=== block 1 ===
### src/rtl/saf_pkg.sv
// Shared definitions for the spline adaptive filter update blocks:
// sweep FSM states, rounding constant and saturation helper.
package saf_pkg;

    typedef enum logic [1:0] {
        IDLE  = 2'd0,
        RUN   = 2'd1,
        DRAIN = 2'd2
    } upd_state_t;

    // Half an output LSB for round-half-up after a right shift by qp.
    function automatic logic signed [63:0] round_half(input int qp);
        return 64'sd1 <<< (qp - 1);
    endfunction

    // Clamp v into the signed range of a w-bit word.
    function automatic logic signed [63:0] sat_s(
        input logic signed [63:0] v,
        input int                 w
    );
        logic signed [63:0] hi;
        logic signed [63:0] lo;
        hi = (64'sd1 <<< (w - 1)) - 64'sd1;
        lo = -(64'sd1 <<< (w - 1));
        if (v > hi) return hi;
        if (v < lo) return lo;
        return v;
    endfunction

endpackage

### src/rtl/wu_round_mul.sv
// Registered signed multiply with round-half-up and Q-format slice.
// W_UPD_SAT_EN: clamp the sliced term instead of wrapping.
module wu_round_mul
    import saf_pkg::*;
#(
    parameter int WIDTH = 16,
    parameter int QP    = 12,
    parameter int TAGW  = 3
) (
    input  logic                    clk,
    input  logic                    reset,
    input  logic                    in_valid,
    input  logic signed [WIDTH-1:0] a,
    input  logic signed [WIDTH-1:0] b,
    input  logic [TAGW-1:0]         in_tag,
    output logic                    out_valid,
    output logic signed [WIDTH-1:0] term,
    output logic [TAGW-1:0]         out_tag
);

    localparam int PW = 2 * WIDTH;
    localparam logic signed [PW-1:0] HALF = PW'(round_half(QP));

    logic signed [PW-1:0]    a_x;
    logic signed [PW-1:0]    b_x;
    logic signed [PW-1:0]    prod;
    logic signed [WIDTH-1:0] term_d;

    assign a_x  = {{WIDTH{a[WIDTH-1]}}, a};
    assign b_x  = {{WIDTH{b[WIDTH-1]}}, b};
    assign prod = a_x * b_x + HALF;

    // Slice the rounded product down to one word (clamped or wrapped).
    always_comb begin
        term_d = '0;
`ifdef W_UPD_SAT_EN
        term_d = WIDTH'(sat_s(64'(prod >>> QP), WIDTH));
`else
        term_d = WIDTH'(prod >>> QP);
`endif
    end

    // Stage register: term, valid and the tap index travel together.
    always_ff @(posedge clk) begin
        if (!reset) begin
            out_valid <= 1'b0;
            term      <= '0;
            out_tag   <= '0;
        end else begin
            out_valid <= in_valid;
            term      <= term_d;
            out_tag   <= in_tag;
        end
    end

endmodule

### src/rtl/w_update_bank_seq.sv
// Time-multiplexed LMS weight update: w[k] += round(x[k]*mu_error).
// W_UPD_SAT_EN: saturating term and weight add (default wraps).
module w_update_bank_seq
    import saf_pkg::*;
#(
    parameter int               WIDTH     = 16,
    parameter int               QP        = 12,
    parameter int               NTAPS     = 8,
    parameter logic [WIDTH-1:0] RESET_VAL = '0
) (
    input  logic                     clk,
    input  logic                     reset,
    input  logic                     x_valid,
    output logic                     x_ready,
    input  logic signed [WIDTH-1:0]  x_in,
    input  logic                     upd_start,
    input  logic signed [WIDTH-1:0]  mu_error,
    output logic                     busy,
    output logic                     upd_done,
    output logic [NTAPS*WIDTH-1:0]   x_taps_flat,
    output logic [NTAPS*WIDTH-1:0]   weights_flat
);

    localparam int IW = $clog2(NTAPS);
    localparam logic [IW-1:0] LAST = IW'(NTAPS - 1);

    logic signed [WIDTH-1:0] taps    [NTAPS];
    logic signed [WIDTH-1:0] weights [NTAPS];

    upd_state_t              state;
    logic [IW-1:0]           idx;
    logic signed [WIDTH-1:0] mu_q;

    logic                    x_acc;
    logic                    issue;
    logic signed [WIDTH-1:0] tap_sel;

    logic                    wv;
    logic signed [WIDTH-1:0] wterm;
    logic [IW-1:0]           widx;
    logic signed [WIDTH-1:0] wsum;

    assign x_ready = ~busy;
    assign x_acc   = x_valid & x_ready;
    assign issue   = (state == RUN);
    assign tap_sel = taps[idx];

    // Input delay line, frozen while a sweep reads it.
    always_ff @(posedge clk) begin
        if (!reset) begin
            for (int k = 0; k < NTAPS; k++) taps[k] <= '0;
        end else if (x_acc) begin
            taps[0] <= x_in;
            for (int k = 1; k < NTAPS; k++) taps[k] <= taps[k-1];
        end
    end

    // Sweep sequencer: IDLE -> RUN (one tap per cycle) -> DRAIN -> IDLE.
    always_ff @(posedge clk) begin
        if (!reset) begin
            state    <= IDLE;
            idx      <= '0;
            mu_q     <= '0;
            busy     <= 1'b0;
            upd_done <= 1'b0;
        end else begin
            upd_done <= 1'b0;
            unique case (state)
                IDLE: begin
                    if (upd_start) begin
                        mu_q  <= mu_error;
                        idx   <= '0;
                        busy  <= 1'b1;
                        state <= RUN;
                    end
                end
                RUN: begin
                    if (idx == LAST) begin
                        idx   <= '0;
                        state <= DRAIN;
                    end else begin
                        idx <= idx + 1'b1;
                    end
                end
                DRAIN: begin
                    busy     <= 1'b0;
                    upd_done <= 1'b1;
                    state    <= IDLE;
                end
                default: begin
                    busy  <= 1'b0;
                    state <= IDLE;
                end
            endcase
        end
    end

    wu_round_mul #(
        .WIDTH (WIDTH),
        .QP    (QP),
        .TAGW  (IW)
    ) u_mul (
        .clk       (clk),
        .reset     (reset),
        .in_valid  (issue),
        .a         (tap_sel),
        .b         (mu_q),
        .in_tag    (idx),
        .out_valid (wv),
        .term      (wterm),
        .out_tag   (widx)
    );

    // Accumulate the term into the addressed weight.
    always_comb begin
        wsum = '0;
`ifdef W_UPD_SAT_EN
        wsum = WIDTH'(sat_s(64'(weights[widx]) + 64'(wterm), WIDTH));
`else
        wsum = weights[widx] + wterm;
`endif
    end

    // Weight bank write port; reset discards any partial sweep.
    always_ff @(posedge clk) begin
        if (!reset) begin
            for (int k = 0; k < NTAPS; k++) weights[k] <= RESET_VAL;
        end else if (wv) begin
            weights[widx] <= wsum;
        end
    end

    for (genvar g = 0; g < NTAPS; g++) begin : g_flat
        assign x_taps_flat[g*WIDTH +: WIDTH]  = taps[g];
        assign weights_flat[g*WIDTH +: WIDTH] = weights[g];
    end

endmodule

### config.mk
export PLATFORM = sky130hd
export DESIGN_NAME = w_update_bank_seq
export DESIGN_NICKNAME = d
export VERILOG_FILES = /design/src/rtl/saf_pkg.sv /design/src/rtl/wu_round_mul.sv /design/src/rtl/w_update_bank_seq.sv
export SDC_FILE = /design/constraint.sdc
export NUM_CORES = 1
export LEC_CHECK = 0
export ABC_AREA = 1
export CORE_UTILIZATION = 51
export CTS_BUF_LIST = sky130_fd_sc_hd__clkbuf_8 sky130_fd_sc_hd__clkbuf_16
export CTS_CLUSTER_DIAMETER = 60
export DETAILED_ROUTE_END_ITERATION = 8
export GPL_ROUTABILITY_DRIVEN = 0
export PLACE_DENSITY_LB_ADDON = 0.2
export SLEW_MARGIN = 25
export SYNTH_ARGS = -nofsm -noshare
export SYNTH_HDL_FRONTEND = slang
export SYNTH_SLANG_ARGS = --single-unit
### constraint.sdc
create_clock -name clk -period 6.3 [get_ports clk]
set_input_delay 1.26 -clock clk [delete_from_list [all_inputs] [get_ports clk]]
set_output_delay 1.26 -clock clk [all_outputs]
set_load 0.02 [all_outputs]
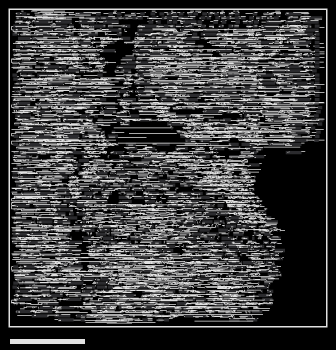
(block_1/met1.png)
Scale bar: 50 um.
wire length on this layer	24.9 mm
nets with wire on the layer	2932

==> flow_summary.ini <==
; flow metrics
[status]
outcome = finished, final reports clean

[detailed_routing]
firstDrtPassIters = 5
met3_length_mm = 5.839
drt-vias-per-instance = 5.444
wl_met2_mm = 32.64

[floorplanning]
fp.coreArea_um2 = 42980
die_y_um = 210.6
core_util_floorplan = 0.5165
num_rows = 76

[critical_path]
cpMaxStageDelayCell = fa_1
crit_end = u_mul.term[15]
max_stage_delay_ns = 0.57
r2r_cells = 29
crit_cells = 29

[power]
pg_comb_mw = 5.68
pwr-share-comb = 0.569
p_seq_mw = 2.48
sw_frac_of_total = 0.4339
power.total_mw = 9.985

[layout]
logic_gates = 1535
syn_to_final_growth_pct = 25.41
clock_buffers = 35
comb_area_frac = 0.4188
nFillCells = 3495

[placement]
place_ws_ns = 0.06192

[yosys]
synth_top_cell_by_count = inv_1
async_flop_share = 0
synth.avg_cell_area_um2 = 9.102
yosys.area.top_type_share = 0.3463
syn-instance-count = 2439
topCellsByArea = edfxtp_1 (35%), fa_1 (21%), inv_1 (8.4%), nor2_1 (6.9%), nand2_1 (6.7%)
topCombFamilyByArea = adder cells
synthSimpleGateAreaFrac = 0.1660

[worst_hold_path]
min_to = upd_done

[sta]
holdWs_ns = 0.4363
slew_viol_final = 0
fin_tns_setup_ns = 0
slew_headroom = 0.3760
setup_viol = 0

[clock_tree]
cts_resized = 0
cts_tree = yes

=== block 2 ===
**src/rtl/updi_break_seq_if.sv**
```systemverilog
// updi_break_seq_if: request/status bundle between the UPDI link controller and the BREAK sequencer
// Signals: start, abort, n_breaks, break_len, gap_len (controller -> sequencer);
//          busy, line, done (sequencer -> controller / pin driver).
// Modports: master = link controller, slave = sequencer.
interface updi_break_seq_if #(
    parameter int CNT_W = 16,
    parameter int NB_W  = 3
);
    logic             start;
    logic             abort;
    logic [NB_W-1:0]  n_breaks;
    logic [CNT_W-1:0] break_len;
    logic [CNT_W-1:0] gap_len;
    logic             busy;
    logic             line;
    logic             done;
    modport master (output start, abort, n_breaks, break_len, gap_len, input busy, line, done);
    modport slave  (input start, abort, n_breaks, break_len, gap_len, output busy, line, done);
endinterface

```
**src/rtl/updi_break_seq.sv**
```systemverilog
// updi_break_seq: drives the UPDI line through a train of N BREAK (low) pulses separated by high gaps
// Ports: clk      - system clock, rising edge
//        rst      - synchronous active-high reset
//        bif      - slave modport: start/abort/n_breaks/break_len/gap_len in; busy/line/done out
// Optional build macro UPDI_BREAK_GUARD_EN: after the last BREAK hold the line high (busy) for
// eff(gap_len) cycles in a GUARD state before completing, giving an idle interval ahead of SYNC.
module updi_break_seq #(
    parameter int CNT_W = 16,
    parameter int NB_W  = 3
) (
    input logic             clk,
    input logic             rst,
    updi_break_seq_if.slave bif
);
`ifdef UPDI_BREAK_GUARD_EN
    typedef enum logic [2:0] {S_IDLE, S_BRK, S_GAP, S_GUARD, S_FIN} state_t;
`else
    typedef enum logic [2:0] {S_IDLE, S_BRK, S_GAP, S_FIN} state_t;
`endif
    state_t           r_state;
    logic [CNT_W-1:0] r_cnt;
    logic [CNT_W-1:0] r_bl_m1;
    logic [CNT_W-1:0] r_gl_m1;
    logic [NB_W-1:0]  r_rem;
    logic             r_busy;
    logic             r_line;
    logic             r_done;
    logic [CNT_W-1:0] w_bl_m1;
    logic [CNT_W-1:0] w_gl_m1;

    // Lengths are stored as eff(x)-1 so a zero request still yields one cycle.
    assign w_bl_m1 = (bif.break_len == '0) ? '0 : bif.break_len - CNT_W'(1);
    assign w_gl_m1 = (bif.gap_len == '0) ? '0 : bif.gap_len - CNT_W'(1);

    assign bif.busy = r_busy;
    assign bif.line = r_line;
    assign bif.done = r_done;

    always_ff @(posedge clk) begin
        if (rst) begin
            r_state <= S_IDLE;
            r_cnt   <= '0;
            r_bl_m1 <= '0;
            r_gl_m1 <= '0;
            r_rem   <= '0;
            r_busy  <= 1'b0;
            r_line  <= 1'b1;
            r_done  <= 1'b0;
        end else begin
            r_done <= 1'b0;
            if (r_state != S_IDLE && bif.abort) begin
                r_state <= S_IDLE;
                r_busy  <= 1'b0;
                r_line  <= 1'b1;
            end else begin
                case (r_state)
                    S_IDLE: begin
                        // abort wins over a simultaneous start
                        if (bif.start && !bif.abort) begin
                            r_bl_m1 <= w_bl_m1;
                            r_gl_m1 <= w_gl_m1;
                            if (bif.n_breaks != '0) begin
                                r_state <= S_BRK;
                                r_line  <= 1'b0;
                                r_busy  <= 1'b1;
                                r_cnt   <= w_bl_m1;
                                r_rem   <= bif.n_breaks - NB_W'(1);
                            end else begin
                                r_state <= S_FIN;
                                r_done  <= 1'b1;
                            end
                        end
                    end
                    S_BRK: begin
                        if (r_cnt != '0) begin
                            r_cnt <= r_cnt - CNT_W'(1);
                        end else if (r_rem != '0) begin
                            r_state <= S_GAP;
                            r_line  <= 1'b1;
                            r_cnt   <= r_gl_m1;
                        end else begin
`ifdef UPDI_BREAK_GUARD_EN
                            r_state <= S_GUARD;
                            r_line  <= 1'b1;
                            r_cnt   <= r_gl_m1;
`else
                            r_state <= S_FIN;
                            r_line  <= 1'b1;
                            r_busy  <= 1'b0;
                            r_done  <= 1'b1;
`endif
                        end
                    end
                    S_GAP: begin
                        if (r_cnt != '0) begin
                            r_cnt <= r_cnt - CNT_W'(1);
                        end else begin
                            r_state <= S_BRK;
                            r_line  <= 1'b0;
                            r_cnt   <= r_bl_m1;
                            r_rem   <= r_rem - NB_W'(1);
                        end
                    end
`ifdef UPDI_BREAK_GUARD_EN
                    S_GUARD: begin
                        if (r_cnt != '0) begin
                            r_cnt <= r_cnt - CNT_W'(1);
                        end else begin
                            r_state <= S_FIN;
                            r_busy  <= 1'b0;
                            r_done  <= 1'b1;
                        end
                    end
`endif
                    // FIN holds done for its single cycle; a start seen here is dropped
                    S_FIN: r_state <= S_IDLE;
                    default: begin
                        r_state <= S_IDLE;
                        r_busy  <= 1'b0;
                        r_line  <= 1'b1;
                    end
                endcase
            end
        end
    end
endmodule
```
**src/flat_wrapper.sv**
```systemverilog
// flat-port wrapper written by rule: the top's interface ports become plain ports
module updi_break_seq_flat 
#(
    parameter int CNT_W = 16,
    parameter int NB_W  = 3
)
  (clk, rst, bif_start, bif_abort, bif_n_breaks, bif_break_len, bif_gap_len, bif_busy, bif_line, bif_done);
  updi_break_seq_if #(.CNT_W(CNT_W), .NB_W(NB_W)) bif_i ();
  input logic clk;
  input logic rst;
  input wire logic [$bits(bif_i.start)-1:0] bif_start;
  input wire logic [$bits(bif_i.abort)-1:0] bif_abort;
  input wire logic [$bits(bif_i.n_breaks)-1:0] bif_n_breaks;
  input wire logic [$bits(bif_i.break_len)-1:0] bif_break_len;
  input wire logic [$bits(bif_i.gap_len)-1:0] bif_gap_len;
  output wire logic [$bits(bif_i.busy)-1:0] bif_busy;
  output wire logic [$bits(bif_i.line)-1:0] bif_line;
  output wire logic [$bits(bif_i.done)-1:0] bif_done;
  assign bif_i.start = bif_start;
  assign bif_i.abort = bif_abort;
  assign bif_i.n_breaks = bif_n_breaks;
  assign bif_i.break_len = bif_break_len;
  assign bif_i.gap_len = bif_gap_len;
  assign bif_busy = bif_i.busy;
  assign bif_line = bif_i.line;
  assign bif_done = bif_i.done;
  updi_break_seq #(.CNT_W(CNT_W), .NB_W(NB_W)) u_core (.clk(clk), .rst(rst), .bif(bif_i));
endmodule
```
**config.mk**
```make
export PLATFORM = sky130hd
export DESIGN_NAME = updi_break_seq_flat
export DESIGN_NICKNAME = d
export VERILOG_FILES = /design/src/rtl/updi_break_seq_if.sv /design/src/rtl/updi_break_seq.sv /design/src/flat_wrapper.sv
export SDC_FILE = /design/constraint.sdc
export NUM_CORES = 1
export LEC_CHECK = 0
export CAP_MARGIN = 30
export CORE_ASPECT_RATIO = 1.1
export CORE_MARGIN = 2
export CORE_UTILIZATION = 50
export CTS_BUF_LIST = sky130_fd_sc_hd__clkbuf_8 sky130_fd_sc_hd__clkbuf_16
export CTS_CLUSTER_DIAMETER = 50
export DETAILED_ROUTE_END_ITERATION = 8
export GPL_TIMING_DRIVEN = 0
export PLACE_DENSITY = 0.75
export SETUP_SLACK_MARGIN = 0.05
export SLEW_MARGIN = 20
export SYNTH_ARGS = -nofsm -noshare
export SYNTH_HDL_FRONTEND = slang
export SYNTH_SLANG_ARGS = --single-unit
```
**constraint.sdc**
```tcl
create_clock -name clk -period 2.5 [get_ports clk]
set_input_delay 0.375 -clock clk [delete_from_list [all_inputs] [get_ports clk]]
set_output_delay 0.375 -clock clk [all_outputs]
set_load 0.01 [all_outputs]
```
==> flow_summary.ini <==
; flow metrics
[yosys]
yosys.area.top_type_share = 0.2997
synthSimpleGateAreaFrac = 0.2763
netlist_top_cells_count = nor2_1 (78), dfxtp_1 (56), o21ai_0 (36), nor3_1 (31), nand2_1 (27)
yosysWarningCount = 0
synth_top_cell_by_count = nor2_1
synth-edff-count = 0
ys_seq_share = 0.2997
syn_area_um2 = 3741

[layout]
buffer_area_frac = 0.1715
layout-drive-gt1-share = 0.2184
top_regs = u_core.r_bl_m1 x16, u_core.r_cnt x16, u_core.r_gl_m1 x16
nFillCells = 582
syn_to_final_growth_pct = 34.75
nets = 604
ff_count = 56
lay_top_cells = nor2_1 (72), dfxtp_1 (49), clkdlybuf4s50_1 (40)

[power]
vdd_drop_max_v = 0.0003663
p_seq_mw = 1.23

[placement]
placed_cell_area_um2 = 4265
gp_congestion = 0.9486

[sta]
slew_viol_final = 0
fin_ws_ns = -0.006012
fin_tns_setup_ns = -0.01997
setup_viol = 5

[clock_tree]
cts_buffer_depth = 2
postCtsHoldBufs = 0

[worst_hold_path]
min_to = u_core.bif.line
hold_depth = 2

[floorplanning]
core_util_floorplan = 0.5090
nWellTaps = 87

[detailed_routing]
drt_first_iter_violations = 521
drc_errors = 0
wl_met1_mm = 4.737
wl_met2_mm = 5.955

[status]
violations = negative setup slack
outcome = complete, but fails checks

[critical_path]
critical_path_buf_inv_count = 2

[grt]
gr-total-overflow = 0
grt_first_pass_wirelength_mm = 18.87
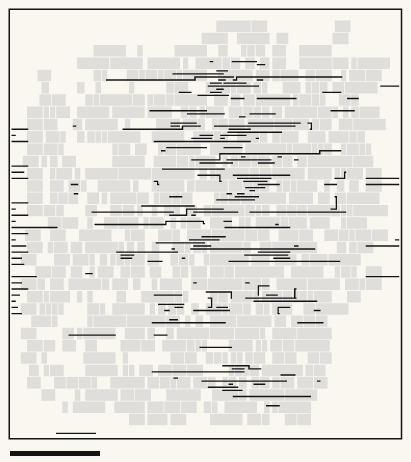
(block_2/met3.png)
Scale bar: 20 um.
wire length on this layer	972 um
share of all routed wire	8.0%
main direction	horizontal
nets with wire on the layer	107
final wirelength: 12.22 mm
grt met3 use: 0.05507

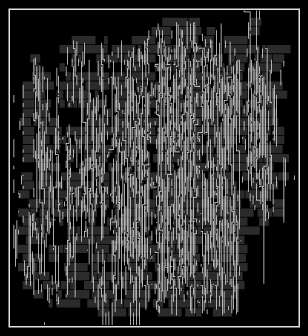
(block_2/met2.png)
nets with wire on the layer	513
main direction	vertical
Via Count: 4170
M2 GR Usage: 0.5199


=== block 3 ===
==> block_3/final_placement.png <==
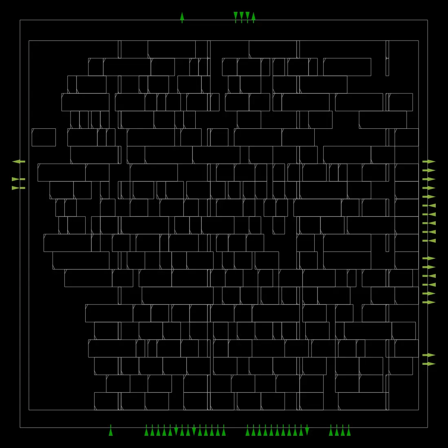
==> block_3/met1.png <==
Scale bar: 20 um.
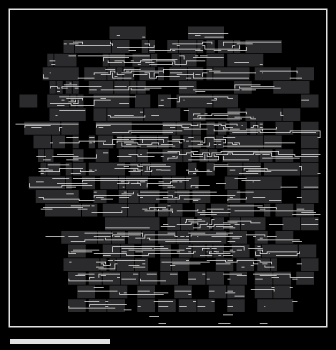
<file path="config.mk">
export PLATFORM = sky130hd
export DESIGN_NAME = uart_tx_scheduler_flat
export DESIGN_NICKNAME = d
export VERILOG_FILES = /design/src/rtl/uart_tx_scheduler_if.sv /design/src/rtl/uart_tx_scheduler.sv /design/src/flat_wrapper.sv
export SDC_FILE = /design/constraint.sdc
export NUM_CORES = 1
export LEC_CHECK = 0
export CORE_UTILIZATION = 40
export DETAILED_ROUTE_END_ITERATION = 10
export PLACE_DENSITY = 0.74
export SLEW_MARGIN = 15
export SYNTH_ARGS = -nofsm -noshare
export SYNTH_HDL_FRONTEND = slang
export SYNTH_SLANG_ARGS = --single-unit
</file>
<file path="constraint.sdc">
create_clock -name i_clk -period 2 [get_ports i_clk]
set_clock_uncertainty 0.1 [all_clocks]
set_input_delay 0.3 -clock i_clk [delete_from_list [all_inputs] [get_ports i_clk]]
set_output_delay 0.3 -clock i_clk [all_outputs]
set_load 0.01 [all_outputs]
</file>
<file path="src/rtl/uart_tx_scheduler_if.sv">
// Bundle between the UART TX scheduler and its clients/transmitter.
// The scheduler uses the master modport; the requesters and transmitter use the slave modport.
interface uart_tx_scheduler_if #(
    parameter int NUM_REQ = 4
) ();
    logic [NUM_REQ-1:0]         req;
    logic [8*NUM_REQ-1:0]       req_data;
    logic [NUM_REQ-1:0]         ack;
    logic                       tx_busy;
    logic                       wr_enb;
    logic [7:0]                 tx_data;
    logic                       tx_enb;
    logic [$clog2(NUM_REQ)-1:0] grant_id;
    logic                       ctrl_busy;

    modport master (
        input  req, req_data, tx_busy,
        output ack, wr_enb, tx_data, tx_enb, grant_id, ctrl_busy
    );

    modport slave (
        output req, req_data, tx_busy,
        input  ack, wr_enb, tx_data, tx_enb, grant_id, ctrl_busy
    );
endinterface

</file>
<file path="src/rtl/uart_tx_scheduler.sv">
// Round-robin scheduler sharing one 8N1 UART transmitter between NUM_REQ requesters.
// Optional burst lock (extra `lock` port) is enabled by defining UART_TX_SCHED_LOCK_EN.
module uart_tx_scheduler #(
    parameter int NUM_REQ  = 4,
    parameter int CLK_FREQ = 50_000_000,
    parameter int BAUD     = 115200
) (
    input  logic               i_clk,
    input  logic               i_rst,
`ifdef UART_TX_SCHED_LOCK_EN
    input  logic [NUM_REQ-1:0] lock,
`endif
    uart_tx_scheduler_if.master bus
);
    localparam int CLKS_PER_BIT = CLK_FREQ / BAUD;
    localparam int IDW          = $clog2(NUM_REQ);
    localparam int CW           = (CLKS_PER_BIT > 2) ? $clog2(CLKS_PER_BIT) : 1;
    localparam logic [CW-1:0]  CNT_MAX = CW'(CLKS_PER_BIT - 1);
    localparam logic [CW-1:0]  CNT_PRE = CW'(CLKS_PER_BIT - 2);
    localparam logic [IDW-1:0] PTR_RST = IDW'(NUM_REQ - 1);

    typedef enum logic [1:0] {
        ST_IDLE       = 2'd0,
        ST_LOAD       = 2'd1,
        ST_WAIT_START = 2'd2,
        ST_WAIT_DONE  = 2'd3
    } state_t;

    state_t             state_r, state_s;
    logic [IDW-1:0]     ptr_r, ptr_s;
    logic [IDW-1:0]     grant_r, grant_s;
    logic [IDW-1:0]     pick_s;
    logic [7:0]         data_r, data_s;
    logic [NUM_REQ-1:0] ack_r, ack_s;
    logic               wr_r, wr_s;
    logic               busy_r;
    logic [CW-1:0]      cnt_r;
    logic               tx_enb_r;

    // First requester at or after p+1 (with wrap); lowest offset wins.
    function automatic logic [IDW-1:0] rr_pick(input logic [NUM_REQ-1:0] r,
                                               input logic [IDW-1:0]     p);
        logic [IDW-1:0] sel;
        logic [IDW-1:0] idx;
        int             j;
        sel = p;
        for (int i = NUM_REQ; i >= 1; i--) begin
            j = int'(p) + i;
            if (j >= NUM_REQ) begin
                j = j - NUM_REQ;
            end
            idx = IDW'(j);
            if (r[idx]) begin
                sel = idx;
            end
        end
        return sel;
    endfunction

    // Free-running baud counter; tx_enb is registered one count early so it lands on CNT_MAX.
    always_ff @(posedge i_clk) begin
        if (i_rst) begin
            cnt_r    <= '0;
            tx_enb_r <= 1'b0;
        end else begin
            if (cnt_r == CNT_MAX) begin
                cnt_r <= '0;
            end else begin
                cnt_r <= cnt_r + 1'b1;
            end
            tx_enb_r <= (cnt_r == CNT_PRE);
        end
    end

    // Next-state and next-output logic; strobes are computed on entry to LOAD.
    always_comb begin
        state_s = state_r;
        ptr_s   = ptr_r;
        grant_s = grant_r;
        data_s  = data_r;
        ack_s   = '0;
        wr_s    = 1'b0;
        pick_s  = rr_pick(bus.req, ptr_r);
        case (state_r)
            ST_IDLE: begin
                if ((|bus.req) && !bus.tx_busy) begin
`ifdef UART_TX_SCHED_LOCK_EN
                    if (bus.req[grant_r] && lock[grant_r]) begin
                        grant_s = grant_r;
                    end else begin
                        grant_s = pick_s;
                        ptr_s   = pick_s;
                    end
`else
                    grant_s = pick_s;
                    ptr_s   = pick_s;
`endif
                    data_s  = bus.req_data[{grant_s, 3'b000} +: 8];
                    ack_s   = NUM_REQ'(1) << grant_s;
                    wr_s    = 1'b1;
                    state_s = ST_LOAD;
                end else begin
                    state_s = ST_IDLE;
                end
            end
            ST_LOAD: begin
                state_s = ST_WAIT_START;
            end
            ST_WAIT_START: begin
                if (bus.tx_busy) begin
                    state_s = ST_WAIT_DONE;
                end else begin
                    state_s = ST_WAIT_START;
                end
            end
            ST_WAIT_DONE: begin
                if (!bus.tx_busy) begin
                    state_s = ST_IDLE;
                end else begin
                    state_s = ST_WAIT_DONE;
                end
            end
            default: begin
                state_s = ST_IDLE;
            end
        endcase
    end

    // FSM state, arbitration pointer and registered outputs.
    always_ff @(posedge i_clk) begin
        if (i_rst) begin
            state_r <= ST_IDLE;
            ptr_r   <= PTR_RST;
            grant_r <= '0;
            data_r  <= 8'h00;
            ack_r   <= '0;
            wr_r    <= 1'b0;
            busy_r  <= 1'b0;
        end else begin
            state_r <= state_s;
            ptr_r   <= ptr_s;
            grant_r <= grant_s;
            data_r  <= data_s;
            ack_r   <= ack_s;
            wr_r    <= wr_s;
            busy_r  <= (state_s != ST_IDLE);
        end
    end

    assign bus.ack       = ack_r;
    assign bus.wr_enb    = wr_r;
    assign bus.tx_data   = data_r;
    assign bus.tx_enb    = tx_enb_r;
    assign bus.grant_id  = grant_r;
    assign bus.ctrl_busy = busy_r;

endmodule

</file>
<file path="src/flat_wrapper.sv">
// flat-port wrapper written by rule: the top's interface ports become plain ports
module uart_tx_scheduler_flat 
#(
    parameter int NUM_REQ  = 4,
    parameter int CLK_FREQ = 50_000_000,
    parameter int BAUD     = 115200
)
  (i_clk, i_rst, bus_req, bus_req_data, bus_tx_busy, bus_ack, bus_wr_enb, bus_tx_data, bus_tx_enb, bus_grant_id, bus_ctrl_busy);
  uart_tx_scheduler_if #(.NUM_REQ(NUM_REQ)) bus_i ();
  input  logic i_clk;
  input  logic i_rst;
  input wire logic [$bits(bus_i.req)-1:0] bus_req;
  input wire logic [$bits(bus_i.req_data)-1:0] bus_req_data;
  input wire logic [$bits(bus_i.tx_busy)-1:0] bus_tx_busy;
  output wire logic [$bits(bus_i.ack)-1:0] bus_ack;
  output wire logic [$bits(bus_i.wr_enb)-1:0] bus_wr_enb;
  output wire logic [$bits(bus_i.tx_data)-1:0] bus_tx_data;
  output wire logic [$bits(bus_i.tx_enb)-1:0] bus_tx_enb;
  output wire logic [$bits(bus_i.grant_id)-1:0] bus_grant_id;
  output wire logic [$bits(bus_i.ctrl_busy)-1:0] bus_ctrl_busy;
  assign bus_i.req = bus_req;
  assign bus_i.req_data = bus_req_data;
  assign bus_i.tx_busy = bus_tx_busy;
  assign bus_ack = bus_i.ack;
  assign bus_wr_enb = bus_i.wr_enb;
  assign bus_tx_data = bus_i.tx_data;
  assign bus_tx_enb = bus_i.tx_enb;
  assign bus_grant_id = bus_i.grant_id;
  assign bus_ctrl_busy = bus_i.ctrl_busy;
  uart_tx_scheduler #(.NUM_REQ(NUM_REQ), .CLK_FREQ(CLK_FREQ), .BAUD(BAUD)) u_core (.i_clk(i_clk), .i_rst(i_rst), .bus(bus_i));
endmodule
</file>
==> flow_summary.ini <==
; flow metrics
[status]
outcome = finished, final reports clean

[yosys]
topCellsByArea = dfxtp_1 (40%), nor2_1 (4.5%), nand3_1 (4.4%), a21bo_1 (4.0%), mux2i_1 (4.0%)
mux_share = 0.04030

[power]
p_leak_nw = 0.9214
pwr-share-comb = 0.249
clkPwrFrac = 0.360
p_seq_mw = 0.674

[critical_path]
crit_end = u_core.bus.tx_data[6]
rr_startpoint = u_core.ptr_r[0]
crit_arrival_ns = 1.99
endpoint_kind = flip-flop
worstPathMaxFanout = 9
critical_path_required_ns = 2.05
regToRegEndpoint = u_core.bus.tx_data[6]

[placement]
dpl.hpwl_mm = 3.056
gp_congestion = 0.8460
place_inst = 272

[grt]
met1_usage = 0.2405
grt_pass1_vias = 1528
track_usage = 0.2171

[layout]
nets = 275
regMostFlops = u_core.cnt_r
mi_logic_area_um2 = 835.8
n_all_inverters = 5
syn_to_final_growth_pct = 53.82

[worst_hold_path]
holdCritPathClass = flip-flop to flip-flop
hold_depth = 1

[detailed_routing]
wl_per_cell_um = 14.21

[sta]
slew_headroom = 0.6503
timing.fmax_ghz = 0.5142

[flow_run]
warnings = 28
## Picture notes: block_3/final_placement.png
fin cells: 279
filler cell count: 277
sequential cell area share: 0.2620
Taps Inserted: 46
flip-flops: 30

## Picture notes: block_3/met1.png
share of all routed wire	43%
longest straight run	23.5 um


=== block 4 ===
<file path="src/rtl/coolgirl_console_detect.sv">
// Power-on CIRAM hold sequencer and famiclone wiring classifier.
// Clocked from CPU M2; samples stable PPU reads to spot a tied /A13 pin.
module coolgirl_console_detect #(
    parameter int INIT_CYCLES    = 15,
    parameter int SAMPLES        = 3,
    parameter int THRESHOLD      = 1,
    parameter int TIMEOUT_CYCLES = 65535
) (
    input  logic m2,
    input  logic rst_n,
    input  logic ppu_rd_in,
    input  logic ppu_a13_in,
    input  logic ppu_not_a13_in,
    input  logic redetect,
    output logic hold_low,
    output logic init_done,
    output logic detect_done,
    output logic new_dendy,
    output logic timed_out,
    output logic [$clog2(2*SAMPLES+1)-1:0] mismatch_count
);

    localparam int IW = $clog2(INIT_CYCLES + 1);
    localparam int SW = $clog2(SAMPLES + 1);
    localparam int MW = $clog2(2*SAMPLES + 1);
    localparam int TW = $clog2(TIMEOUT_CYCLES + 1);

    localparam logic [IW-1:0] INIT_LAST = IW'(INIT_CYCLES - 1);
    localparam logic [SW-1:0] SAMP_MAX  = SW'(SAMPLES);
    localparam logic [MW-1:0] MM_MAX    = MW'(2*SAMPLES);
    localparam logic [MW-1:0] MM_THR    = MW'(THRESHOLD);
    localparam logic [TW-1:0] TO_LAST   = TW'(TIMEOUT_CYCLES - 1);

    typedef enum logic [1:0] {
        ST_INIT,
        ST_DETECT,
        ST_DONE_NEW,
        ST_DONE_ORIG
    } state_t;

    state_t state, state_n;

    logic [IW-1:0] init_cnt, init_cnt_n;
    logic [SW-1:0] lo_cnt, lo_cnt_n;
    logic [SW-1:0] hi_cnt, hi_cnt_n;
    logic [MW-1:0] mm_cnt, mm_cnt_n;
    logic [TW-1:0] to_cnt, to_cnt_n;
    logic          tmo_q, tmo_n;

    logic [1:0] rd_sync;
    logic [1:0] a13_sync;
    logic [1:0] na13_sync;
    logic       rd_prev;
    logic       a13_prev;

    logic rd_s;
    logic a13_s;
    logic na13_s;
    logic sample_ok;
    logic is_mismatch;
    logic take_lo;
    logic take_hi;

    always_ff @(posedge m2 or negedge rst_n) begin
        if (!rst_n) begin
            rd_sync   <= '0;
            a13_sync  <= '0;
            na13_sync <= '0;
            rd_prev   <= 1'b0;
            a13_prev  <= 1'b0;
        end else begin
            rd_sync   <= {rd_sync[0], ppu_rd_in};
            a13_sync  <= {a13_sync[0], ppu_a13_in};
            na13_sync <= {na13_sync[0], ppu_not_a13_in};
            rd_prev   <= rd_sync[1];
            a13_prev  <= a13_sync[1];
        end
    end

    assign rd_s   = rd_sync[1];
    assign a13_s  = a13_sync[1];
    assign na13_s = na13_sync[1];

    // A read counts only once /RD has been low two cycles with A13 steady.
    assign sample_ok   = !rd_s && !rd_prev && (a13_s == a13_prev);
    assign is_mismatch = (a13_s == na13_s);
    assign take_lo     = sample_ok && !a13_s && (lo_cnt != SAMP_MAX);
    assign take_hi     = sample_ok &&  a13_s && (hi_cnt != SAMP_MAX);

    always_ff @(posedge m2 or negedge rst_n) begin
        if (!rst_n) begin
            state    <= ST_INIT;
            init_cnt <= INIT_LAST;
            lo_cnt   <= '0;
            hi_cnt   <= '0;
            mm_cnt   <= '0;
            to_cnt   <= '0;
            tmo_q    <= 1'b0;
        end else begin
            state    <= state_n;
            init_cnt <= init_cnt_n;
            lo_cnt   <= lo_cnt_n;
            hi_cnt   <= hi_cnt_n;
            mm_cnt   <= mm_cnt_n;
            to_cnt   <= to_cnt_n;
            tmo_q    <= tmo_n;
        end
    end

    always_comb begin
        state_n    = state;
        init_cnt_n = init_cnt;
        lo_cnt_n   = lo_cnt;
        hi_cnt_n   = hi_cnt;
        mm_cnt_n   = mm_cnt;
        to_cnt_n   = to_cnt;
        tmo_n      = tmo_q;

        unique case (state)
            ST_INIT: begin
                if (init_cnt == '0) begin
                    state_n = ST_DETECT;
                end else begin
                    init_cnt_n = init_cnt - 1'b1;
                end
            end
            default: begin
                if (redetect) begin
                    state_n  = ST_DETECT;
                    lo_cnt_n = '0;
                    hi_cnt_n = '0;
                    mm_cnt_n = '0;
                    to_cnt_n = '0;
                    tmo_n    = 1'b0;
                end else if (state == ST_DETECT) begin
                    to_cnt_n = to_cnt + 1'b1;

                    unique case (1'b1)
                        take_lo: lo_cnt_n = lo_cnt + 1'b1;
                        take_hi: hi_cnt_n = hi_cnt + 1'b1;
                        default: ;
                    endcase

                    if ((take_lo || take_hi) && is_mismatch
                        && (mm_cnt != MM_MAX)) begin
                        mm_cnt_n = mm_cnt + 1'b1;
                    end

                    // Mismatch verdict outranks a complete sample set.
                    if (mm_cnt_n >= MM_THR) begin
                        state_n = ST_DONE_NEW;
                    end else if ((lo_cnt_n == SAMP_MAX)
                                 && (hi_cnt_n == SAMP_MAX)) begin
                        state_n = ST_DONE_ORIG;
                    end else if (to_cnt == TO_LAST) begin
                        state_n = ST_DONE_ORIG;
                        tmo_n   = 1'b1;
                    end
                end
            end
        endcase
    end

    assign hold_low       = (state == ST_INIT);
    assign init_done      = (state != ST_INIT);
    assign detect_done    = (state == ST_DONE_NEW) || (state == ST_DONE_ORIG);
    assign new_dendy      = (state == ST_DONE_NEW);
    assign timed_out      = tmo_q;
    assign mismatch_count = mm_cnt;

endmodule

</file>
<file path="config.mk">
export PLATFORM = sky130hd
export DESIGN_NAME = coolgirl_console_detect
export DESIGN_NICKNAME = d
export VERILOG_FILES = /design/src/rtl/coolgirl_console_detect.sv
export SDC_FILE = /design/constraint.sdc
export NUM_CORES = 1
export LEC_CHECK = 0
export ABC_AREA = 1
export CAP_MARGIN = 20
export CORE_UTILIZATION = 51
export CTS_BUF_LIST = sky130_fd_sc_hd__clkbuf_4
export CTS_CLUSTER_SIZE = 40
export DETAILED_ROUTE_END_ITERATION = 7
export PLACE_DENSITY_LB_ADDON = 0.15
export RECOVER_POWER = 100
export SLEW_MARGIN = 20
export SYNTH_ARGS = -nofsm -noshare
export SYNTH_HDL_FRONTEND = slang
export SYNTH_SLANG_ARGS = --single-unit
</file>
<file path="constraint.sdc">
create_clock -name m2 -period 1.8 [get_ports m2]
set_clock_uncertainty 0.1 [all_clocks]
set_input_delay 0.18 -clock m2 [delete_from_list [all_inputs] [get_ports m2]]
set_output_delay 0.18 -clock m2 [all_outputs]
set_load 0.01 [all_outputs]
</file>
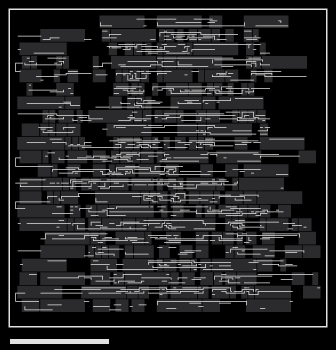
(block_4/met1.png)
Scale bar: 20 um.
main direction	horizontal
longest straight run	28.1 um
nets with wire on the layer	266
final wirelength: 4.091 mm
GR Util met1: 0.3027
Via Count: 1676

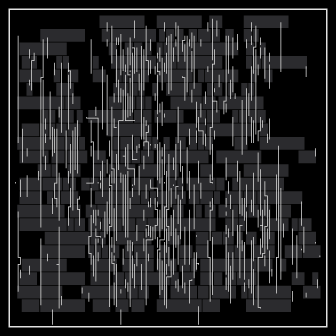
(block_4/met2.png)
share of all routed wire	47%
longest straight run	30.1 um
main direction	vertical
M2 GR Usage: 0.3511

==> flow_summary.ini <==
; flow metrics
[critical_path]
cp-start-kind = flip-flop
critical_path_required_ns = 1.94
crit_cells = 12
critical_path_buf_inv_count = 2
reg2reg_slack_ns = 0.02

[clock_tree]
cts_resized = 10

[status]
outcome = finished, final reports clean

[placement]
place_inst = 309
placed_cell_area_um2 = 2310
gp_congestion = 0.8420

[yosys]
ys_ff = 38
xor_area_frac = 0.009061

[sta]
timing.fmax_ghz = 0.5620

[layout]
layout-drive-gt1-share = 0.3405
lay_top_cells = nand2_1 (35), dfrtp_1 (33), buf_4 (32)
nets = 291
n_antenna_cell = 0
clock_buffers = 5

[grt]
gr-total-overflow = 0

[power]
p_seq_mw = 1.02
pwr-share-comb = 0.396

=== block 5 ===
## src/rtl/nor_seq_pkg.sv

```systemverilog
// nor_seq_pkg: shared encodings for the NOR sequencer (ops, sources, destinations, micro-op record).
package nor_seq_pkg;

    typedef enum logic [2:0] {
        OP_NOR, OP_OR, OP_AND, OP_NAND, OP_XOR, OP_XNOR, OP_NOT, OP_RSV
    } op_t;

    // SRC_ONE is a tied-high input so the reserved op can produce R=0 through the NOR.
    typedef enum logic [2:0] {
        SRC_A, SRC_B, SRC_T1, SRC_T2, SRC_T3, SRC_R, SRC_ONE
    } src_t;

    typedef enum logic [1:0] {DST_T1, DST_T2, DST_T3, DST_R} dst_t;

    typedef struct packed {
        src_t src_x;
        src_t src_y;
        dst_t dst;
        logic last;
    } uop_t;

    function automatic uop_t mk(src_t x, src_t y, dst_t d, logic l);
        return '{src_x: x, src_y: y, dst: d, last: l};
    endfunction

endpackage

```

## src/rtl/nor_seq_rom.sv

```systemverilog
// nor_seq_rom: combinational (op, step) -> micro-op table; last marks the final step of a bit.
module nor_seq_rom
    import nor_seq_pkg::*;
(
    input  op_t        op,
    input  logic [2:0] step,
    output uop_t       uop
);

    always_comb begin
        uop = mk(SRC_ONE, SRC_ONE, DST_R, 1'b1);
        case (op)
            OP_NOR: uop = mk(SRC_A, SRC_B, DST_R, 1'b1);
            OP_NOT: uop = mk(SRC_A, SRC_A, DST_R, 1'b1);
            OP_OR:  uop = step == 3'd0 ? mk(SRC_A, SRC_B, DST_T1, 1'b0) : mk(SRC_T1, SRC_T1, DST_R, 1'b1);
            OP_AND, OP_NAND:
                case (step)
                    3'd0:    uop = mk(SRC_A, SRC_A, DST_T1, 1'b0);
                    3'd1:    uop = mk(SRC_B, SRC_B, DST_T2, 1'b0);
                    3'd2:    uop = mk(SRC_T1, SRC_T2, DST_R, op == OP_AND);
                    default: uop = mk(SRC_R, SRC_R, DST_R, 1'b1);
                endcase
            OP_XOR, OP_XNOR:
                case (step)
                    3'd0:    uop = mk(SRC_A, SRC_B, DST_T1, 1'b0);
                    3'd1:    uop = mk(SRC_A, SRC_T1, DST_T2, 1'b0);
                    3'd2:    uop = mk(SRC_B, SRC_T1, DST_T3, 1'b0);
                    3'd3:    uop = mk(SRC_T2, SRC_T3, DST_R, op == OP_XNOR);
                    default: uop = mk(SRC_R, SRC_R, DST_R, 1'b1);
                endcase
            default: uop = mk(SRC_ONE, SRC_ONE, DST_R, 1'b1);
        endcase
    end

endmodule

```

## src/rtl/nor_sequencer.sv

```systemverilog
// nor_sequencer: bit-serial logic unit stepping one shared NOR per clock through per-op micro-sequences.
// Define NOR_SEQ_CNT_EN to add the saturating 32-bit nor_count output.
module nor_sequencer
    import nor_seq_pkg::*;
#(
    parameter int WIDTH = 8
) (
    input  logic             clk,
    input  logic             reset,
    input  logic             start,
    input  logic [2:0]       op,
    input  logic [WIDTH-1:0] a,
    input  logic [WIDTH-1:0] b,
    output logic             busy,
    output logic             done,
`ifdef NOR_SEQ_CNT_EN
    output logic [31:0]      nor_count,
`endif
    output logic [WIDTH-1:0] result
);

    localparam int BW = WIDTH > 1 ? $clog2(WIDTH) : 1;
    localparam logic [1:0] IDLE = 2'd0, RUN = 2'd1, DONE = 2'd2;

    logic [1:0]       state;
    op_t              op_q;
    logic [WIDTH-1:0] a_q, b_q;
    logic             t1, t2, t3;
    logic [BW-1:0]    bit_idx;
    logic [2:0]       step;
    uop_t             uop;
    logic [7:0]       src_vec;
    logic             x, y, nor_out;

    nor_seq_rom u_rom (.op(op_q), .step(step), .uop(uop));

    assign src_vec = {2'b11, result[bit_idx], t3, t2, t1, b_q[bit_idx], a_q[bit_idx]};
    assign x = src_vec[uop.src_x];
    assign y = src_vec[uop.src_y];

    nor u_nor (nor_out, x, y);

    assign busy = state != IDLE;
    assign done = state == DONE;

    always_ff @(posedge clk or posedge reset) begin
        if (reset) begin
            state   <= IDLE;
            op_q    <= OP_NOR;
            a_q     <= '0;
            b_q     <= '0;
            {t1, t2, t3} <= '0;
            bit_idx <= '0;
            step    <= '0;
            result  <= '0;
        end else begin
            case (state)
                IDLE:
                    if (start) begin
                        op_q    <= op_t'(op);
                        a_q     <= a;
                        b_q     <= b;
                        {t1, t2, t3} <= '0;
                        bit_idx <= '0;
                        step    <= '0;
                        result  <= '0;
                        state   <= RUN;
                    end
                RUN: begin
                    case (uop.dst)
                        DST_T1:  t1 <= nor_out;
                        DST_T2:  t2 <= nor_out;
                        DST_T3:  t3 <= nor_out;
                        default: result[bit_idx] <= nor_out;
                    endcase
                    if (uop.last) begin
                        step <= '0;
                        if (bit_idx == BW'(WIDTH - 1)) state <= DONE;
                        else bit_idx <= bit_idx + 1'b1;
                    end else begin
                        step <= step + 3'd1;
                    end
                end
                default: state <= IDLE;
            endcase
        end
    end

`ifdef NOR_SEQ_CNT_EN
    always_ff @(posedge clk or posedge reset) begin
        if (reset) nor_count <= '0;
        else if (state == RUN && nor_count != '1) nor_count <= nor_count + 32'd1;
    end
`endif

endmodule

```

## config.mk

```make
export PLATFORM = sky130hd
export DESIGN_NAME = nor_sequencer
export DESIGN_NICKNAME = d
export VERILOG_FILES = /design/src/rtl/nor_seq_pkg.sv /design/src/rtl/nor_seq_rom.sv /design/src/rtl/nor_sequencer.sv
export SDC_FILE = /design/constraint.sdc
export NUM_CORES = 1
export LEC_CHECK = 0
export CORE_AREA = 2 2 73 75
export CTS_BUF_LIST = sky130_fd_sc_hd__clkbuf_8
export DETAILED_ROUTE_END_ITERATION = 6
export DIE_AREA = 0 0 75 77
export PLACE_DENSITY_LB_ADDON = 0.08
export SYNTH_ARGS = -nofsm -noshare
export SYNTH_HDL_FRONTEND = slang
export SYNTH_HIERARCHICAL = 1
export SYNTH_SLANG_ARGS = --single-unit
```

## constraint.sdc

```tcl
create_clock -name clk -period 2.3 [get_ports clk]
set_input_delay 0.46 -clock clk [delete_from_list [all_inputs] [get_ports clk]]
set_output_delay 0.46 -clock clk [all_outputs]
set_load 0.1 [all_outputs]
```

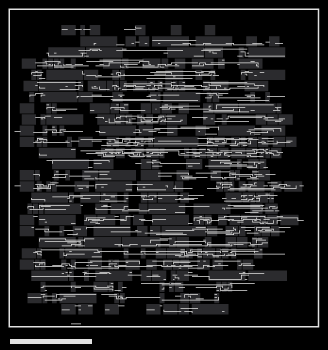
(block_5/met1.png)
Scale bar: 20 um.
share of all routed wire	47%
nets with wire on the layer	305
final wirelength: 5.291 mm
GR Util met1: 0.2948

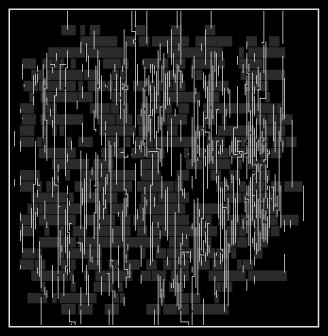
(block_5/met2.png)
longest straight run	29.6 um
nets with wire on the layer	268
share of all routed wire	49%
wire length on this layer	2590 um

==> flow_summary.ini <==
; flow metrics
[status]
outcome = finished, final reports clean

[floorplanning]
core_util_floorplan = 0.4794
pin_count = 32

[layout]
fin_cells = 384
buffer_area_frac = 0.1512
top_regs = a_q x8, b_q x8, result x8
layout_top_cell = nand2_1

[yosys]
synth_top_cell_by_count = nand2_1
synth-edff-count = 0
adder_share = 0.01573
yosysWarningCount = 6
synth_chip_area_um2 = 2386
yosysTopAreaCell = dfrtp_1
syn_area_um2 = 2386
topCombFamilyByArea = simple AND/OR/NAND/NOR gates
syn-instance-count = 272

[critical_path]
worstPathMaxFanout = 11
reg2reg_slack_ns = 0.10
critPathTopFamily = simple AND/OR/NAND/NOR gates
r2r_cells = 8

[sta]
setup_viol = 0
timing.fmax_ghz = 0.4546

[power]
p_int_mw = 2.647

[grt]
track_usage = 0.2011
gr-total-overflow = 0
busiest_layer = met2

[detailed_routing]
drt-vias-per-instance = 5.331

[clock_tree]
postCtsSetupRepairBufs = 0

[placement]
place_ws_ns = 0.08066
dpl.hpwl_mm = 3.923
placed_cell_area_um2 = 2816

[worst_hold_path]
hold_depth = 2
holdCritPathClass = flip-flop to flip-flop

[flow_run]
warnings = 26

=== block 6 ===
==> block_6/met2.png <==
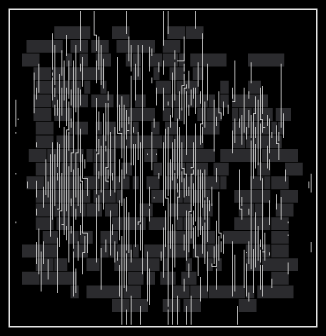
==> block_6/met3.png <==
Scale bar: 20 um.
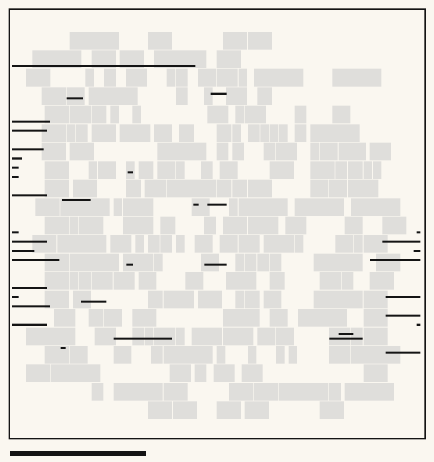
==> block_6/final_placement.png <==
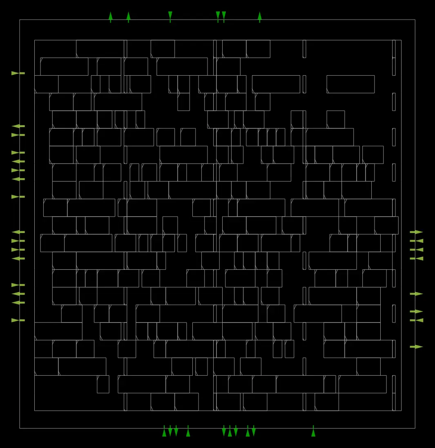
===== src/rtl/elevator_request_scheduler_if.sv =====
// Bundles the floor-call, controller-status and dispatch signals exchanged
// between the request scheduler and its environment.
interface elevator_request_scheduler_if #(
    parameter int FLOORS = 8
);
    logic [FLOORS-1:0] call_btn;
    logic [FLOORS-1:0] current_floor;
    logic              complete;
    logic              door_alert;
    logic              weight_alert;
    logic [FLOORS-1:0] request_floor;
    logic              req_valid;
    logic [FLOORS-1:0] pending;
    logic              dir_up;
    logic              busy;

    // master drives the buttons and controller status; slave is the scheduler
    modport master (
        output call_btn, current_floor, complete, door_alert, weight_alert,
        input  request_floor, req_valid, pending, dir_up, busy
    );

    modport slave (
        input  call_btn, current_floor, complete, door_alert, weight_alert,
        output request_floor, req_valid, pending, dir_up, busy
    );
endinterface


===== src/rtl/elevator_request_scheduler.sv =====
// Latches floor calls, dispatches one one-hot target at a time, retires it on arrival
// and dwells before the next dispatch. Define SCHED_SCAN_EN for SCAN (sweep) selection.
module elevator_request_scheduler #(
    parameter int                FLOORS       = 8,
    parameter int                DWELL_CYCLES = 16,
    parameter logic [FLOORS-1:0] RESET_FLOOR  = FLOORS'(8'h01)
) (
    input  logic                         clk,
    input  logic                         reset,
    elevator_request_scheduler_if.slave  bus
);
    localparam int CW = (DWELL_CYCLES > 1) ? $clog2(DWELL_CYCLES) : 1;

    typedef enum logic [1:0] {
        ST_IDLE,
        ST_SERVE,
        ST_HOLD,
        ST_DWELL
    } state_t;

    state_t            state_reg, state_next;
    logic [FLOORS-1:0] pending_reg, pending_next;
    logic [FLOORS-1:0] request_reg, request_next;
    logic              valid_reg, valid_next;
    logic              dir_reg, dir_next;
    logic [CW-1:0]     dwell_reg, dwell_next;
    logic [FLOORS-1:0] clr;
    logic [FLOORS-1:0] target;
    logic              arrived;
    logic              alert;

    function automatic logic [FLOORS-1:0] lowest_bit(input logic [FLOORS-1:0] v);
        return v & (~v + FLOORS'(1));
    endfunction

    function automatic logic [FLOORS-1:0] highest_bit(input logic [FLOORS-1:0] v);
        logic [FLOORS-1:0] r;
        r = '0;
        for (int i = 0; i < FLOORS; i++) begin
            if (v[i]) begin
                r = FLOORS'(1) << i;
            end
        end
        return r;
    endfunction

`ifdef SCHED_SCAN_EN
    // Every floor is at-or-above or at-or-below the current one, so the two
    // candidate sets together always cover the whole pending bitmap.
    logic [FLOORS-1:0] at_or_above;
    logic [FLOORS-1:0] at_or_below;
    logic [FLOORS-1:0] up_cand;
    logic [FLOORS-1:0] down_cand;

    generate
        for (genvar gi = 0; gi < FLOORS; gi++) begin : g_floor_cmp
            localparam logic [FLOORS-1:0] FLOOR_VAL = FLOORS'(1) << gi;
            assign at_or_above[gi] = (FLOOR_VAL >= bus.current_floor);
            assign at_or_below[gi] = (FLOOR_VAL <= bus.current_floor);
        end
    endgenerate

    assign up_cand   = pending_reg & at_or_above;
    assign down_cand = pending_reg & at_or_below;

    always_comb begin
        target = '0;
        if (dir_reg) begin
            target = (up_cand != '0) ? lowest_bit(up_cand) : highest_bit(down_cand);
        end else begin
            target = (down_cand != '0) ? highest_bit(down_cand) : lowest_bit(up_cand);
        end
    end
`else
    always_comb begin
        target = lowest_bit(pending_reg);
    end
`endif

    // request_reg is one-hot, so equality also rejects a non-one-hot current_floor
    assign arrived = bus.complete && (bus.current_floor == request_reg);
    assign alert   = bus.door_alert || bus.weight_alert;

    always_comb begin
        state_next   = state_reg;
        request_next = request_reg;
        valid_next   = valid_reg;
        dir_next     = dir_reg;
        dwell_next   = dwell_reg;
        clr          = '0;

        case (state_reg)
            ST_IDLE: begin
                if (pending_reg != '0) begin
                    if (target == bus.current_floor) begin
                        clr        = target;
                        dwell_next = CW'(DWELL_CYCLES - 1);
                        state_next = ST_DWELL;
                    end else begin
                        request_next = target;
                        valid_next   = 1'b1;
                        dir_next     = (target > bus.current_floor);
                        state_next   = ST_SERVE;
                    end
                end
            end
            ST_SERVE: begin
                if (alert) begin
                    state_next = ST_HOLD;
                end else if (arrived) begin
                    clr        = request_reg;
                    valid_next = 1'b0;
                    dwell_next = CW'(DWELL_CYCLES - 1);
                    state_next = ST_DWELL;
                end
            end
            ST_HOLD: begin
                if (!alert) begin
                    state_next = ST_SERVE;
                end
            end
            ST_DWELL: begin
                if (dwell_reg == '0) begin
                    state_next = ST_IDLE;
                end else begin
                    dwell_next = dwell_reg - CW'(1);
                end
            end
            default: begin
                state_next = ST_IDLE;
            end
        endcase

        // clear wins over a same-cycle press at the retired floor
        pending_next = (pending_reg | bus.call_btn) & ~clr;
    end

    always_ff @(posedge clk) begin
        if (reset) begin
            state_reg   <= ST_IDLE;
            pending_reg <= '0;
            request_reg <= RESET_FLOOR;
            valid_reg   <= 1'b0;
            dir_reg     <= 1'b1;
            dwell_reg   <= '0;
        end else begin
            state_reg   <= state_next;
            pending_reg <= pending_next;
            request_reg <= request_next;
            valid_reg   <= valid_next;
            dir_reg     <= dir_next;
            dwell_reg   <= dwell_next;
        end
    end

    assign bus.request_floor = request_reg;
    assign bus.req_valid     = valid_reg;
    assign bus.pending       = pending_reg;
    assign bus.dir_up        = dir_reg;
    assign bus.busy          = (state_reg != ST_IDLE);

endmodule


===== src/flat_wrapper.sv =====
// flat-port wrapper written by rule: the top's interface ports become plain ports
module elevator_request_scheduler_flat 
#(
    parameter int                FLOORS       = 8,
    parameter int                DWELL_CYCLES = 16,
    parameter logic [FLOORS-1:0] RESET_FLOOR  = FLOORS'(8'h01)
)
  (clk, reset, bus_call_btn, bus_current_floor, bus_complete, bus_door_alert, bus_weight_alert, bus_request_floor, bus_req_valid, bus_pending, bus_dir_up, bus_busy);
  elevator_request_scheduler_if #(.FLOORS(FLOORS)) bus_i ();
  input  logic clk;
  input  logic reset;
  input wire logic [$bits(bus_i.call_btn)-1:0] bus_call_btn;
  input wire logic [$bits(bus_i.current_floor)-1:0] bus_current_floor;
  input wire logic [$bits(bus_i.complete)-1:0] bus_complete;
  input wire logic [$bits(bus_i.door_alert)-1:0] bus_door_alert;
  input wire logic [$bits(bus_i.weight_alert)-1:0] bus_weight_alert;
  output wire logic [$bits(bus_i.request_floor)-1:0] bus_request_floor;
  output wire logic [$bits(bus_i.req_valid)-1:0] bus_req_valid;
  output wire logic [$bits(bus_i.pending)-1:0] bus_pending;
  output wire logic [$bits(bus_i.dir_up)-1:0] bus_dir_up;
  output wire logic [$bits(bus_i.busy)-1:0] bus_busy;
  assign bus_i.call_btn = bus_call_btn;
  assign bus_i.current_floor = bus_current_floor;
  assign bus_i.complete = bus_complete;
  assign bus_i.door_alert = bus_door_alert;
  assign bus_i.weight_alert = bus_weight_alert;
  assign bus_request_floor = bus_i.request_floor;
  assign bus_req_valid = bus_i.req_valid;
  assign bus_pending = bus_i.pending;
  assign bus_dir_up = bus_i.dir_up;
  assign bus_busy = bus_i.busy;
  elevator_request_scheduler #(.FLOORS(FLOORS), .DWELL_CYCLES(DWELL_CYCLES), .RESET_FLOOR(RESET_FLOOR)) u_core (.clk(clk), .reset(reset), .bus(bus_i));
endmodule

===== config.mk =====
export PLATFORM = sky130hd
export DESIGN_NAME = elevator_request_scheduler_flat
export DESIGN_NICKNAME = d
export VERILOG_FILES = /design/src/rtl/elevator_request_scheduler_if.sv /design/src/rtl/elevator_request_scheduler.sv /design/src/flat_wrapper.sv
export SDC_FILE = /design/constraint.sdc
export NUM_CORES = 1
export LEC_CHECK = 0
export CORE_AREA = 2 2 59 61
export DETAILED_ROUTE_END_ITERATION = 6
export DIE_AREA = 0 0 61 63
export PLACE_DENSITY_LB_ADDON = 0.12
export SYNTH_ARGS = -nofsm -noshare
export SYNTH_HDL_FRONTEND = slang
export SYNTH_SLANG_ARGS = --single-unit

===== constraint.sdc =====
create_clock -name clk -period 2.8 [get_ports clk]
set_input_delay 0.42 -clock clk [delete_from_list [all_inputs] [get_ports clk]]
set_output_delay 0.42 -clock clk [all_outputs]
set_load 0.01 [all_outputs]

==> flow_summary.ini <==
; flow metrics
[yosys]
synth-edff-count = 0
yosysTopAreaCell = dfxtp_1
synth.avg_cell_area_um2 = 8.612
xor_area_frac = 0.05650
ys_cells = 162

[sta]
holdWs_ns = 0.5141
slew_headroom = 0.6781
fin_tns_setup_ns = 0
layout_min_cycle_time_ns = 2.697
slew_viol_final = 0
worstMarginPinSlew_ns = 0.4818

[critical_path]
crit_chain = or4_1, nor4_2, and2_1, ha_1, nand4_1, o21ba_2, and2_2, mux2i_1, nor2_1
cp-start-kind = flip-flop
endpoint_kind = flip-flop
cpMaxStageDelayCell = or4_1
critical_path_required_ns = 3.03
critPathTopFamily = simple AND/OR/NAND/NOR gates

[status]
outcome = finished, final reports clean

[floorplanning]
nWellTaps = 46

[detailed_routing]
met3_length_um = 140
drt.antenna.violating_nets = 0
drt-vias-per-instance = 5.478

[layout]
signal_buffers = 49
nets = 241
fin_util = 0.6001
mi_logic_area_um2 = 868.3
dominant_cells = combinational gates
seq_area_um2 = 480.5

[grt]
gr-total-overflow = 0
grt_pass1_vias = 1387
grt_use_met2 = 0.3562

[power]
pwr-share-comb = 0.362
p_seq_mw = 0.426

[flow_run]
warnings = 26

[clock_tree]
postCtsHoldBufs = 0

[worst_hold_path]
hp-start = u_core.dwell_reg[1]
## Picture notes: block_6/met2.png
wire length on this layer	1940 um
longest straight run	45.6 um
main direction	vertical
nets with wire on the layer	210
final wirelength: 3.945 mm
Via Count: 1397

## Picture notes: block_6/met3.png
main direction	horizontal
wire length on this layer	141 um
nets with wire on the layer	31
grt met3 use: 0.02277

## Picture notes: block_6/final_placement.png
fin cells: 255
flip-flops: 24
filler cell count: 321


=== block 7 ===
## src/rtl/mem_size_unit_pkg.sv

```systemverilog
// Shared encodings for the load/store size unit: access sizes, FSM states
// and the bytes-per-word helper used to size lane offsets.
package mem_size_pkg;

    localparam logic [1:0] SZ_B = 2'b00;
    localparam logic [1:0] SZ_H = 2'b01;
    localparam logic [1:0] SZ_W = 2'b10;
    localparam logic [1:0] SZ_D = 2'b11;

    typedef enum logic [1:0] {
        IDLE    = 2'b00,
        RD_WAIT = 2'b01,
        WRITE   = 2'b10,
        RESP    = 2'b11
    } state_t;

    // log2 of the number of bytes in a DATA_W-bit word (2 for 32, 3 for 64)
    function automatic int bytes_log2(input int data_w);
        int n;
        n = 0;
        while ((8 << n) < data_w) n++;
        return n;
    endfunction

endpackage

```

## src/rtl/mem_size_unit_if.sv

```systemverilog
// Datapath request/response and word-memory signals of the size unit.
// master = datapath plus memory side, slave = the size unit itself.
interface mem_size_unit_if #(
    parameter int DATA_W = 32,
    parameter int ADDR_W = 32
);
    logic              req_valid;
    logic              req_ready;
    logic              req_write;
    logic [1:0]        req_size;
    logic              req_signed;
    logic [ADDR_W-1:0] req_addr;
    logic [DATA_W-1:0] req_wdata;
    logic              resp_valid;
    logic [DATA_W-1:0] resp_rdata;
    logic              resp_err;
    logic [ADDR_W-1:0] mem_addr;
    logic              mem_wr;
    logic [DATA_W-1:0] mem_wdata;
    logic [DATA_W-1:0] mem_rdata;

    modport master (
        output req_valid, req_write, req_size, req_signed, req_addr, req_wdata,
        input  req_ready, resp_valid, resp_rdata, resp_err,
        input  mem_addr, mem_wr, mem_wdata,
        output mem_rdata
    );

    modport slave (
        input  req_valid, req_write, req_size, req_signed, req_addr, req_wdata,
        output req_ready, resp_valid, resp_rdata, resp_err,
        output mem_addr, mem_wr, mem_wdata,
        input  mem_rdata
    );
endinterface

```

## src/rtl/mem_size_unit_lane_align.sv

```systemverilog
// Combinational byte-lane steering: extracts and extends load fields from a
// memory word, and merges store bytes into a memory word. Lane o of the word
// is bits [8o+7:8o]; SWAP_BYTES selects whether the lowest-address lane is
// the most significant byte of the register value.
module lane_align
    import mem_size_pkg::*;
#(
    parameter int DATA_W     = 32,
    parameter int SWAP_BYTES = 1
) (
    input  logic [1:0]                    size,
    input  logic [bytes_log2(DATA_W)-1:0] offset,
    input  logic                          sign_ext,
    input  logic [DATA_W-1:0]             rd_word,
    input  logic [DATA_W-1:0]             wdata,
    output logic [DATA_W-1:0]             ld_data,
    output logic [DATA_W-1:0]             merged
);
    localparam int NB = DATA_W / 8;

    logic [3:0] n_bytes;
    int         top_lane;
    logic       fill;

    assign n_bytes  = 4'd1 << size;
    // Lane holding the sign bit; masking keeps illegal sizes in range
    assign top_lane = (SWAP_BYTES != 0) ? int'(offset)
                                        : ((int'(offset) + int'(n_bytes) - 1) & (NB - 1));
    assign fill     = sign_ext & rd_word[8*top_lane + 7];

    // Load path: gather 2^size lanes into the low bytes, then extend
    always_comb begin
        ld_data = '0;
        for (int j = 0; j < NB; j++) begin
            if (j < int'(n_bytes)) begin
                if (SWAP_BYTES != 0)
                    ld_data[8*j +: 8] = rd_word[8*((int'(offset) + int'(n_bytes) - 1 - j) & (NB - 1)) +: 8];
                else
                    ld_data[8*j +: 8] = rd_word[8*((int'(offset) + j) & (NB - 1)) +: 8];
            end else begin
                ld_data[8*j +: 8] = {8{fill}};
            end
        end
    end

    // Store path: overwrite the selected lanes with the low bytes of wdata
    always_comb begin
        merged = rd_word;
        for (int l = 0; l < NB; l++) begin
            if ((l >= int'(offset)) && (l < int'(offset) + int'(n_bytes))) begin
                if (SWAP_BYTES != 0)
                    merged[8*l +: 8] = wdata[8*((int'(n_bytes) - 1 - (l - int'(offset))) & (NB - 1)) +: 8];
                else
                    merged[8*l +: 8] = wdata[8*((l - int'(offset)) & (NB - 1)) +: 8];
            end
        end
    end

endmodule

```

## src/rtl/mem_size_unit.sv

```systemverilog
// Sequential load/store size unit. One request at a time: loads read the
// aligned word and extract the field, sub-word stores read-modify-write,
// full-width stores write directly, illegal accesses answer with an error
// without touching memory.
module mem_size_unit
    import mem_size_pkg::*;
#(
    parameter int DATA_W     = 32,
    parameter int ADDR_W     = 32,
    parameter int MEM_LAT    = 1,
    parameter int SWAP_BYTES = 1
) (
    input  logic          clk,
    input  logic          reset,
    mem_size_unit_if.slave bus
);
    localparam int         OFF_W    = bytes_log2(DATA_W);
    localparam logic [1:0] FULL_SZ  = 2'(OFF_W);
    localparam logic [1:0] CNT_INIT = 2'(MEM_LAT - 1);

    state_t            state;
    state_t            state_nx;
    logic [1:0]        cnt;

    // request fields held for the whole transaction
    logic              wr_q;
    logic              sgn_q;
    logic              err_q;
    logic [1:0]        size_q;
    logic [OFF_W-1:0]  off_q;
    logic [DATA_W-1:0] wdata_q;

    logic              accept;
    logic              acc_mis;
    logic              acc_err;
    logic              acc_full;

    logic [1:0]        al_size;
    logic [OFF_W-1:0]  al_off;
    logic              al_sgn;
    logic [DATA_W-1:0] al_wdata;
    logic [DATA_W-1:0] ld_data;
    logic [DATA_W-1:0] merged;

    logic              ready;
    logic              mem_wr_nx;
    logic              resp_valid_nx;
    logic              resp_err_nx;
    logic [DATA_W-1:0] rdata_nx;
    logic [DATA_W-1:0] wdata_nx;

    logic              mem_wr_r;
    logic              resp_valid_r;
    logic              resp_err_r;
    logic [DATA_W-1:0] resp_rdata_r;
    logic [DATA_W-1:0] mem_wdata_r;
    logic [ADDR_W-1:0] mem_addr_r;

    assign accept   = ready && bus.req_valid;
    assign acc_full = (bus.req_size == FULL_SZ);

    // Alignment check of the incoming request against its own size
    always_comb begin
        case (bus.req_size)
            SZ_B:    acc_mis = 1'b0;
            SZ_H:    acc_mis = bus.req_addr[0];
            SZ_W:    acc_mis = |bus.req_addr[1:0];
            default: acc_mis = |bus.req_addr[2:0];
        endcase
    end

    assign acc_err = acc_mis || ((OFF_W == 2) && (bus.req_size == SZ_D));

    // A full-width store goes straight from IDLE to WRITE, so lane steering
    // must see the live request there; every other use is after the latch.
    assign al_size  = (state == IDLE) ? bus.req_size   : size_q;
    assign al_off   = (state == IDLE) ? bus.req_addr[OFF_W-1:0] : off_q;
    assign al_sgn   = (state == IDLE) ? bus.req_signed : sgn_q;
    assign al_wdata = (state == IDLE) ? bus.req_wdata  : wdata_q;

    lane_align #(
        .DATA_W     (DATA_W),
        .SWAP_BYTES (SWAP_BYTES)
    ) u_lane_align (
        .size     (al_size),
        .offset   (al_off),
        .sign_ext (al_sgn),
        .rd_word  (bus.mem_rdata),
        .wdata    (al_wdata),
        .ld_data  (ld_data),
        .merged   (merged)
    );

    // FSM state register
    always_ff @(posedge clk) begin
        if (reset) state <= IDLE;
        else       state <= state_nx;
    end

    // FSM next-state logic
    always_comb begin
        state_nx = state;
        case (state)
            IDLE: begin
                if (bus.req_valid) begin
                    if (acc_err)                        state_nx = RESP;
                    else if (bus.req_write && acc_full) state_nx = WRITE;
                    else                                state_nx = RD_WAIT;
                end
            end
            RD_WAIT: if (cnt == 2'd0) state_nx = wr_q ? WRITE : RESP;
            WRITE:   state_nx = RESP;
            RESP:    state_nx = IDLE;
            default: state_nx = IDLE;
        endcase
    end

    // FSM outputs: ready decode plus next values of the registered outputs
    always_comb begin
        ready         = (state == IDLE);
        mem_wr_nx     = (state_nx == WRITE);
        resp_valid_nx = (state_nx == RESP);
        resp_err_nx   = resp_valid_nx && ((state == IDLE) ? acc_err : err_q);
        rdata_nx      = ((state == RD_WAIT) && (state_nx == RESP)) ? ld_data : '0;
        wdata_nx      = mem_wr_nx ? merged : mem_wdata_r;
    end

    // Registered outputs, memory address and latency counter
    always_ff @(posedge clk) begin
        if (reset) begin
            cnt          <= 2'd0;
            mem_wr_r     <= 1'b0;
            resp_valid_r <= 1'b0;
            resp_err_r   <= 1'b0;
            resp_rdata_r <= '0;
            mem_wdata_r  <= '0;
            mem_addr_r   <= '0;
        end else begin
            mem_wr_r     <= mem_wr_nx;
            resp_valid_r <= resp_valid_nx;
            resp_err_r   <= resp_err_nx;
            resp_rdata_r <= rdata_nx;
            mem_wdata_r  <= wdata_nx;
            if (accept) begin
                mem_addr_r <= {bus.req_addr[ADDR_W-1:OFF_W], {OFF_W{1'b0}}};
                cnt        <= CNT_INIT;
            end else if ((state == RD_WAIT) && (cnt != 2'd0)) begin
                cnt <= cnt - 2'd1;
            end
        end
    end

    // Request latch; data only, so it needs no reset
    always_ff @(posedge clk) begin
        if (accept) begin
            wr_q    <= bus.req_write;
            size_q  <= bus.req_size;
            sgn_q   <= bus.req_signed;
            off_q   <= bus.req_addr[OFF_W-1:0];
            wdata_q <= bus.req_wdata;
            err_q   <= acc_err;
        end
    end

    assign bus.req_ready  = ready;
    assign bus.resp_valid = resp_valid_r;
    assign bus.resp_rdata = resp_rdata_r;
    assign bus.resp_err   = resp_err_r;
    assign bus.mem_addr   = mem_addr_r;
    assign bus.mem_wr     = mem_wr_r;
    assign bus.mem_wdata  = mem_wdata_r;

endmodule

```

## src/flat_wrapper.sv

```systemverilog
// flat-port wrapper written by rule: the top's interface ports become plain ports
module mem_size_unit_flat import mem_size_pkg::*;
#(
    parameter int DATA_W     = 32,
    parameter int ADDR_W     = 32,
    parameter int MEM_LAT    = 1,
    parameter int SWAP_BYTES = 1
)
  (clk, reset, bus_req_valid, bus_req_write, bus_req_size, bus_req_signed, bus_req_addr, bus_req_wdata, bus_req_ready, bus_resp_valid, bus_resp_rdata, bus_resp_err, bus_mem_addr, bus_mem_wr, bus_mem_wdata, bus_mem_rdata);
  mem_size_unit_if #(.DATA_W(DATA_W), .ADDR_W(ADDR_W)) bus_i ();
  input  logic clk;
  input  logic reset;
  input wire logic [$bits(bus_i.req_valid)-1:0] bus_req_valid;
  input wire logic [$bits(bus_i.req_write)-1:0] bus_req_write;
  input wire logic [$bits(bus_i.req_size)-1:0] bus_req_size;
  input wire logic [$bits(bus_i.req_signed)-1:0] bus_req_signed;
  input wire logic [$bits(bus_i.req_addr)-1:0] bus_req_addr;
  input wire logic [$bits(bus_i.req_wdata)-1:0] bus_req_wdata;
  output wire logic [$bits(bus_i.req_ready)-1:0] bus_req_ready;
  output wire logic [$bits(bus_i.resp_valid)-1:0] bus_resp_valid;
  output wire logic [$bits(bus_i.resp_rdata)-1:0] bus_resp_rdata;
  output wire logic [$bits(bus_i.resp_err)-1:0] bus_resp_err;
  output wire logic [$bits(bus_i.mem_addr)-1:0] bus_mem_addr;
  output wire logic [$bits(bus_i.mem_wr)-1:0] bus_mem_wr;
  output wire logic [$bits(bus_i.mem_wdata)-1:0] bus_mem_wdata;
  input wire logic [$bits(bus_i.mem_rdata)-1:0] bus_mem_rdata;
  assign bus_i.req_valid = bus_req_valid;
  assign bus_i.req_write = bus_req_write;
  assign bus_i.req_size = bus_req_size;
  assign bus_i.req_signed = bus_req_signed;
  assign bus_i.req_addr = bus_req_addr;
  assign bus_i.req_wdata = bus_req_wdata;
  assign bus_req_ready = bus_i.req_ready;
  assign bus_resp_valid = bus_i.resp_valid;
  assign bus_resp_rdata = bus_i.resp_rdata;
  assign bus_resp_err = bus_i.resp_err;
  assign bus_mem_addr = bus_i.mem_addr;
  assign bus_mem_wr = bus_i.mem_wr;
  assign bus_mem_wdata = bus_i.mem_wdata;
  assign bus_i.mem_rdata = bus_mem_rdata;
  mem_size_unit #(.DATA_W(DATA_W), .ADDR_W(ADDR_W), .MEM_LAT(MEM_LAT), .SWAP_BYTES(SWAP_BYTES)) u_core (.clk(clk), .reset(reset), .bus(bus_i));
endmodule
```

## config.mk

```make
export PLATFORM = sky130hd
export DESIGN_NAME = mem_size_unit_flat
export DESIGN_NICKNAME = d
export VERILOG_FILES = /design/src/rtl/mem_size_unit_pkg.sv /design/src/rtl/mem_size_unit_if.sv /design/src/rtl/mem_size_unit_lane_align.sv /design/src/rtl/mem_size_unit.sv /design/src/flat_wrapper.sv
export SDC_FILE = /design/constraint.sdc
export NUM_CORES = 1
export LEC_CHECK = 0
export CAP_MARGIN = 20
export CORE_UTILIZATION = 48
export DETAILED_ROUTE_END_ITERATION = 16
export GPL_TIMING_DRIVEN = 1
export PLACE_DENSITY = 0.8
export SETUP_SLACK_MARGIN = 0.2
export SLEW_MARGIN = 10
export SYNTH_ARGS = -nofsm -noshare
export SYNTH_HDL_FRONTEND = slang
export SYNTH_SLANG_ARGS = --single-unit
```

## constraint.sdc

```tcl
create_clock -name clk -period 4.5 [get_ports clk]
set_clock_uncertainty 0.15 [all_clocks]
set_input_delay 0.9 -clock clk [delete_from_list [all_inputs] [get_ports clk]]
set_output_delay 0.9 -clock clk [all_outputs]
set_load 0.01 [all_outputs]
```

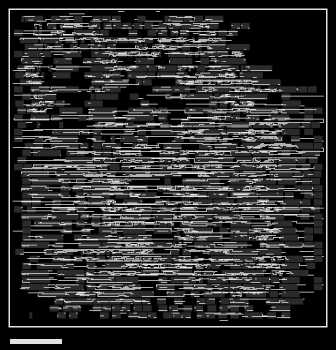
(block_7/met1.png)
Scale bar: 20 um.
longest straight run	40.5 um
main direction	horizontal
share of all routed wire	43%
wire length on this layer	7830 um

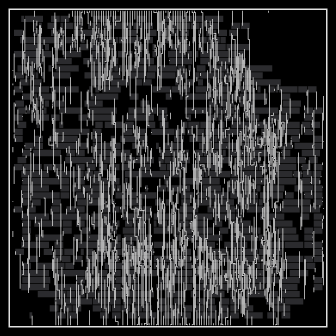
(block_7/met2.png)
longest straight run	45.2 um
main direction	vertical
share of all routed wire	46%
nets with wire on the layer	780
wire length on this layer	8360 um

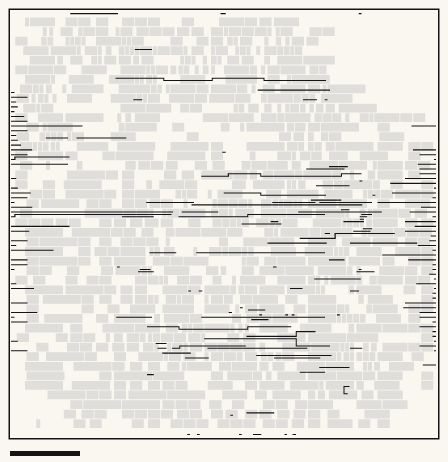
(block_7/met3.png)
Scale bar: 20 um.
wire length on this layer	1360 um
longest straight run	48.3 um
main direction	horizontal
nets with wire on the layer	144
share of all routed wire	7.5%
Via Count: 5603
grt met3 use: 0.06742
final wirelength: 18.08 mm

==> flow_summary.ini <==
; flow metrics
[critical_path]
rr_startpoint = u_core.state[0]
critical_path_buf_inv_count = 4
critPathKind = input pin to flip-flop
worst_path_most_repeated_cell = inv_1
cpMaxStageDelayCell = a2bb2oi_1
crit_chain = clkdlybuf4s50_1, mux2_4, nand2b_1, inv_1, ha_1, inv_1, fa_2, inv_1, a2bb2oi_1, o211ai_1, and2_0, a221o_1

[grt]
grt_first_pass_wirelength_mm = 27.99
grt_start_max_net_pins = 40

[layout]
nets = 926
layout-drive-gt1-share = 0.1171
seq_area_um2 = 3193
seq-cell-share = 0.3310
n_all_inverters = 11
syn_to_final_growth_pct = 40.19
comb_area_frac = 0.3567

[detailed_routing]
wl_per_cell_um = 17.93

[clock_tree]
htreeDepth = 4
worstSkewPairLatency_ns = 0.43

[yosys]
ys_cells = 630
topCombFamilyByArea = multiplexers
topCellsByArea = dfxtp_1 (29%), edfxtp_1 (17%), mux2i_1 (14%), mux4_2 (11%), nand2_1 (5.3%)

[floorplanning]
nWellTaps = 180
die_w_um = 121.7
die_area_um2 = 14820

[power]
pwr-share-comb = 0.389
power.total_mw = 4.773

[placement]
dpl.hpwl_mm = 13.49

[flow_run]
maxCapViolCount = 0

[status]
outcome = finished, final reports clean

[sta]
worstMarginPinSlew_ns = 0.8254
timing.fmax_ghz = 0.2556

[worst_hold_path]
holdCritPathClass = flip-flop to flip-flop

=== block 8 ===
==> block_8/met1.png <==
Scale bar: 10 um.
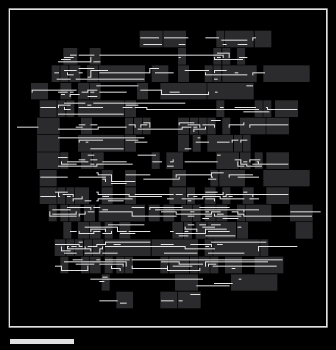
<file path="src/rtl/au_down_counter.sv">
// au_down_counter: loadable, pausable down-counter built around one AU_dec.
// A start value is taken over a valid/ready handshake and counted down to zero,
// one step per enabled cycle; done pulses for one cycle when zero is reached.
// Optional build macro AU_DOWN_COUNTER_RELOAD_EN adds the auto_reload input:
// the count restarts from the last loaded value instead of finishing.
// AU_dec (decrement-by-one datapath) lives in this file so the block is
// self-contained; ARCH selects its implementation:
//   0 (and any unknown value): plain subtract
//   1: explicit ripple-borrow chain
//   2: add of the all-ones word (two's complement -1)

module AU_dec #(
    parameter int WIDTH = 8,
    parameter int ARCH  = 0
) (
    input  logic [WIDTH-1:0] a,
    output logic [WIDTH-1:0] y
);

    localparam logic [WIDTH-1:0] ONE = {{(WIDTH-1){1'b0}}, 1'b1};

    generate
        if (ARCH == 1) begin : g_ripple
            // borrow[i] is set when every bit below i is zero
            logic [WIDTH-1:0] borrow;
            assign borrow[0] = 1'b1;
            for (genvar i = 1; i < WIDTH; i++) begin : g_bit
                assign borrow[i] = borrow[i-1] & ~a[i-1];
            end
            assign y = a ^ borrow;
        end else if (ARCH == 2) begin : g_addones
            assign y = a + {WIDTH{1'b1}};
        end else begin : g_sub
            assign y = a - ONE;
        end
    endgenerate

endmodule

module au_down_counter #(
    parameter int WIDTH = 8,
    parameter int ARCH  = 0
) (
    input  logic             clk,
    input  logic             rst,
    input  logic             ld_valid,
    output logic             ld_ready,
    input  logic [WIDTH-1:0] ld_value,
    input  logic             en,
    input  logic             abort,
`ifdef AU_DOWN_COUNTER_RELOAD_EN
    input  logic             auto_reload,
`endif
    output logic [WIDTH-1:0] cnt,
    output logic             busy,
    output logic             done
);

    localparam logic [WIDTH-1:0] ONE = {{(WIDTH-1){1'b0}}, 1'b1};

    typedef enum logic [1:0] {
        S_IDLE = 2'd0,
        S_RUN  = 2'd1,
        S_DONE = 2'd2
    } state_t;

    state_t           state;
    state_t           state_nxt;
    logic [WIDTH-1:0] cnt_nxt;
    logic [WIDTH-1:0] dec;
    logic             load;

`ifdef AU_DOWN_COUNTER_RELOAD_EN
    logic [WIDTH-1:0] reload_val;
    logic             reload_flag;
    logic             reload_flag_nxt;
`endif

    // Decrement datapath; its result is only used while cnt >= 2
    AU_dec #(
        .WIDTH(WIDTH),
        .ARCH (ARCH)
    ) u_dec (
        .a(cnt),
        .y(dec)
    );

    assign ld_ready = (state != S_RUN) && !abort;
    assign load     = ld_valid && ld_ready;
    assign busy     = (state == S_RUN);
`ifdef AU_DOWN_COUNTER_RELOAD_EN
    assign done     = (state == S_DONE) || reload_flag;
`else
    assign done     = (state == S_DONE);
`endif

    // Next-state and next-count selection
    always_comb begin
        state_nxt = state;
        cnt_nxt   = cnt;
`ifdef AU_DOWN_COUNTER_RELOAD_EN
        reload_flag_nxt = 1'b0;
`endif
        case (state)
            S_RUN: begin
                if (abort) begin
                    state_nxt = S_IDLE;
                    cnt_nxt   = '0;
                end else if (en) begin
                    if (cnt == ONE) begin
                        // Last step forced to zero; never wraps below zero
                        cnt_nxt = '0;
`ifdef AU_DOWN_COUNTER_RELOAD_EN
                        if (auto_reload) begin
                            reload_flag_nxt = 1'b1;
                        end else begin
                            state_nxt = S_DONE;
                        end
`else
                        state_nxt = S_DONE;
`endif
                    end
`ifdef AU_DOWN_COUNTER_RELOAD_EN
                    else if (cnt == '0) begin
                        // Zero in RUN only occurs in the periodic reload slot
                        cnt_nxt = reload_val;
                    end
`endif
                    else begin
                        cnt_nxt = dec;
                    end
                end
            end
            default: begin
                // IDLE and DONE both accept a load; DONE otherwise drops to IDLE
                if (load) begin
                    cnt_nxt   = ld_value;
                    state_nxt = (ld_value == '0) ? S_DONE : S_RUN;
                end else if (state == S_DONE) begin
                    state_nxt = S_IDLE;
                end
            end
        endcase
    end

    // State and count registers with synchronous reset
    always_ff @(posedge clk) begin
        if (rst) begin
            state <= S_IDLE;
            cnt   <= '0;
        end else begin
            state <= state_nxt;
            cnt   <= cnt_nxt;
        end
    end

`ifdef AU_DOWN_COUNTER_RELOAD_EN
    // Reload flag is control (reset); the reload value is data (no reset)
    always_ff @(posedge clk) begin
        if (rst) begin
            reload_flag <= 1'b0;
        end else begin
            reload_flag <= reload_flag_nxt;
        end
    end

    // Capture the start value of every accepted load for periodic restarts
    always_ff @(posedge clk) begin
        if (load) begin
            reload_val <= ld_value;
        end
    end
`endif

endmodule

</file>
<file path="config.mk">
export PLATFORM = sky130hd
export DESIGN_NAME = au_down_counter
export DESIGN_NICKNAME = d
export VERILOG_FILES = /design/src/rtl/au_down_counter.sv
export SDC_FILE = /design/constraint.sdc
export NUM_CORES = 1
export LEC_CHECK = 0
export ABC_AREA = 1
export CAP_MARGIN = 20
export CORE_MARGIN = 2
export CORE_UTILIZATION = 35
export DETAILED_ROUTE_END_ITERATION = 8
export SYNTH_ARGS = -nofsm -noshare
export SYNTH_HDL_FRONTEND = slang
export SYNTH_SLANG_ARGS = --single-unit
</file>
<file path="constraint.sdc">
create_clock -name clk -period 2.1 [get_ports clk]
set_input_delay 0.315 -clock clk [delete_from_list [all_inputs] [get_ports clk]]
set_output_delay 0.315 -clock clk [all_outputs]
set_load 0.1 [all_outputs]
</file>
==> flow_summary.ini <==
; flow metrics
[detailed_routing]
drt_first_iter_violations = 16

[critical_path]
r2r_cells = 7
crit_cells = 3
worstPathMaxFanout = 3

[yosys]
yosysWarningCount = 0
synth.distinct_cells = 18
synth-edff-count = 0
xor_area_frac = 0.01213
syn_area_um2 = 721.9

[power]
power_leader = combinational logic

[layout]
ff_count = 10

[sta]
setup_viol = 0
holdWs_ns = 0.4849

[status]
outcome = finished, final reports clean

[floorplanning]
num_rows = 16
nWellTaps = 27

[clock_tree]
cts_inserted_buffers = 3

[grt]
grt_start_max_net_pins = 10
## Picture notes: block_8/met1.png
share of all routed wire	45%
longest straight run	23.5 um
wire length on this layer	847 um
main direction	horizontal
GR Util met1: 0.1996
Via Count: 798


=== block 9 ===
## src/rtl/hazard_ctrl.sv

```systemverilog
// Pipeline hazard controller: operand forwarding, load-use and interlock stalls,
// branch flushes and data-memory wait handling, with a saturating stall counter.
//
// state    | meaning
// IDLE     | normal flow; load-use / interlock detected combinationally
// LU_STALL | extra load-use stall cycles, count holds cycles still to stall
// MEM_WAIT | data memory not ready; savedState and count hold the frozen context
module hazard_ctrl #(
  parameter int REG_AW   = 5,
  parameter int LOAD_LAT = 1,
  parameter int FWD_EN   = 1,
  parameter int CNT_W    = 32
) (
  input  logic              clk,
  input  logic              rst,
  input  logic [REG_AW-1:0] rs1_d,
  input  logic [REG_AW-1:0] rs2_d,
  input  logic [REG_AW-1:0] rs1_e,
  input  logic [REG_AW-1:0] rs2_e,
  input  logic [REG_AW-1:0] rd_e,
  input  logic [REG_AW-1:0] rd_m,
  input  logic [REG_AW-1:0] rd_w,
  input  logic              reg_write_e,
  input  logic              reg_write_m,
  input  logic              reg_write_w,
  input  logic              load_e,
  input  logic              pcsrc_e,
  input  logic              mem_ready_m,
  output logic [1:0]        forward_ae,
  output logic [1:0]        forward_be,
  output logic              stall_f,
  output logic              stall_d,
  output logic              stall_e,
  output logic              stall_m,
  output logic              flush_d,
  output logic              flush_e,
  output logic              busy,
  output logic [CNT_W-1:0]  perf_stall_cnt
);

  localparam int CW = $clog2(LOAD_LAT + 1);

  typedef enum logic [1:0] {IDLE, LU_STALL, MEM_WAIT} stateT;

  stateT            state, savedState, effState, nextState, nextSaved;
  logic [CW-1:0]    count, nextCount;
  logic [CNT_W-1:0] perfCnt;
  logic             luHazard, interlock;
  logic             stallFd, stallEm, flushD, flushE;
  logic [1:0]       fwdA, fwdB;

  // x0 is hardwired to zero, so it can never create a dependency
  function automatic logic regMatch(input logic [REG_AW-1:0] a, input logic [REG_AW-1:0] b);
    return (a != '0) && (a == b);
  endfunction

  function automatic logic [1:0] fwdSel(input logic [REG_AW-1:0] rs);
    logic [1:0] sel;
    sel = 2'b00;
    if (FWD_EN != 0) begin
      if (reg_write_m && regMatch(rd_m, rs))
        sel = 2'b10;
      else if (reg_write_w && regMatch(rd_w, rs))
        sel = 2'b01;
    end
    return sel;
  endfunction

  always_comb begin
    luHazard  = load_e && (regMatch(rd_e, rs1_d) || regMatch(rd_e, rs2_d));
    interlock = (FWD_EN == 0) &&
                ((reg_write_e && (regMatch(rd_e, rs1_d) || regMatch(rd_e, rs2_d))) ||
                 (reg_write_m && (regMatch(rd_m, rs1_d) || regMatch(rd_m, rs2_d))));
    fwdA      = fwdSel(rs1_e);
    fwdB      = fwdSel(rs2_e);
  end

  // Once memory is ready again, MEM_WAIT acts exactly like the state it interrupted
  assign effState = (state == MEM_WAIT) ? savedState : state;

  always_comb begin
    nextState = state;
    nextSaved = savedState;
    nextCount = count;
    stallFd   = 1'b0;
    stallEm   = 1'b0;
    flushD    = 1'b0;
    flushE    = 1'b0;
    if (!mem_ready_m) begin
      stallFd   = 1'b1;
      stallEm   = 1'b1;
      nextState = MEM_WAIT;
      if (state != MEM_WAIT)
        nextSaved = state;
    end else if (pcsrc_e) begin
      flushD    = 1'b1;
      flushE    = 1'b1;
      nextState = IDLE;
      nextSaved = IDLE;
      nextCount = '0;
    end else if (effState == LU_STALL) begin
      stallFd   = 1'b1;
      flushE    = 1'b1;
      nextCount = count - CW'(1);
      nextState = (count == CW'(1)) ? IDLE : LU_STALL;
    end else if (luHazard || interlock) begin
      stallFd   = 1'b1;
      flushE    = 1'b1;
      nextState = IDLE;
      if (luHazard && (LOAD_LAT > 1)) begin
        nextState = LU_STALL;
        nextCount = CW'(LOAD_LAT - 1);
      end
    end else begin
      nextState = IDLE;
    end
  end

  always_ff @(posedge clk) begin
    if (!rst) begin
      state      <= IDLE;
      savedState <= IDLE;
      count      <= '0;
      perfCnt    <= '0;
    end else begin
      state      <= nextState;
      savedState <= nextSaved;
      count      <= nextCount;
      if (stallFd && (perfCnt != '1))
        perfCnt <= perfCnt + CNT_W'(1);
    end
  end

  // Everything except the counter is forced quiet while reset is held
  assign forward_ae     = rst ? fwdA : 2'b00;
  assign forward_be     = rst ? fwdB : 2'b00;
  assign stall_f        = rst & stallFd;
  assign stall_d        = rst & stallFd;
  assign stall_e        = rst & stallEm;
  assign stall_m        = rst & stallEm;
  assign flush_d        = rst & flushD;
  assign flush_e        = rst & flushE;
  assign busy           = rst & (state != IDLE);
  assign perf_stall_cnt = perfCnt;

endmodule
```

## config.mk

```make
export PLATFORM = sky130hd
export DESIGN_NAME = hazard_ctrl
export DESIGN_NICKNAME = d
export VERILOG_FILES = /design/src/rtl/hazard_ctrl.sv
export SDC_FILE = /design/constraint.sdc
export NUM_CORES = 1
export LEC_CHECK = 0
export CAP_MARGIN = 30
export CORE_ASPECT_RATIO = 1.4
export CORE_MARGIN = 1
export CORE_UTILIZATION = 40
export DETAILED_ROUTE_END_ITERATION = 7
export DONT_BUFFER_PORTS = 1
export REMOVE_ABC_BUFFERS = 1
export SLEW_MARGIN = 0
export SYNTH_ARGS = -nofsm -noshare
export SYNTH_HDL_FRONTEND = slang
export SYNTH_SLANG_ARGS = --single-unit
```

## constraint.sdc

```tcl
create_clock -name clk -period 2.7 [get_ports clk]
set_input_delay 0.81 -clock clk [delete_from_list [all_inputs] [get_ports clk]]
set_output_delay 0.81 -clock clk [all_outputs]
set_load 0.03 [all_outputs]
```

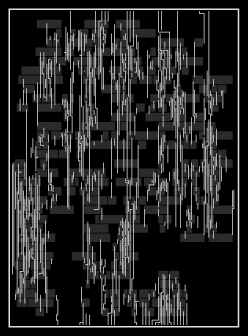
(block_9/met2.png)
longest straight run	34.0 um
wire length on this layer	2960 um
share of all routed wire	52%
main direction	vertical
nets with wire on the layer	319
Via Count: 2229
M2 GR Usage: 0.3620
final wirelength: 5.638 mm

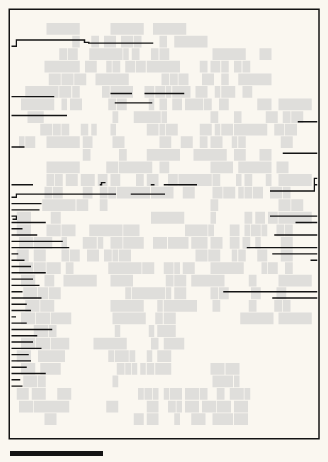
(block_9/met3.png)
Scale bar: 20 um.
main direction	horizontal
longest straight run	21.4 um
wire length on this layer	362 um
share of all routed wire	6.4%
nets with wire on the layer	51

==> flow_summary.ini <==
; flow metrics
[layout]
n_antenna_cell = 0
fin_area_um2 = 2719
clock_area_frac = 0.03175
fin_cells = 383
nets = 358

[worst_hold_path]
min_to = count

[yosys]
netlist_top_cells_count = dfxtp_1 (37), a21oi_1 (31), nand2_1 (23), o21ai_0 (19), or3_1 (18)
mux_share = 0.01283
synth_top_cell_by_count = dfxtp_1
synth_chip_area_um2 = 2340

[detailed_routing]
wl_met1_mm = 2.266
drt.antenna.violating_nets = 0

[clock_tree]
cts.sinks = 37
cts_buffer_depth = 2
cts_resized = 7

[power]
p_leak_nw = 0.9173
sw_frac_of_total = 0.2700
clkPwrFrac = 0.354
vdd_drop_max_v = 0.0002211
p_int_mw = 0.7914
p_seq_mw = 0.552

[floorplanning]
num_rows = 32

[status]
outcome = complete, but fails checks
violations = negative setup slack

[critical_path]
rr_startpoint = perf_stall_cnt[11]
crit_chain = or4_4, o21ai_4, nor4_2, nor4_1, buf_4
crit_end = forward_be[0]
cp-start-kind = input pin
regToRegEndpoint = perf_stall_cnt[30]

[sta]
fin_ws_ns = -0.08670
holdWs_ns = 0.4952
worstMarginPinSlew_ns = 0.4849
setup_viol = 3
slew_headroom = 0.6758

[placement]
port_buffers = 0
gp_congestion = 0.8677

=== block 10 ===
==> block_10/met1.png <==
Scale bar: 20 um.
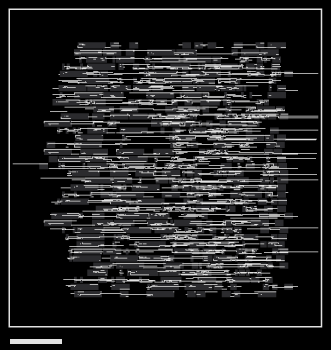
[src/rtl/mcs4_pc_stack.sv]
// mcs4_pc_stack
// Program counter plus circular return-address stack for MCS-4-family cores.
// The decoder commits one operation per instruction cycle via step. The bus
// arbiter reads the current address one nibble at a time through addr_nib.
// Overflow and underflow are sticky until rst or clr_err.
module mcs4_pc_stack #(
  parameter int ADDR_W       = 12,
  parameter int STACK_DEPTH  = 3,
  parameter int WRAP_MODE    = 1,
  localparam int NIB_W       = $clog2(ADDR_W / 4),
  localparam int DEP_W       = $clog2(STACK_DEPTH + 1),
  localparam int PTR_W       = (STACK_DEPTH > 1) ? $clog2(STACK_DEPTH) : 1
) (
  input  logic              clk,
  input  logic              rst,
  input  logic              step,
  input  logic [2:0]        op,
  input  logic              ilen,
  input  logic [ADDR_W-1:0] target,
  input  logic              clr_err,
  input  logic [NIB_W-1:0]  nib_idx,
  output logic [ADDR_W-1:0] pc,
  output logic [3:0]        addr_nib,
  output logic [ADDR_W-1:0] top,
  output logic [DEP_W-1:0]  depth,
  output logic              overflow,
  output logic              underflow
);

  typedef enum logic [2:0] {
    OP_HOLD  = 3'd0,
    OP_INC   = 3'd1,
    OP_JUMP  = 3'd2,
    OP_JPAGE = 3'd3,
    OP_CALL  = 3'd4,
    OP_RET   = 3'd5
  } op_e;

  // Low byte of an address is the in-page offset; the rest selects the page.
  localparam logic [ADDR_W-1:0] PAGE_MASK = ADDR_W'(8'hFF);

  // Circular pointer helpers: the stack index always wraps at STACK_DEPTH.
  function automatic logic [PTR_W-1:0] ptr_inc(input logic [PTR_W-1:0] p);
    if (p == PTR_W'(STACK_DEPTH - 1)) begin
      ptr_inc = {PTR_W{1'b0}};
    end else begin
      ptr_inc = p + PTR_W'(1);
    end
  endfunction

  function automatic logic [PTR_W-1:0] ptr_dec(input logic [PTR_W-1:0] p);
    if (p == {PTR_W{1'b0}}) begin
      ptr_dec = PTR_W'(STACK_DEPTH - 1);
    end else begin
      ptr_dec = p - PTR_W'(1);
    end
  endfunction

  logic [ADDR_W-1:0] pc_r, pc_s;
  logic [ADDR_W-1:0] top_r, top_s;
  logic [PTR_W-1:0]  ptr_r, ptr_s;
  logic [DEP_W-1:0]  depth_r, depth_s;
  logic              ovf_r, ovf_s;
  logic              unf_r, unf_s;
  logic [ADDR_W-1:0] stack_r [STACK_DEPTH];

  logic [ADDR_W-1:0] nxt_s;
  logic [ADDR_W-1:0] jpage_s;
  logic [PTR_W-1:0]  ptr_dec_s;
  logic [PTR_W-1:0]  top_idx_s;
  logic              full_s;
  logic              empty_s;
  logic              wr_en_s;
  logic              ovf_set_s;
  logic              unf_set_s;

  // Shared address arithmetic; everything wraps modulo 2^ADDR_W.
  always_comb begin
    nxt_s     = pc_r + ADDR_W'(1) + ADDR_W'(ilen);
    jpage_s   = (nxt_s & ~PAGE_MASK) | (target & PAGE_MASK);
    ptr_dec_s = ptr_dec(ptr_r);
    full_s    = (depth_r == DEP_W'(STACK_DEPTH));
    empty_s   = (depth_r == {DEP_W{1'b0}});
  end

  // Next-state decode for pc, stack pointer, depth and the stack write.
  always_comb begin
    pc_s      = pc_r;
    ptr_s     = ptr_r;
    depth_s   = depth_r;
    wr_en_s   = 1'b0;
    ovf_set_s = 1'b0;
    unf_set_s = 1'b0;
    if (step) begin
      case (op)
        OP_INC:   pc_s = nxt_s;
        OP_JUMP:  pc_s = target;
        OP_JPAGE: pc_s = jpage_s;
        OP_CALL: begin
          pc_s = target;
          if (!full_s) begin
            wr_en_s = 1'b1;
            ptr_s   = ptr_inc(ptr_r);
            depth_s = depth_r + DEP_W'(1);
          end else begin
            ovf_set_s = 1'b1;
            if (WRAP_MODE != 0) begin
              // Overwrite the oldest entry, 4004 style.
              wr_en_s = 1'b1;
              ptr_s   = ptr_inc(ptr_r);
            end else begin
              // Saturate: the return address is dropped.
              ptr_s = ptr_r;
            end
          end
        end
        OP_RET: begin
          if (!empty_s) begin
            pc_s    = stack_r[ptr_dec_s];
            ptr_s   = ptr_dec_s;
            depth_s = depth_r - DEP_W'(1);
          end else begin
            unf_set_s = 1'b1;
            if (WRAP_MODE != 0) begin
              // Pop a stale entry; depth cannot go below zero.
              pc_s  = stack_r[ptr_dec_s];
              ptr_s = ptr_dec_s;
            end else begin
              pc_s = nxt_s;
            end
          end
        end
        default: pc_s = pc_r;
      endcase
    end else begin
      pc_s = pc_r;
    end
  end

  // Sticky flags: clr_err works without step, a same-edge error wins.
  always_comb begin
    if (ovf_set_s) begin
      ovf_s = 1'b1;
    end else if (clr_err) begin
      ovf_s = 1'b0;
    end else begin
      ovf_s = ovf_r;
    end
    if (unf_set_s) begin
      unf_s = 1'b1;
    end else if (clr_err) begin
      unf_s = 1'b0;
    end else begin
      unf_s = unf_r;
    end
  end

  // Look ahead to the entry that will sit below the pointer after this edge,
  // so top can be a plain register.
  always_comb begin
    top_idx_s = ptr_dec(ptr_s);
    if (wr_en_s && (top_idx_s == ptr_r)) begin
      top_s = nxt_s;
    end else begin
      top_s = stack_r[top_idx_s];
    end
  end

  // State registers with synchronous reset taking priority.
  always_ff @(posedge clk) begin
    if (rst) begin
      pc_r    <= {ADDR_W{1'b0}};
      top_r   <= {ADDR_W{1'b0}};
      ptr_r   <= {PTR_W{1'b0}};
      depth_r <= {DEP_W{1'b0}};
      ovf_r   <= 1'b0;
      unf_r   <= 1'b0;
      for (int i = 0; i < STACK_DEPTH; i++) begin
        stack_r[i] <= {ADDR_W{1'b0}};
      end
    end else begin
      pc_r    <= pc_s;
      top_r   <= top_s;
      ptr_r   <= ptr_s;
      depth_r <= depth_s;
      ovf_r   <= ovf_s;
      unf_r   <= unf_s;
      if (wr_en_s) begin
        stack_r[ptr_r] <= nxt_s;
      end else begin
        stack_r[ptr_r] <= stack_r[ptr_r];
      end
    end
  end

  // Bus nibble select; an index past the top nibble reads as zero.
  always_comb begin
    addr_nib = 4'h0;
    for (int i = 0; i < ADDR_W / 4; i++) begin
      addr_nib = addr_nib | (pc_r[4*i +: 4] & {4{nib_idx == NIB_W'(i)}});
    end
  end

  assign pc        = pc_r;
  assign top       = top_r;
  assign depth     = depth_r;
  assign overflow  = ovf_r;
  assign underflow = unf_r;

endmodule

[config.mk]
export PLATFORM = sky130hd
export DESIGN_NAME = mcs4_pc_stack
export DESIGN_NICKNAME = d
export VERILOG_FILES = /design/src/rtl/mcs4_pc_stack.sv
export SDC_FILE = /design/constraint.sdc
export NUM_CORES = 1
export LEC_CHECK = 0
export ABC_CLOCK_PERIOD_IN_PS = 2500
export CORE_AREA = 10 10 109 111
export CTS_BUF_LIST = sky130_fd_sc_hd__clkbuf_8
export DETAILED_ROUTE_END_ITERATION = 7
export DIE_AREA = 0 0 119 121
export GPL_TIMING_DRIVEN = 1
export PLACE_DENSITY_LB_ADDON = 0.08
export RECOVER_POWER = 25
export REMOVE_ABC_BUFFERS = 1
export SYNTH_ARGS = -nofsm -noshare
export SYNTH_HDL_FRONTEND = slang
export SYNTH_SLANG_ARGS = --single-unit
[constraint.sdc]
create_clock -name clk -period 2.5 [get_ports clk]
set_input_delay 0.5 -clock clk [delete_from_list [all_inputs] [get_ports clk]]
set_output_delay 0.5 -clock clk [all_outputs]
set_load 0.005 [all_outputs]
==> flow_summary.ini <==
; flow metrics
[sta]
grt_setup_unrepaired = false

[layout]
fin_area_um2 = 5548
layout_top_cell = nor2_1

[yosys]
mux_share = 0.1533
xor_area_frac = 0.02173
yosysWarningCount = 0
yosys.area_share.aoi = 0.1153

[critical_path]
worstPathMaxFanout = 4
critical_path_buf_inv_count = 3
worst_path_most_repeated_cell = clkdlybuf4s50_1
crit_chain = clkdlybuf4s50_1, buf_4, mux2i_1, o21ai_0, clkdlybuf4s50_1
regToRegEndpoint = top[4]

[status]
outcome = finished, final reports clean

[detailed_routing]
firstDrtPassIters = 4
drt_first_iter_violations = 235

[clock_tree]
cts_tree = yes

[power]
clk-power_mw = 1.05
p_int_mw = 2.252
power.total_mw = 3.059

[floorplanning]
fp.coreArea_um2 = 9639

[flow_run]
maxCapViolCount = 0

[grt]
grt_pass1_vias = 3534
## Picture notes: block_10/met1.png
main direction	horizontal
nets with wire on the layer	472


=== block 11 ===
==> block_11/met1.png <==
Scale bar: 50 um.
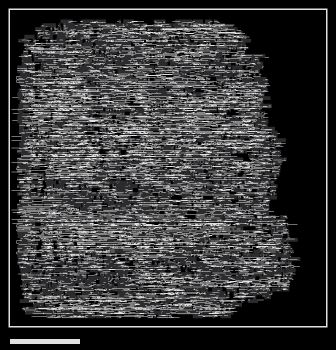
==> block_11/met2.png <==
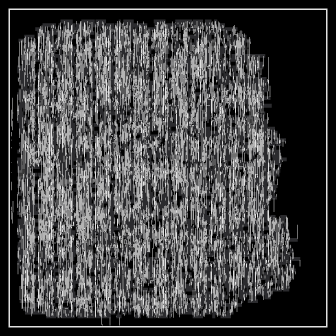
File: src/rtl/lampFPU_pkg.sv
// rtl/lampFPU_pkg.sv - shared widths, state encoding, constants and seed helper for the Goldschmidt sqrt core
package lampFPU_pkg;

    localparam int F_DW_DEF      = 7;
    localparam int PREC_DW_DEF   = 8;
    localparam int APPROX_DW_DEF = 4;
    localparam int ITER_MAX_DEF  = 6;

    // Internal word is Q2.(F_DW+PREC_DW); iteration fields count 0..ITER_MAX
    localparam int GS_W   = 2 + F_DW_DEF + PREC_DW_DEF;
    localparam int GS_ITW = $clog2(ITER_MAX_DEF + 1);

    typedef enum logic [2:0] {
        IDLE,
        SEED,
        MUL_B,
        COMPL,
        MUL_R,
        DONE
    } gs_state_e;

    // Integer parts of 1.0 and 3.0 in the Q2 word; the fraction is appended as zeros
    localparam logic [1:0] ONE_Q   = 2'd1;
    localparam logic [1:0] THREE_Q = 2'd3;

    // floor(2^A / sqrt(idx / 2^(A-1))) computed as isqrt(floor(2^(3A-1) / idx));
    // indices below 0.5 are never valid operands and map to 0
    function automatic int gs_seed(input int approx_dw, input int idx);
        int x;
        int r;
        if (idx < (1 << (approx_dw - 2))) begin
            return 0;
        end
        x = (1 << (3 * approx_dw - 1)) / idx;
        r = 0;
        for (int k = 0; k < (1 << (approx_dw + 1)); k++) begin
            if ((r + 1) * (r + 1) <= x) begin
                r = r + 1;
            end
        end
        return r;
    endfunction

endpackage

File: src/rtl/lamp_fpu_gs_sqrt_seed.sv
// rtl/lamp_fpu_gs_sqrt_seed.sv - combinational 1/sqrt seed table, Q1.APPROX_DW entries
module lamp_fpu_gs_sqrt_seed
    import lampFPU_pkg::*;
#(
    parameter int APPROX_DW = APPROX_DW_DEF
) (
    input  logic [APPROX_DW-1:0] idx,
    output logic [APPROX_DW:0]   seed
);

    localparam int SW = APPROX_DW + 1;

    logic [SW-1:0] lut [2**APPROX_DW];

    for (genvar i = 0; i < 2**APPROX_DW; i++) begin : g_lut
        localparam logic [SW-1:0] SEED_VAL = SW'(gs_seed(APPROX_DW, i));
        assign lut[i] = SEED_VAL;
    end

    assign seed = lut[idx];

endmodule

File: src/rtl/lamp_fpu_gs_sqrt.sv
// rtl/lamp_fpu_gs_sqrt.sv - iterative Goldschmidt sqrt / inverse sqrt core; option LAMP_GS_EARLY_TERM_EN
module lamp_fpu_gs_sqrt
    import lampFPU_pkg::*;
#(
    parameter int F_DW      = F_DW_DEF,
    parameter int PREC_DW   = PREC_DW_DEF,
    parameter int APPROX_DW = APPROX_DW_DEF,
    parameter int ITER_MAX  = ITER_MAX_DEF,
    parameter int ITW       = $clog2(ITER_MAX + 1)
) (
    input  logic            clk,
    input  logic            rst_n,
    input  logic            in_valid_i,
    output logic            in_ready_o,
    input  logic [F_DW:0]   s_i,
    input  logic            mode_i,
    input  logic [ITW-1:0]  iters_i,
    output logic            out_valid_o,
    input  logic            out_ready_i,
    output logic [F_DW+1:0] result_o,
    output logic            sticky_o,
    output logic            invalid_o,
    output logic [ITW-1:0]  iter_o
);

    localparam int FB = F_DW + PREC_DW;
    localparam int W  = 2 + FB;
    localparam int W2 = 2 * W;
    localparam int RW = F_DW + 2;
    localparam int SW = APPROX_DW + 1;

    localparam logic [W-1:0] THREE_W = {THREE_Q, {FB{1'b0}}};
`ifdef LAMP_GS_EARLY_TERM_EN
    localparam logic [W-1:0] ONE_W = {ONE_Q, {FB{1'b0}}};
`endif

    gs_state_e      state;
    logic [W-1:0]   b;
    logic [W-1:0]   r;
    logic [W-1:0]   y;
    logic [ITW-1:0] cnt;
    logic [ITW-1:0] n_q;
    logic           mode_q;

    logic           accept;
    logic           bad_in;
    logic [ITW-1:0] iters_clamp;
    logic [SW-1:0]  seed;
    logic [W-1:0]   b_init;
    logic [W-1:0]   r_init;
    logic [W-1:0]   b_r;
    logic [W-1:0]   b_next;
    logic [W-1:0]   r_next;
    logic [W-1:0]   y_mul;
    logic [W-1:0]   y_next;
    logic [RW-1:0]  res_next;
    logic           stk_next;
    logic [ITW-1:0] cnt_inc;

    assign in_ready_o  = (state == IDLE) || ((state == DONE) && out_ready_i);
    assign accept      = in_valid_i && in_ready_o;
    assign bad_in      = (s_i[F_DW -: 2] == 2'b00);
    assign iters_clamp = (iters_i > ITW'(ITER_MAX)) ? ITW'(ITER_MAX) : iters_i;

    lamp_fpu_gs_sqrt_seed #(
        .APPROX_DW (APPROX_DW)
    ) u_seed (
        .idx  (s_i[F_DW -: APPROX_DW]),
        .seed (seed)
    );

    // Operand and seed aligned into the Q2.FB working format
    assign b_init = {1'b0, s_i, {PREC_DW{1'b0}}};
    assign r_init = {1'b0, seed, {(FB - APPROX_DW){1'b0}}};

    // Truncating datapath; b*r doubles as the SEED-state sqrt product since b still holds s there
    assign b_r      = W'((W2'(b) * W2'(r)) >> FB);
    assign b_next   = W'((W2'(b_r) * W2'(r)) >> FB);
    assign r_next   = (THREE_W - b) >> 1;
    assign y_mul    = W'((W2'(y) * W2'(r)) >> FB);
    assign y_next   = (state == SEED)  ? (mode_q ? r : b_r) :
                      (state == MUL_R) ? y_mul : y;
    assign res_next = RW'(y_next >> (PREC_DW - 1));
    assign stk_next = |y_next[PREC_DW-2:0];
    assign cnt_inc  = cnt + ITW'(1);

    // Control FSM with datapath registers and registered result outputs
    always_ff @(posedge clk or negedge rst_n) begin
        if (!rst_n) begin
            state       <= IDLE;
            b           <= '0;
            r           <= '0;
            y           <= '0;
            cnt         <= '0;
            n_q         <= '0;
            mode_q      <= 1'b0;
            out_valid_o <= 1'b0;
            result_o    <= '0;
            sticky_o    <= 1'b0;
            invalid_o   <= 1'b0;
            iter_o      <= '0;
        end else if (accept) begin
            b      <= b_init;
            r      <= r_init;
            cnt    <= '0;
            n_q    <= iters_clamp;
            mode_q <= mode_i;
            if (bad_in) begin
                state       <= DONE;
                out_valid_o <= 1'b1;
                result_o    <= '0;
                sticky_o    <= 1'b0;
                invalid_o   <= 1'b1;
                iter_o      <= '0;
            end else begin
                state       <= SEED;
                out_valid_o <= 1'b0;
                invalid_o   <= 1'b0;
            end
        end else begin
            case (state)
                SEED: begin
                    y <= y_next;
                    if (n_q == '0) begin
                        state       <= DONE;
                        out_valid_o <= 1'b1;
                        result_o    <= res_next;
                        sticky_o    <= stk_next;
                        iter_o      <= '0;
                    end else begin
                        state <= MUL_B;
                    end
                end
                MUL_B: begin
                    b     <= b_next;
                    state <= COMPL;
                end
                COMPL: begin
                    r <= r_next;
`ifdef LAMP_GS_EARLY_TERM_EN
                    if (r_next == ONE_W) begin
                        state       <= DONE;
                        out_valid_o <= 1'b1;
                        result_o    <= res_next;
                        sticky_o    <= stk_next;
                        iter_o      <= cnt_inc;
                    end else begin
                        state <= MUL_R;
                    end
`else
                    state <= MUL_R;
`endif
                end
                MUL_R: begin
                    y   <= y_next;
                    cnt <= cnt_inc;
                    if (cnt_inc == n_q) begin
                        state       <= DONE;
                        out_valid_o <= 1'b1;
                        result_o    <= res_next;
                        sticky_o    <= stk_next;
                        iter_o      <= cnt_inc;
                    end else begin
                        state <= MUL_B;
                    end
                end
                DONE: begin
                    if (out_ready_i) begin
                        state       <= IDLE;
                        out_valid_o <= 1'b0;
                    end
                end
                default: begin
                    state <= IDLE;
                end
            endcase
        end
    end

endmodule

File: config.mk
export PLATFORM = sky130hd
export DESIGN_NAME = lamp_fpu_gs_sqrt
export DESIGN_NICKNAME = d
export VERILOG_FILES = /design/src/rtl/lampFPU_pkg.sv /design/src/rtl/lamp_fpu_gs_sqrt_seed.sv /design/src/rtl/lamp_fpu_gs_sqrt.sv
export SDC_FILE = /design/constraint.sdc
export NUM_CORES = 2
export LEC_CHECK = 0
export CORE_MARGIN = 5
export CORE_UTILIZATION = 65
export DETAILED_ROUTE_END_ITERATION = 10
export HOLD_SLACK_MARGIN = 0.08
export PLACE_DENSITY = 0.82
export SLEW_MARGIN = 20
export SYNTH_ARGS = -nofsm -noshare
export SYNTH_HDL_FRONTEND = slang
export SYNTH_HIERARCHICAL = 1
export SYNTH_SLANG_ARGS = --single-unit
File: constraint.sdc
create_clock -name clk -period 13.9 [get_ports clk]
set_clock_uncertainty 0.15 [all_clocks]
set_input_delay 2.78 -clock clk [delete_from_list [all_inputs] [get_ports clk]]
set_output_delay 2.78 -clock clk [all_outputs]
set_load 0.01 [all_outputs]
==> flow_summary.ini <==
; flow metrics
[status]
outcome = finished, final reports clean

[layout]
seq-cell-share = 0.06099
top_regs = b x17, y x17, r x16
clock_buffers = 9
n_antenna_cell = 0

[critical_path]
critical_path_buf_inv_count = 7
critPathTopFamily = adder cells
worstPathMaxFanout = 22
setup.worst_path.start = b[10]
worst_path_most_repeated_cell = fa_1
reg2reg_slack_ns = 0.71

[detailed_routing]
num_vias = 22946
drt-total-wl_mm = 73.20
drc_errors = 0

[yosys]
yosysTopAreaCell = fa_1
ys_ff = 75

[grt]
grt_first_pass_wirelength_mm = 124.4

[floorplanning]
die_w_um = 224.4

[worst_hold_path]
hp-start = cnt[1]

[clock_tree]
htreeDepth = 3
root_buffer = clkbuf_16

[sta]
layout_min_cycle_time_ns = 13.19
## Picture notes: block_11/met1.png
longest straight run	44.6 um
share of all routed wire	37%
nets with wire on the layer	3946
main direction	horizontal

## Picture notes: block_11/met2.png
longest straight run	43.7 um
share of all routed wire	49%
main direction	vertical
nets with wire on the layer	3793
wire length on this layer	35.8 mm


=== block 12 ===
File: src/rtl/bus_drv_pkg.sv
`default_nettype none
// ============================================================================
// Package : bus_drv_pkg
// Brief   : Shared constants and types for the bus driver device ports.
// Rev     : 1.0  initial release
// ============================================================================
package bus_drv_pkg;

    localparam int         PKT_W    = 16;
    localparam logic [7:0] BCAST_ID = 8'hFF;

    typedef logic [PKT_W-1:0] pkt_t;

    // Bit positions inside err_flags: {rx_udf, rx_ovf, tx_udf, tx_ovf}
    typedef enum logic [1:0] {
        ERR_TX_OVF = 2'd0,
        ERR_TX_UDF = 2'd1,
        ERR_RX_OVF = 2'd2,
        ERR_RX_UDF = 2'd3
    } err_bit_e;

endpackage
`default_nettype wire

File: src/rtl/sync_fifo_fwft.sv
`default_nettype none
// ============================================================================
// Module  : sync_fifo_fwft
// Brief   : First-word fall-through FIFO with per-cycle overflow/underflow strobes.
// Rev     : 1.0  initial release
// ============================================================================
module sync_fifo_fwft #(
    parameter int width = 16,
    parameter int depth = 8
) (
    input  logic                       clk,
    input  logic                       reset,
    input  logic                       wr,
    input  logic [width-1:0]           din,
    input  logic                       rd,
    output logic [width-1:0]           dout,
    output logic                       empty,
    output logic                       full,
    output logic [$clog2(depth+1)-1:0] count,
    output logic                       ovf,
    output logic                       udf
);
    localparam int PW = $clog2(depth);
    localparam int CW = $clog2(depth + 1);
    localparam logic [PW-1:0] c_ptr_one  = PW'(1);
    localparam logic [CW-1:0] c_cnt_one  = CW'(1);
    localparam logic [CW-1:0] c_cnt_full = CW'(depth);

    logic [width-1:0] r_mem [depth];
    logic [PW-1:0]    r_wr_ptr;
    logic [PW-1:0]    r_rd_ptr;
    logic [CW-1:0]    r_count;
    logic             w_do_wr;
    logic             w_do_rd;

    assign empty = (r_count == '0);
    assign full  = (r_count == c_cnt_full);
    // A full FIFO still accepts a write when the head leaves in the same cycle;
    // an empty FIFO ignores the read even if a write arrives alongside it.
    assign w_do_wr = wr && (!full || rd);
    assign w_do_rd = rd && !empty;
    assign ovf     = wr && full && !rd;
    assign udf     = rd && empty;
    assign dout    = empty ? '0 : r_mem[r_rd_ptr];
    assign count   = r_count;

    always_ff @(posedge clk) begin
        if (w_do_wr) begin
            r_mem[r_wr_ptr] <= din;
        end
    end

    always_ff @(posedge clk or negedge reset) begin
        if (!reset) begin
            r_wr_ptr <= '0;
            r_rd_ptr <= '0;
            r_count  <= '0;
        end else begin
            if (w_do_wr) begin
                r_wr_ptr <= r_wr_ptr + c_ptr_one;
            end
            if (w_do_rd) begin
                r_rd_ptr <= r_rd_ptr + c_ptr_one;
            end
            case ({w_do_wr, w_do_rd})
                2'b10:   r_count <= r_count + c_cnt_one;
                2'b01:   r_count <= r_count - c_cnt_one;
                default: r_count <= r_count;
            endcase
        end
    end

endmodule
`default_nettype wire

File: src/rtl/bus_port_fifo.sv
`default_nettype none
// ============================================================================
// Module  : bus_port_fifo
// Brief   : Device-side TX/RX FIFO pair for one slot of the bus driver.
// Rev     : 1.0  initial release
// ============================================================================
module bus_port_fifo
    import bus_drv_pkg::*;
#(
    parameter int width = 16,
    parameter int depth = 8
) (
    input  logic                       clk,
    input  logic                       reset,
    input  logic                       dev_push,
    input  logic [width-1:0]           dev_din,
    output logic                       dev_full,
    output logic                       pndng,
    output logic [width-1:0]           D_pop,
    input  logic                       pop,
    input  logic                       push,
    input  logic [width-1:0]           D_push,
    input  logic                       dev_pop,
    output logic                       dev_rx_pndng,
    output logic [width-1:0]           dev_dout,
    output logic [$clog2(depth+1)-1:0] tx_count,
    output logic [$clog2(depth+1)-1:0] rx_count,
    output logic [3:0]                 err_flags
);
    logic       w_tx_empty;
    logic       w_tx_ovf;
    logic       w_tx_udf;
    logic       w_rx_empty;
    logic       w_unused_rx_full;
    logic       w_rx_ovf;
    logic       w_rx_udf;
    logic [3:0] w_err_evt;
    logic [3:0] r_err_flags;

    sync_fifo_fwft #(.width(width), .depth(depth)) u_tx (
        .clk   (clk),
        .reset (reset),
        .wr    (dev_push),
        .din   (dev_din),
        .rd    (pop),
        .dout  (D_pop),
        .empty (w_tx_empty),
        .full  (dev_full),
        .count (tx_count),
        .ovf   (w_tx_ovf),
        .udf   (w_tx_udf)
    );

    // The bus cannot be throttled, so RX full is never fed back.
    sync_fifo_fwft #(.width(width), .depth(depth)) u_rx (
        .clk   (clk),
        .reset (reset),
        .wr    (push),
        .din   (D_push),
        .rd    (dev_pop),
        .dout  (dev_dout),
        .empty (w_rx_empty),
        .full  (w_unused_rx_full),
        .count (rx_count),
        .ovf   (w_rx_ovf),
        .udf   (w_rx_udf)
    );

    assign pndng        = !w_tx_empty;
    assign dev_rx_pndng = !w_rx_empty;

    always_comb begin
        w_err_evt             = '0;
        w_err_evt[ERR_TX_OVF] = w_tx_ovf;
        w_err_evt[ERR_TX_UDF] = w_tx_udf;
        w_err_evt[ERR_RX_OVF] = w_rx_ovf;
        w_err_evt[ERR_RX_UDF] = w_rx_udf;
    end

    always_ff @(posedge clk or negedge reset) begin
        if (!reset) begin
            r_err_flags <= '0;
        end else begin
            r_err_flags <= r_err_flags | w_err_evt;
        end
    end

    assign err_flags = r_err_flags;

endmodule
`default_nettype wire

File: config.mk
export PLATFORM = sky130hd
export DESIGN_NAME = bus_port_fifo
export DESIGN_NICKNAME = d
export VERILOG_FILES = /design/src/rtl/bus_drv_pkg.sv /design/src/rtl/sync_fifo_fwft.sv /design/src/rtl/bus_port_fifo.sv
export SDC_FILE = /design/constraint.sdc
export NUM_CORES = 1
export LEC_CHECK = 0
export CAP_MARGIN = 20
export CORE_MARGIN = 1
export CORE_UTILIZATION = 52
export DETAILED_ROUTE_END_ITERATION = 8
export PLACE_DENSITY_LB_ADDON = 0.2
export REMOVE_ABC_BUFFERS = 1
export SYNTH_ARGS = -nofsm -noshare
export SYNTH_HDL_FRONTEND = slang
export SYNTH_HIERARCHICAL = 1
export SYNTH_SLANG_ARGS = --single-unit
export TNS_END_PERCENT = 30
File: constraint.sdc
create_clock -name clk -period 3 [get_ports clk]
set_input_delay 0.6 -clock clk [delete_from_list [all_inputs] [get_ports clk]]
set_output_delay 0.6 -clock clk [all_outputs]
set_load 0.03 [all_outputs]
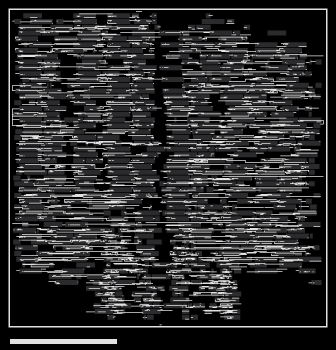
(block_12/met1.png)
Scale bar: 50 um.
longest straight run	47.4 um
main direction	horizontal
nets with wire on the layer	645
Via Count: 5369
GR Util met1: 0.2413

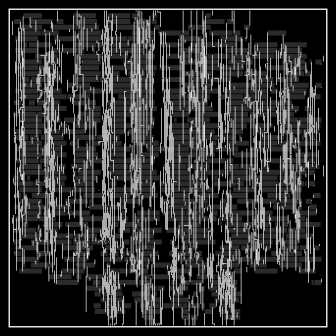
(block_12/met2.png)
main direction	vertical
share of all routed wire	54%
nets with wire on the layer	627
final wirelength: 20.43 mm
M2 GR Usage: 0.3474

==> flow_summary.ini <==
; flow metrics
[layout]
ff_count = 280
n_antenna_cell = 0
buffer_area_frac = 0.08197
seq_area_um2 = 8290
n_all_inverters = 5
fin_area_um2 = 13490
logic_gates = 228
dominant_cells = registers
layout_top_cell = edfxtp_1
nets = 709
lay_top_cells = edfxtp_1 (256), mux4_2 (64), clkdlybuf4s50_1 (51)

[clock_tree]
postCtsSetupRepairBufs = 1
htreeDepth = 1
cts.sinks = 280

[critical_path]
crit_end = pndng
critPathKind = flip-flop to output port
cpMaxStageDelayCell = clkdlybuf4s50_1
crit_chain = nor4_4, buf_4, inv_1, clkdlybuf4s50_1
max_stage_delay_ns = 0.59

[status]
outcome = finished, final reports clean

[placement]
dpl.hpwl_mm = 12.04
gp_congestion = 0.7028

[sta]
grt_setup_unrepaired = false
holdWs_ns = 0.4238
slew_viol_final = 0
clock_skew_ns = 0.02179
finalClockPeriodUsage = 0.9703

[flow_run]
maxCapViolCount = 0
warnings = 27

[power]
sw_frac_of_total = 0.3320
power.total_mw = 14.30
p_int_mw = 9.551
clkPwrFrac = 0.259
power_leader = registers
p_leak_nw = 4.655
powerDensity_nw_per_um2 = 1060

[floorplanning]
die_area_um2 = 21950
pin_count = 85
fp.coreArea_um2 = 20960

[grt]
grt_pass1_vias = 5642

[detailed_routing]
firstDrtPassIters = 4
drt-vias-per-instance = 5.599
topRoutingLayerUsed = met4
wl_met1_mm = 8.180

=== block 13 ===
==> block_13/met1.png <==
Scale bar: 20 um.
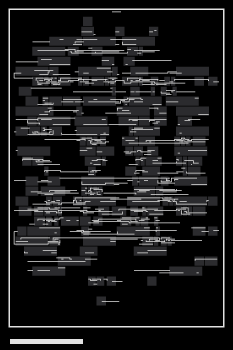
==> block_13/met2.png <==
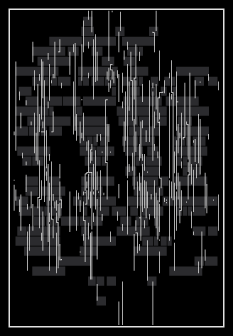
[src/rtl/seq_div_8by4.sv]
// seq_div_8by4: sequential restoring divider, one quotient bit per clock, start/busy/done handshake
module seq_div_8by4 #(
    parameter int DW = 8,
    parameter int VW = 4
) (
    input  logic          clk,
    input  logic          rst_n,
    input  logic          start,
    input  logic [DW-1:0] dividend,
    input  logic [VW-1:0] divisor,
    output logic          busy,
    output logic          done,
    output logic [DW-1:0] quotient,
    output logic [VW-1:0] remainder,
    output logic          div_zero
);
    localparam int CW = (DW > 1) ? $clog2(DW) : 1;
    typedef enum logic [1:0] {IDLE, RUN, DONE} state_t;
    state_t        state_q, state_d;
    logic [VW:0]   pr_q, pr_d, pr_sh;
    logic [DW-1:0] qsh_q, qsh_d, quo_q, quo_d;
    logic [VW-1:0] dvs_q, dvs_d, rem_q, rem_d;
    logic [CW-1:0] cnt_q, cnt_d;
    logic          dz_q, dz_d, ge;
    always_comb begin
        pr_sh   = {pr_q[VW-1:0], qsh_q[DW-1]};
        ge      = pr_sh >= {1'b0, dvs_q};
        state_d = state_q;
        pr_d    = pr_q;
        qsh_d   = qsh_q;
        dvs_d   = dvs_q;
        cnt_d   = cnt_q;
        quo_d   = quo_q;
        rem_d   = rem_q;
        dz_d    = dz_q;
        case (state_q)
            IDLE: if (start) begin
                state_d = RUN;
                pr_d    = '0;
                qsh_d   = dividend;
                dvs_d   = divisor;
                cnt_d   = CW'(DW - 1);
            end
            RUN: begin
                pr_d  = ge ? pr_sh - {1'b0, dvs_q} : pr_sh;
                qsh_d = {qsh_q[DW-2:0], ge};
                cnt_d = cnt_q - CW'(1);
                // results are registered on the final iteration so they are valid throughout DONE
                if (cnt_q == '0) begin
                    state_d = DONE;
                    dz_d    = dvs_q == '0;
                    quo_d   = dz_d ? '1 : qsh_d;
                    rem_d   = dz_d ? '0 : pr_d[VW-1:0];
                end
            end
            DONE:    state_d = IDLE;
            default: state_d = IDLE;
        endcase
    end
    always_ff @(posedge clk or negedge rst_n) begin
        if (!rst_n) begin
            state_q <= IDLE;
            pr_q    <= '0;
            qsh_q   <= '0;
            dvs_q   <= '0;
            cnt_q   <= '0;
            quo_q   <= '0;
            rem_q   <= '0;
            dz_q    <= 1'b0;
        end else begin
            state_q <= state_d;
            pr_q    <= pr_d;
            qsh_q   <= qsh_d;
            dvs_q   <= dvs_d;
            cnt_q   <= cnt_d;
            quo_q   <= quo_d;
            rem_q   <= rem_d;
            dz_q    <= dz_d;
        end
    end
    assign busy      = state_q != IDLE;
    assign done      = state_q == DONE;
    assign quotient  = quo_q;
    assign remainder = rem_q;
    assign div_zero  = dz_q;
endmodule
[config.mk]
export PLATFORM = sky130hd
export DESIGN_NAME = seq_div_8by4
export DESIGN_NICKNAME = d
export VERILOG_FILES = /design/src/rtl/seq_div_8by4.sv
export SDC_FILE = /design/constraint.sdc
export NUM_CORES = 1
export LEC_CHECK = 0
export ABC_CLOCK_PERIOD_IN_PS = 2600
export CORE_ASPECT_RATIO = 1.5
export CORE_UTILIZATION = 35
export DETAILED_ROUTE_END_ITERATION = 7
export SLEW_MARGIN = 25
export SYNTH_ARGS = -nofsm -noshare
export SYNTH_HDL_FRONTEND = slang
export SYNTH_SLANG_ARGS = --single-unit
[constraint.sdc]
create_clock -name clk -period 2.6 [get_ports clk]
set_input_delay 0.52 -clock clk [delete_from_list [all_inputs] [get_ports clk]]
set_output_delay 0.52 -clock clk [all_outputs]
set_load 0.1 [all_outputs]
==> flow_summary.ini <==
; flow metrics
[grt]
grt_use_met3 = 0.03771
grt_first_pass_wirelength_mm = 5.713

[critical_path]
setup.worst_path.start = pr_q[1]
r2r_cells = 6
rr_startpoint = pr_q[1]
worstPathMaxFanout = 6

[layout]
dominant_cells = registers
n_all_inverters = 10
mi_logic_area_um2 = 709.4
fin_cells = 229
comb_area_frac = 0.3511
nets = 202

[floorplanning]
die_y_um = 86.04
num_rows = 30

[placement]
gp_congestion = 0.7814

[detailed_routing]
met3_length_um = 159
drc_errors = 3
wl_met2_mm = 1.721
wl_met1_mm = 1.386

[status]
violations = design-rule violations
outcome = complete, but fails checks

[worst_hold_path]
hp-start = remainder[0]
## Picture notes: block_13/met1.png
share of all routed wire	41%
wire length on this layer	1390 um
nets with wire on the layer	176
main direction	horizontal
GR Util met1: 0.1716
final wirelength: 3.346 mm
Via Count: 1171

## Picture notes: block_13/met2.png
longest straight run	33.0 um
share of all routed wire	51%
nets with wire on the layer	164
wire length on this layer	1720 um
main direction	vertical
M2 GR Usage: 0.2675



==> gallery <==
Metal 3.
picture 1
Scale bar: 20 um.
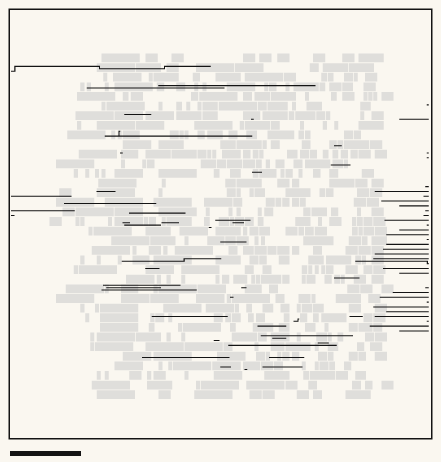
picture 2
Scale bar: 10 um.
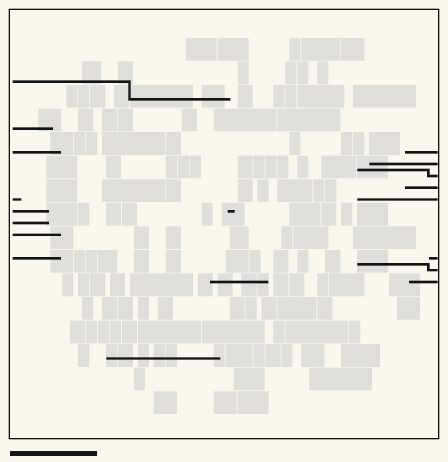
picture 3
Scale bar: 50 um.
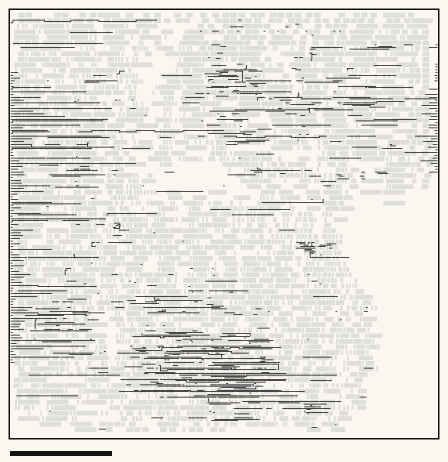
picture 4
Scale bar: 20 um.
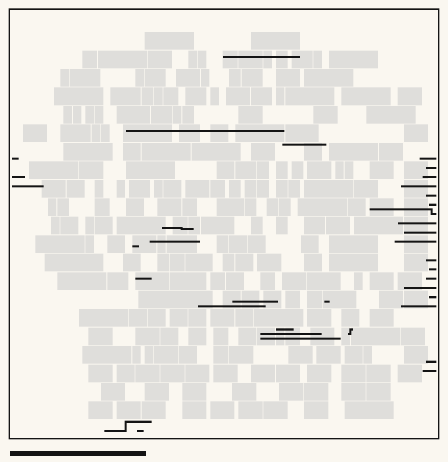
picture 5
Scale bar: 20 um.
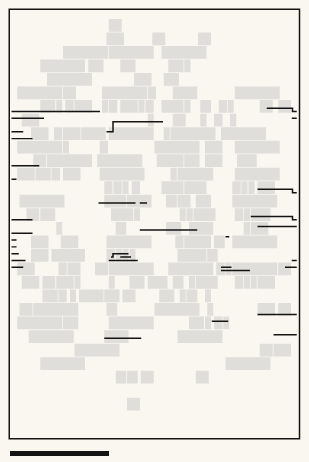
picture 6
Scale bar: 50 um.
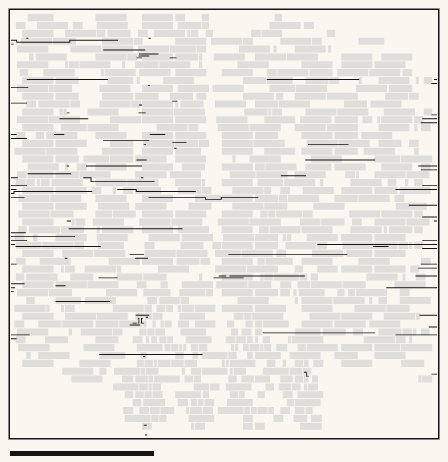
Of these, smallest die: picture 2
Of these, largest die: picture 3
| from | picture |
|---|---|
| block 10 | picture 1 |
| block 1 | picture 3 |
| block 8 | picture 2 |
| block 13 | picture 5 |
| block 3 | picture 4 |
| block 12 | picture 6 |


## Gallery

M1 wires.
Scale bar: 20 um.
panel A
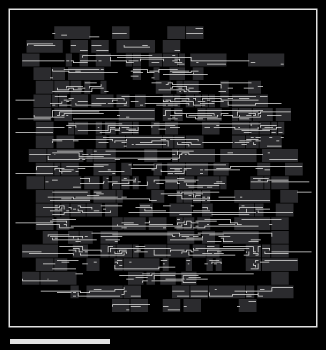
panel B
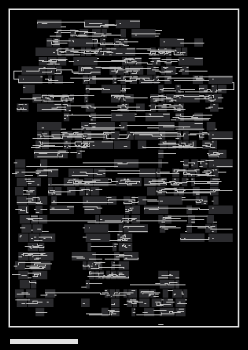
panel C
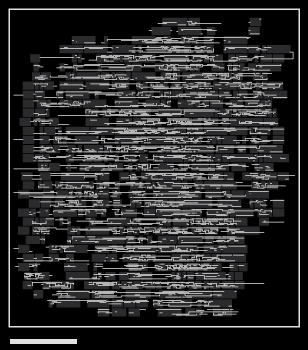
The one with the smallest die is panel A.
The one with the largest die is panel C.
panel A -> block 6
panel B -> block 9
panel C -> block 2

Power and IR drop assume default switching activity.
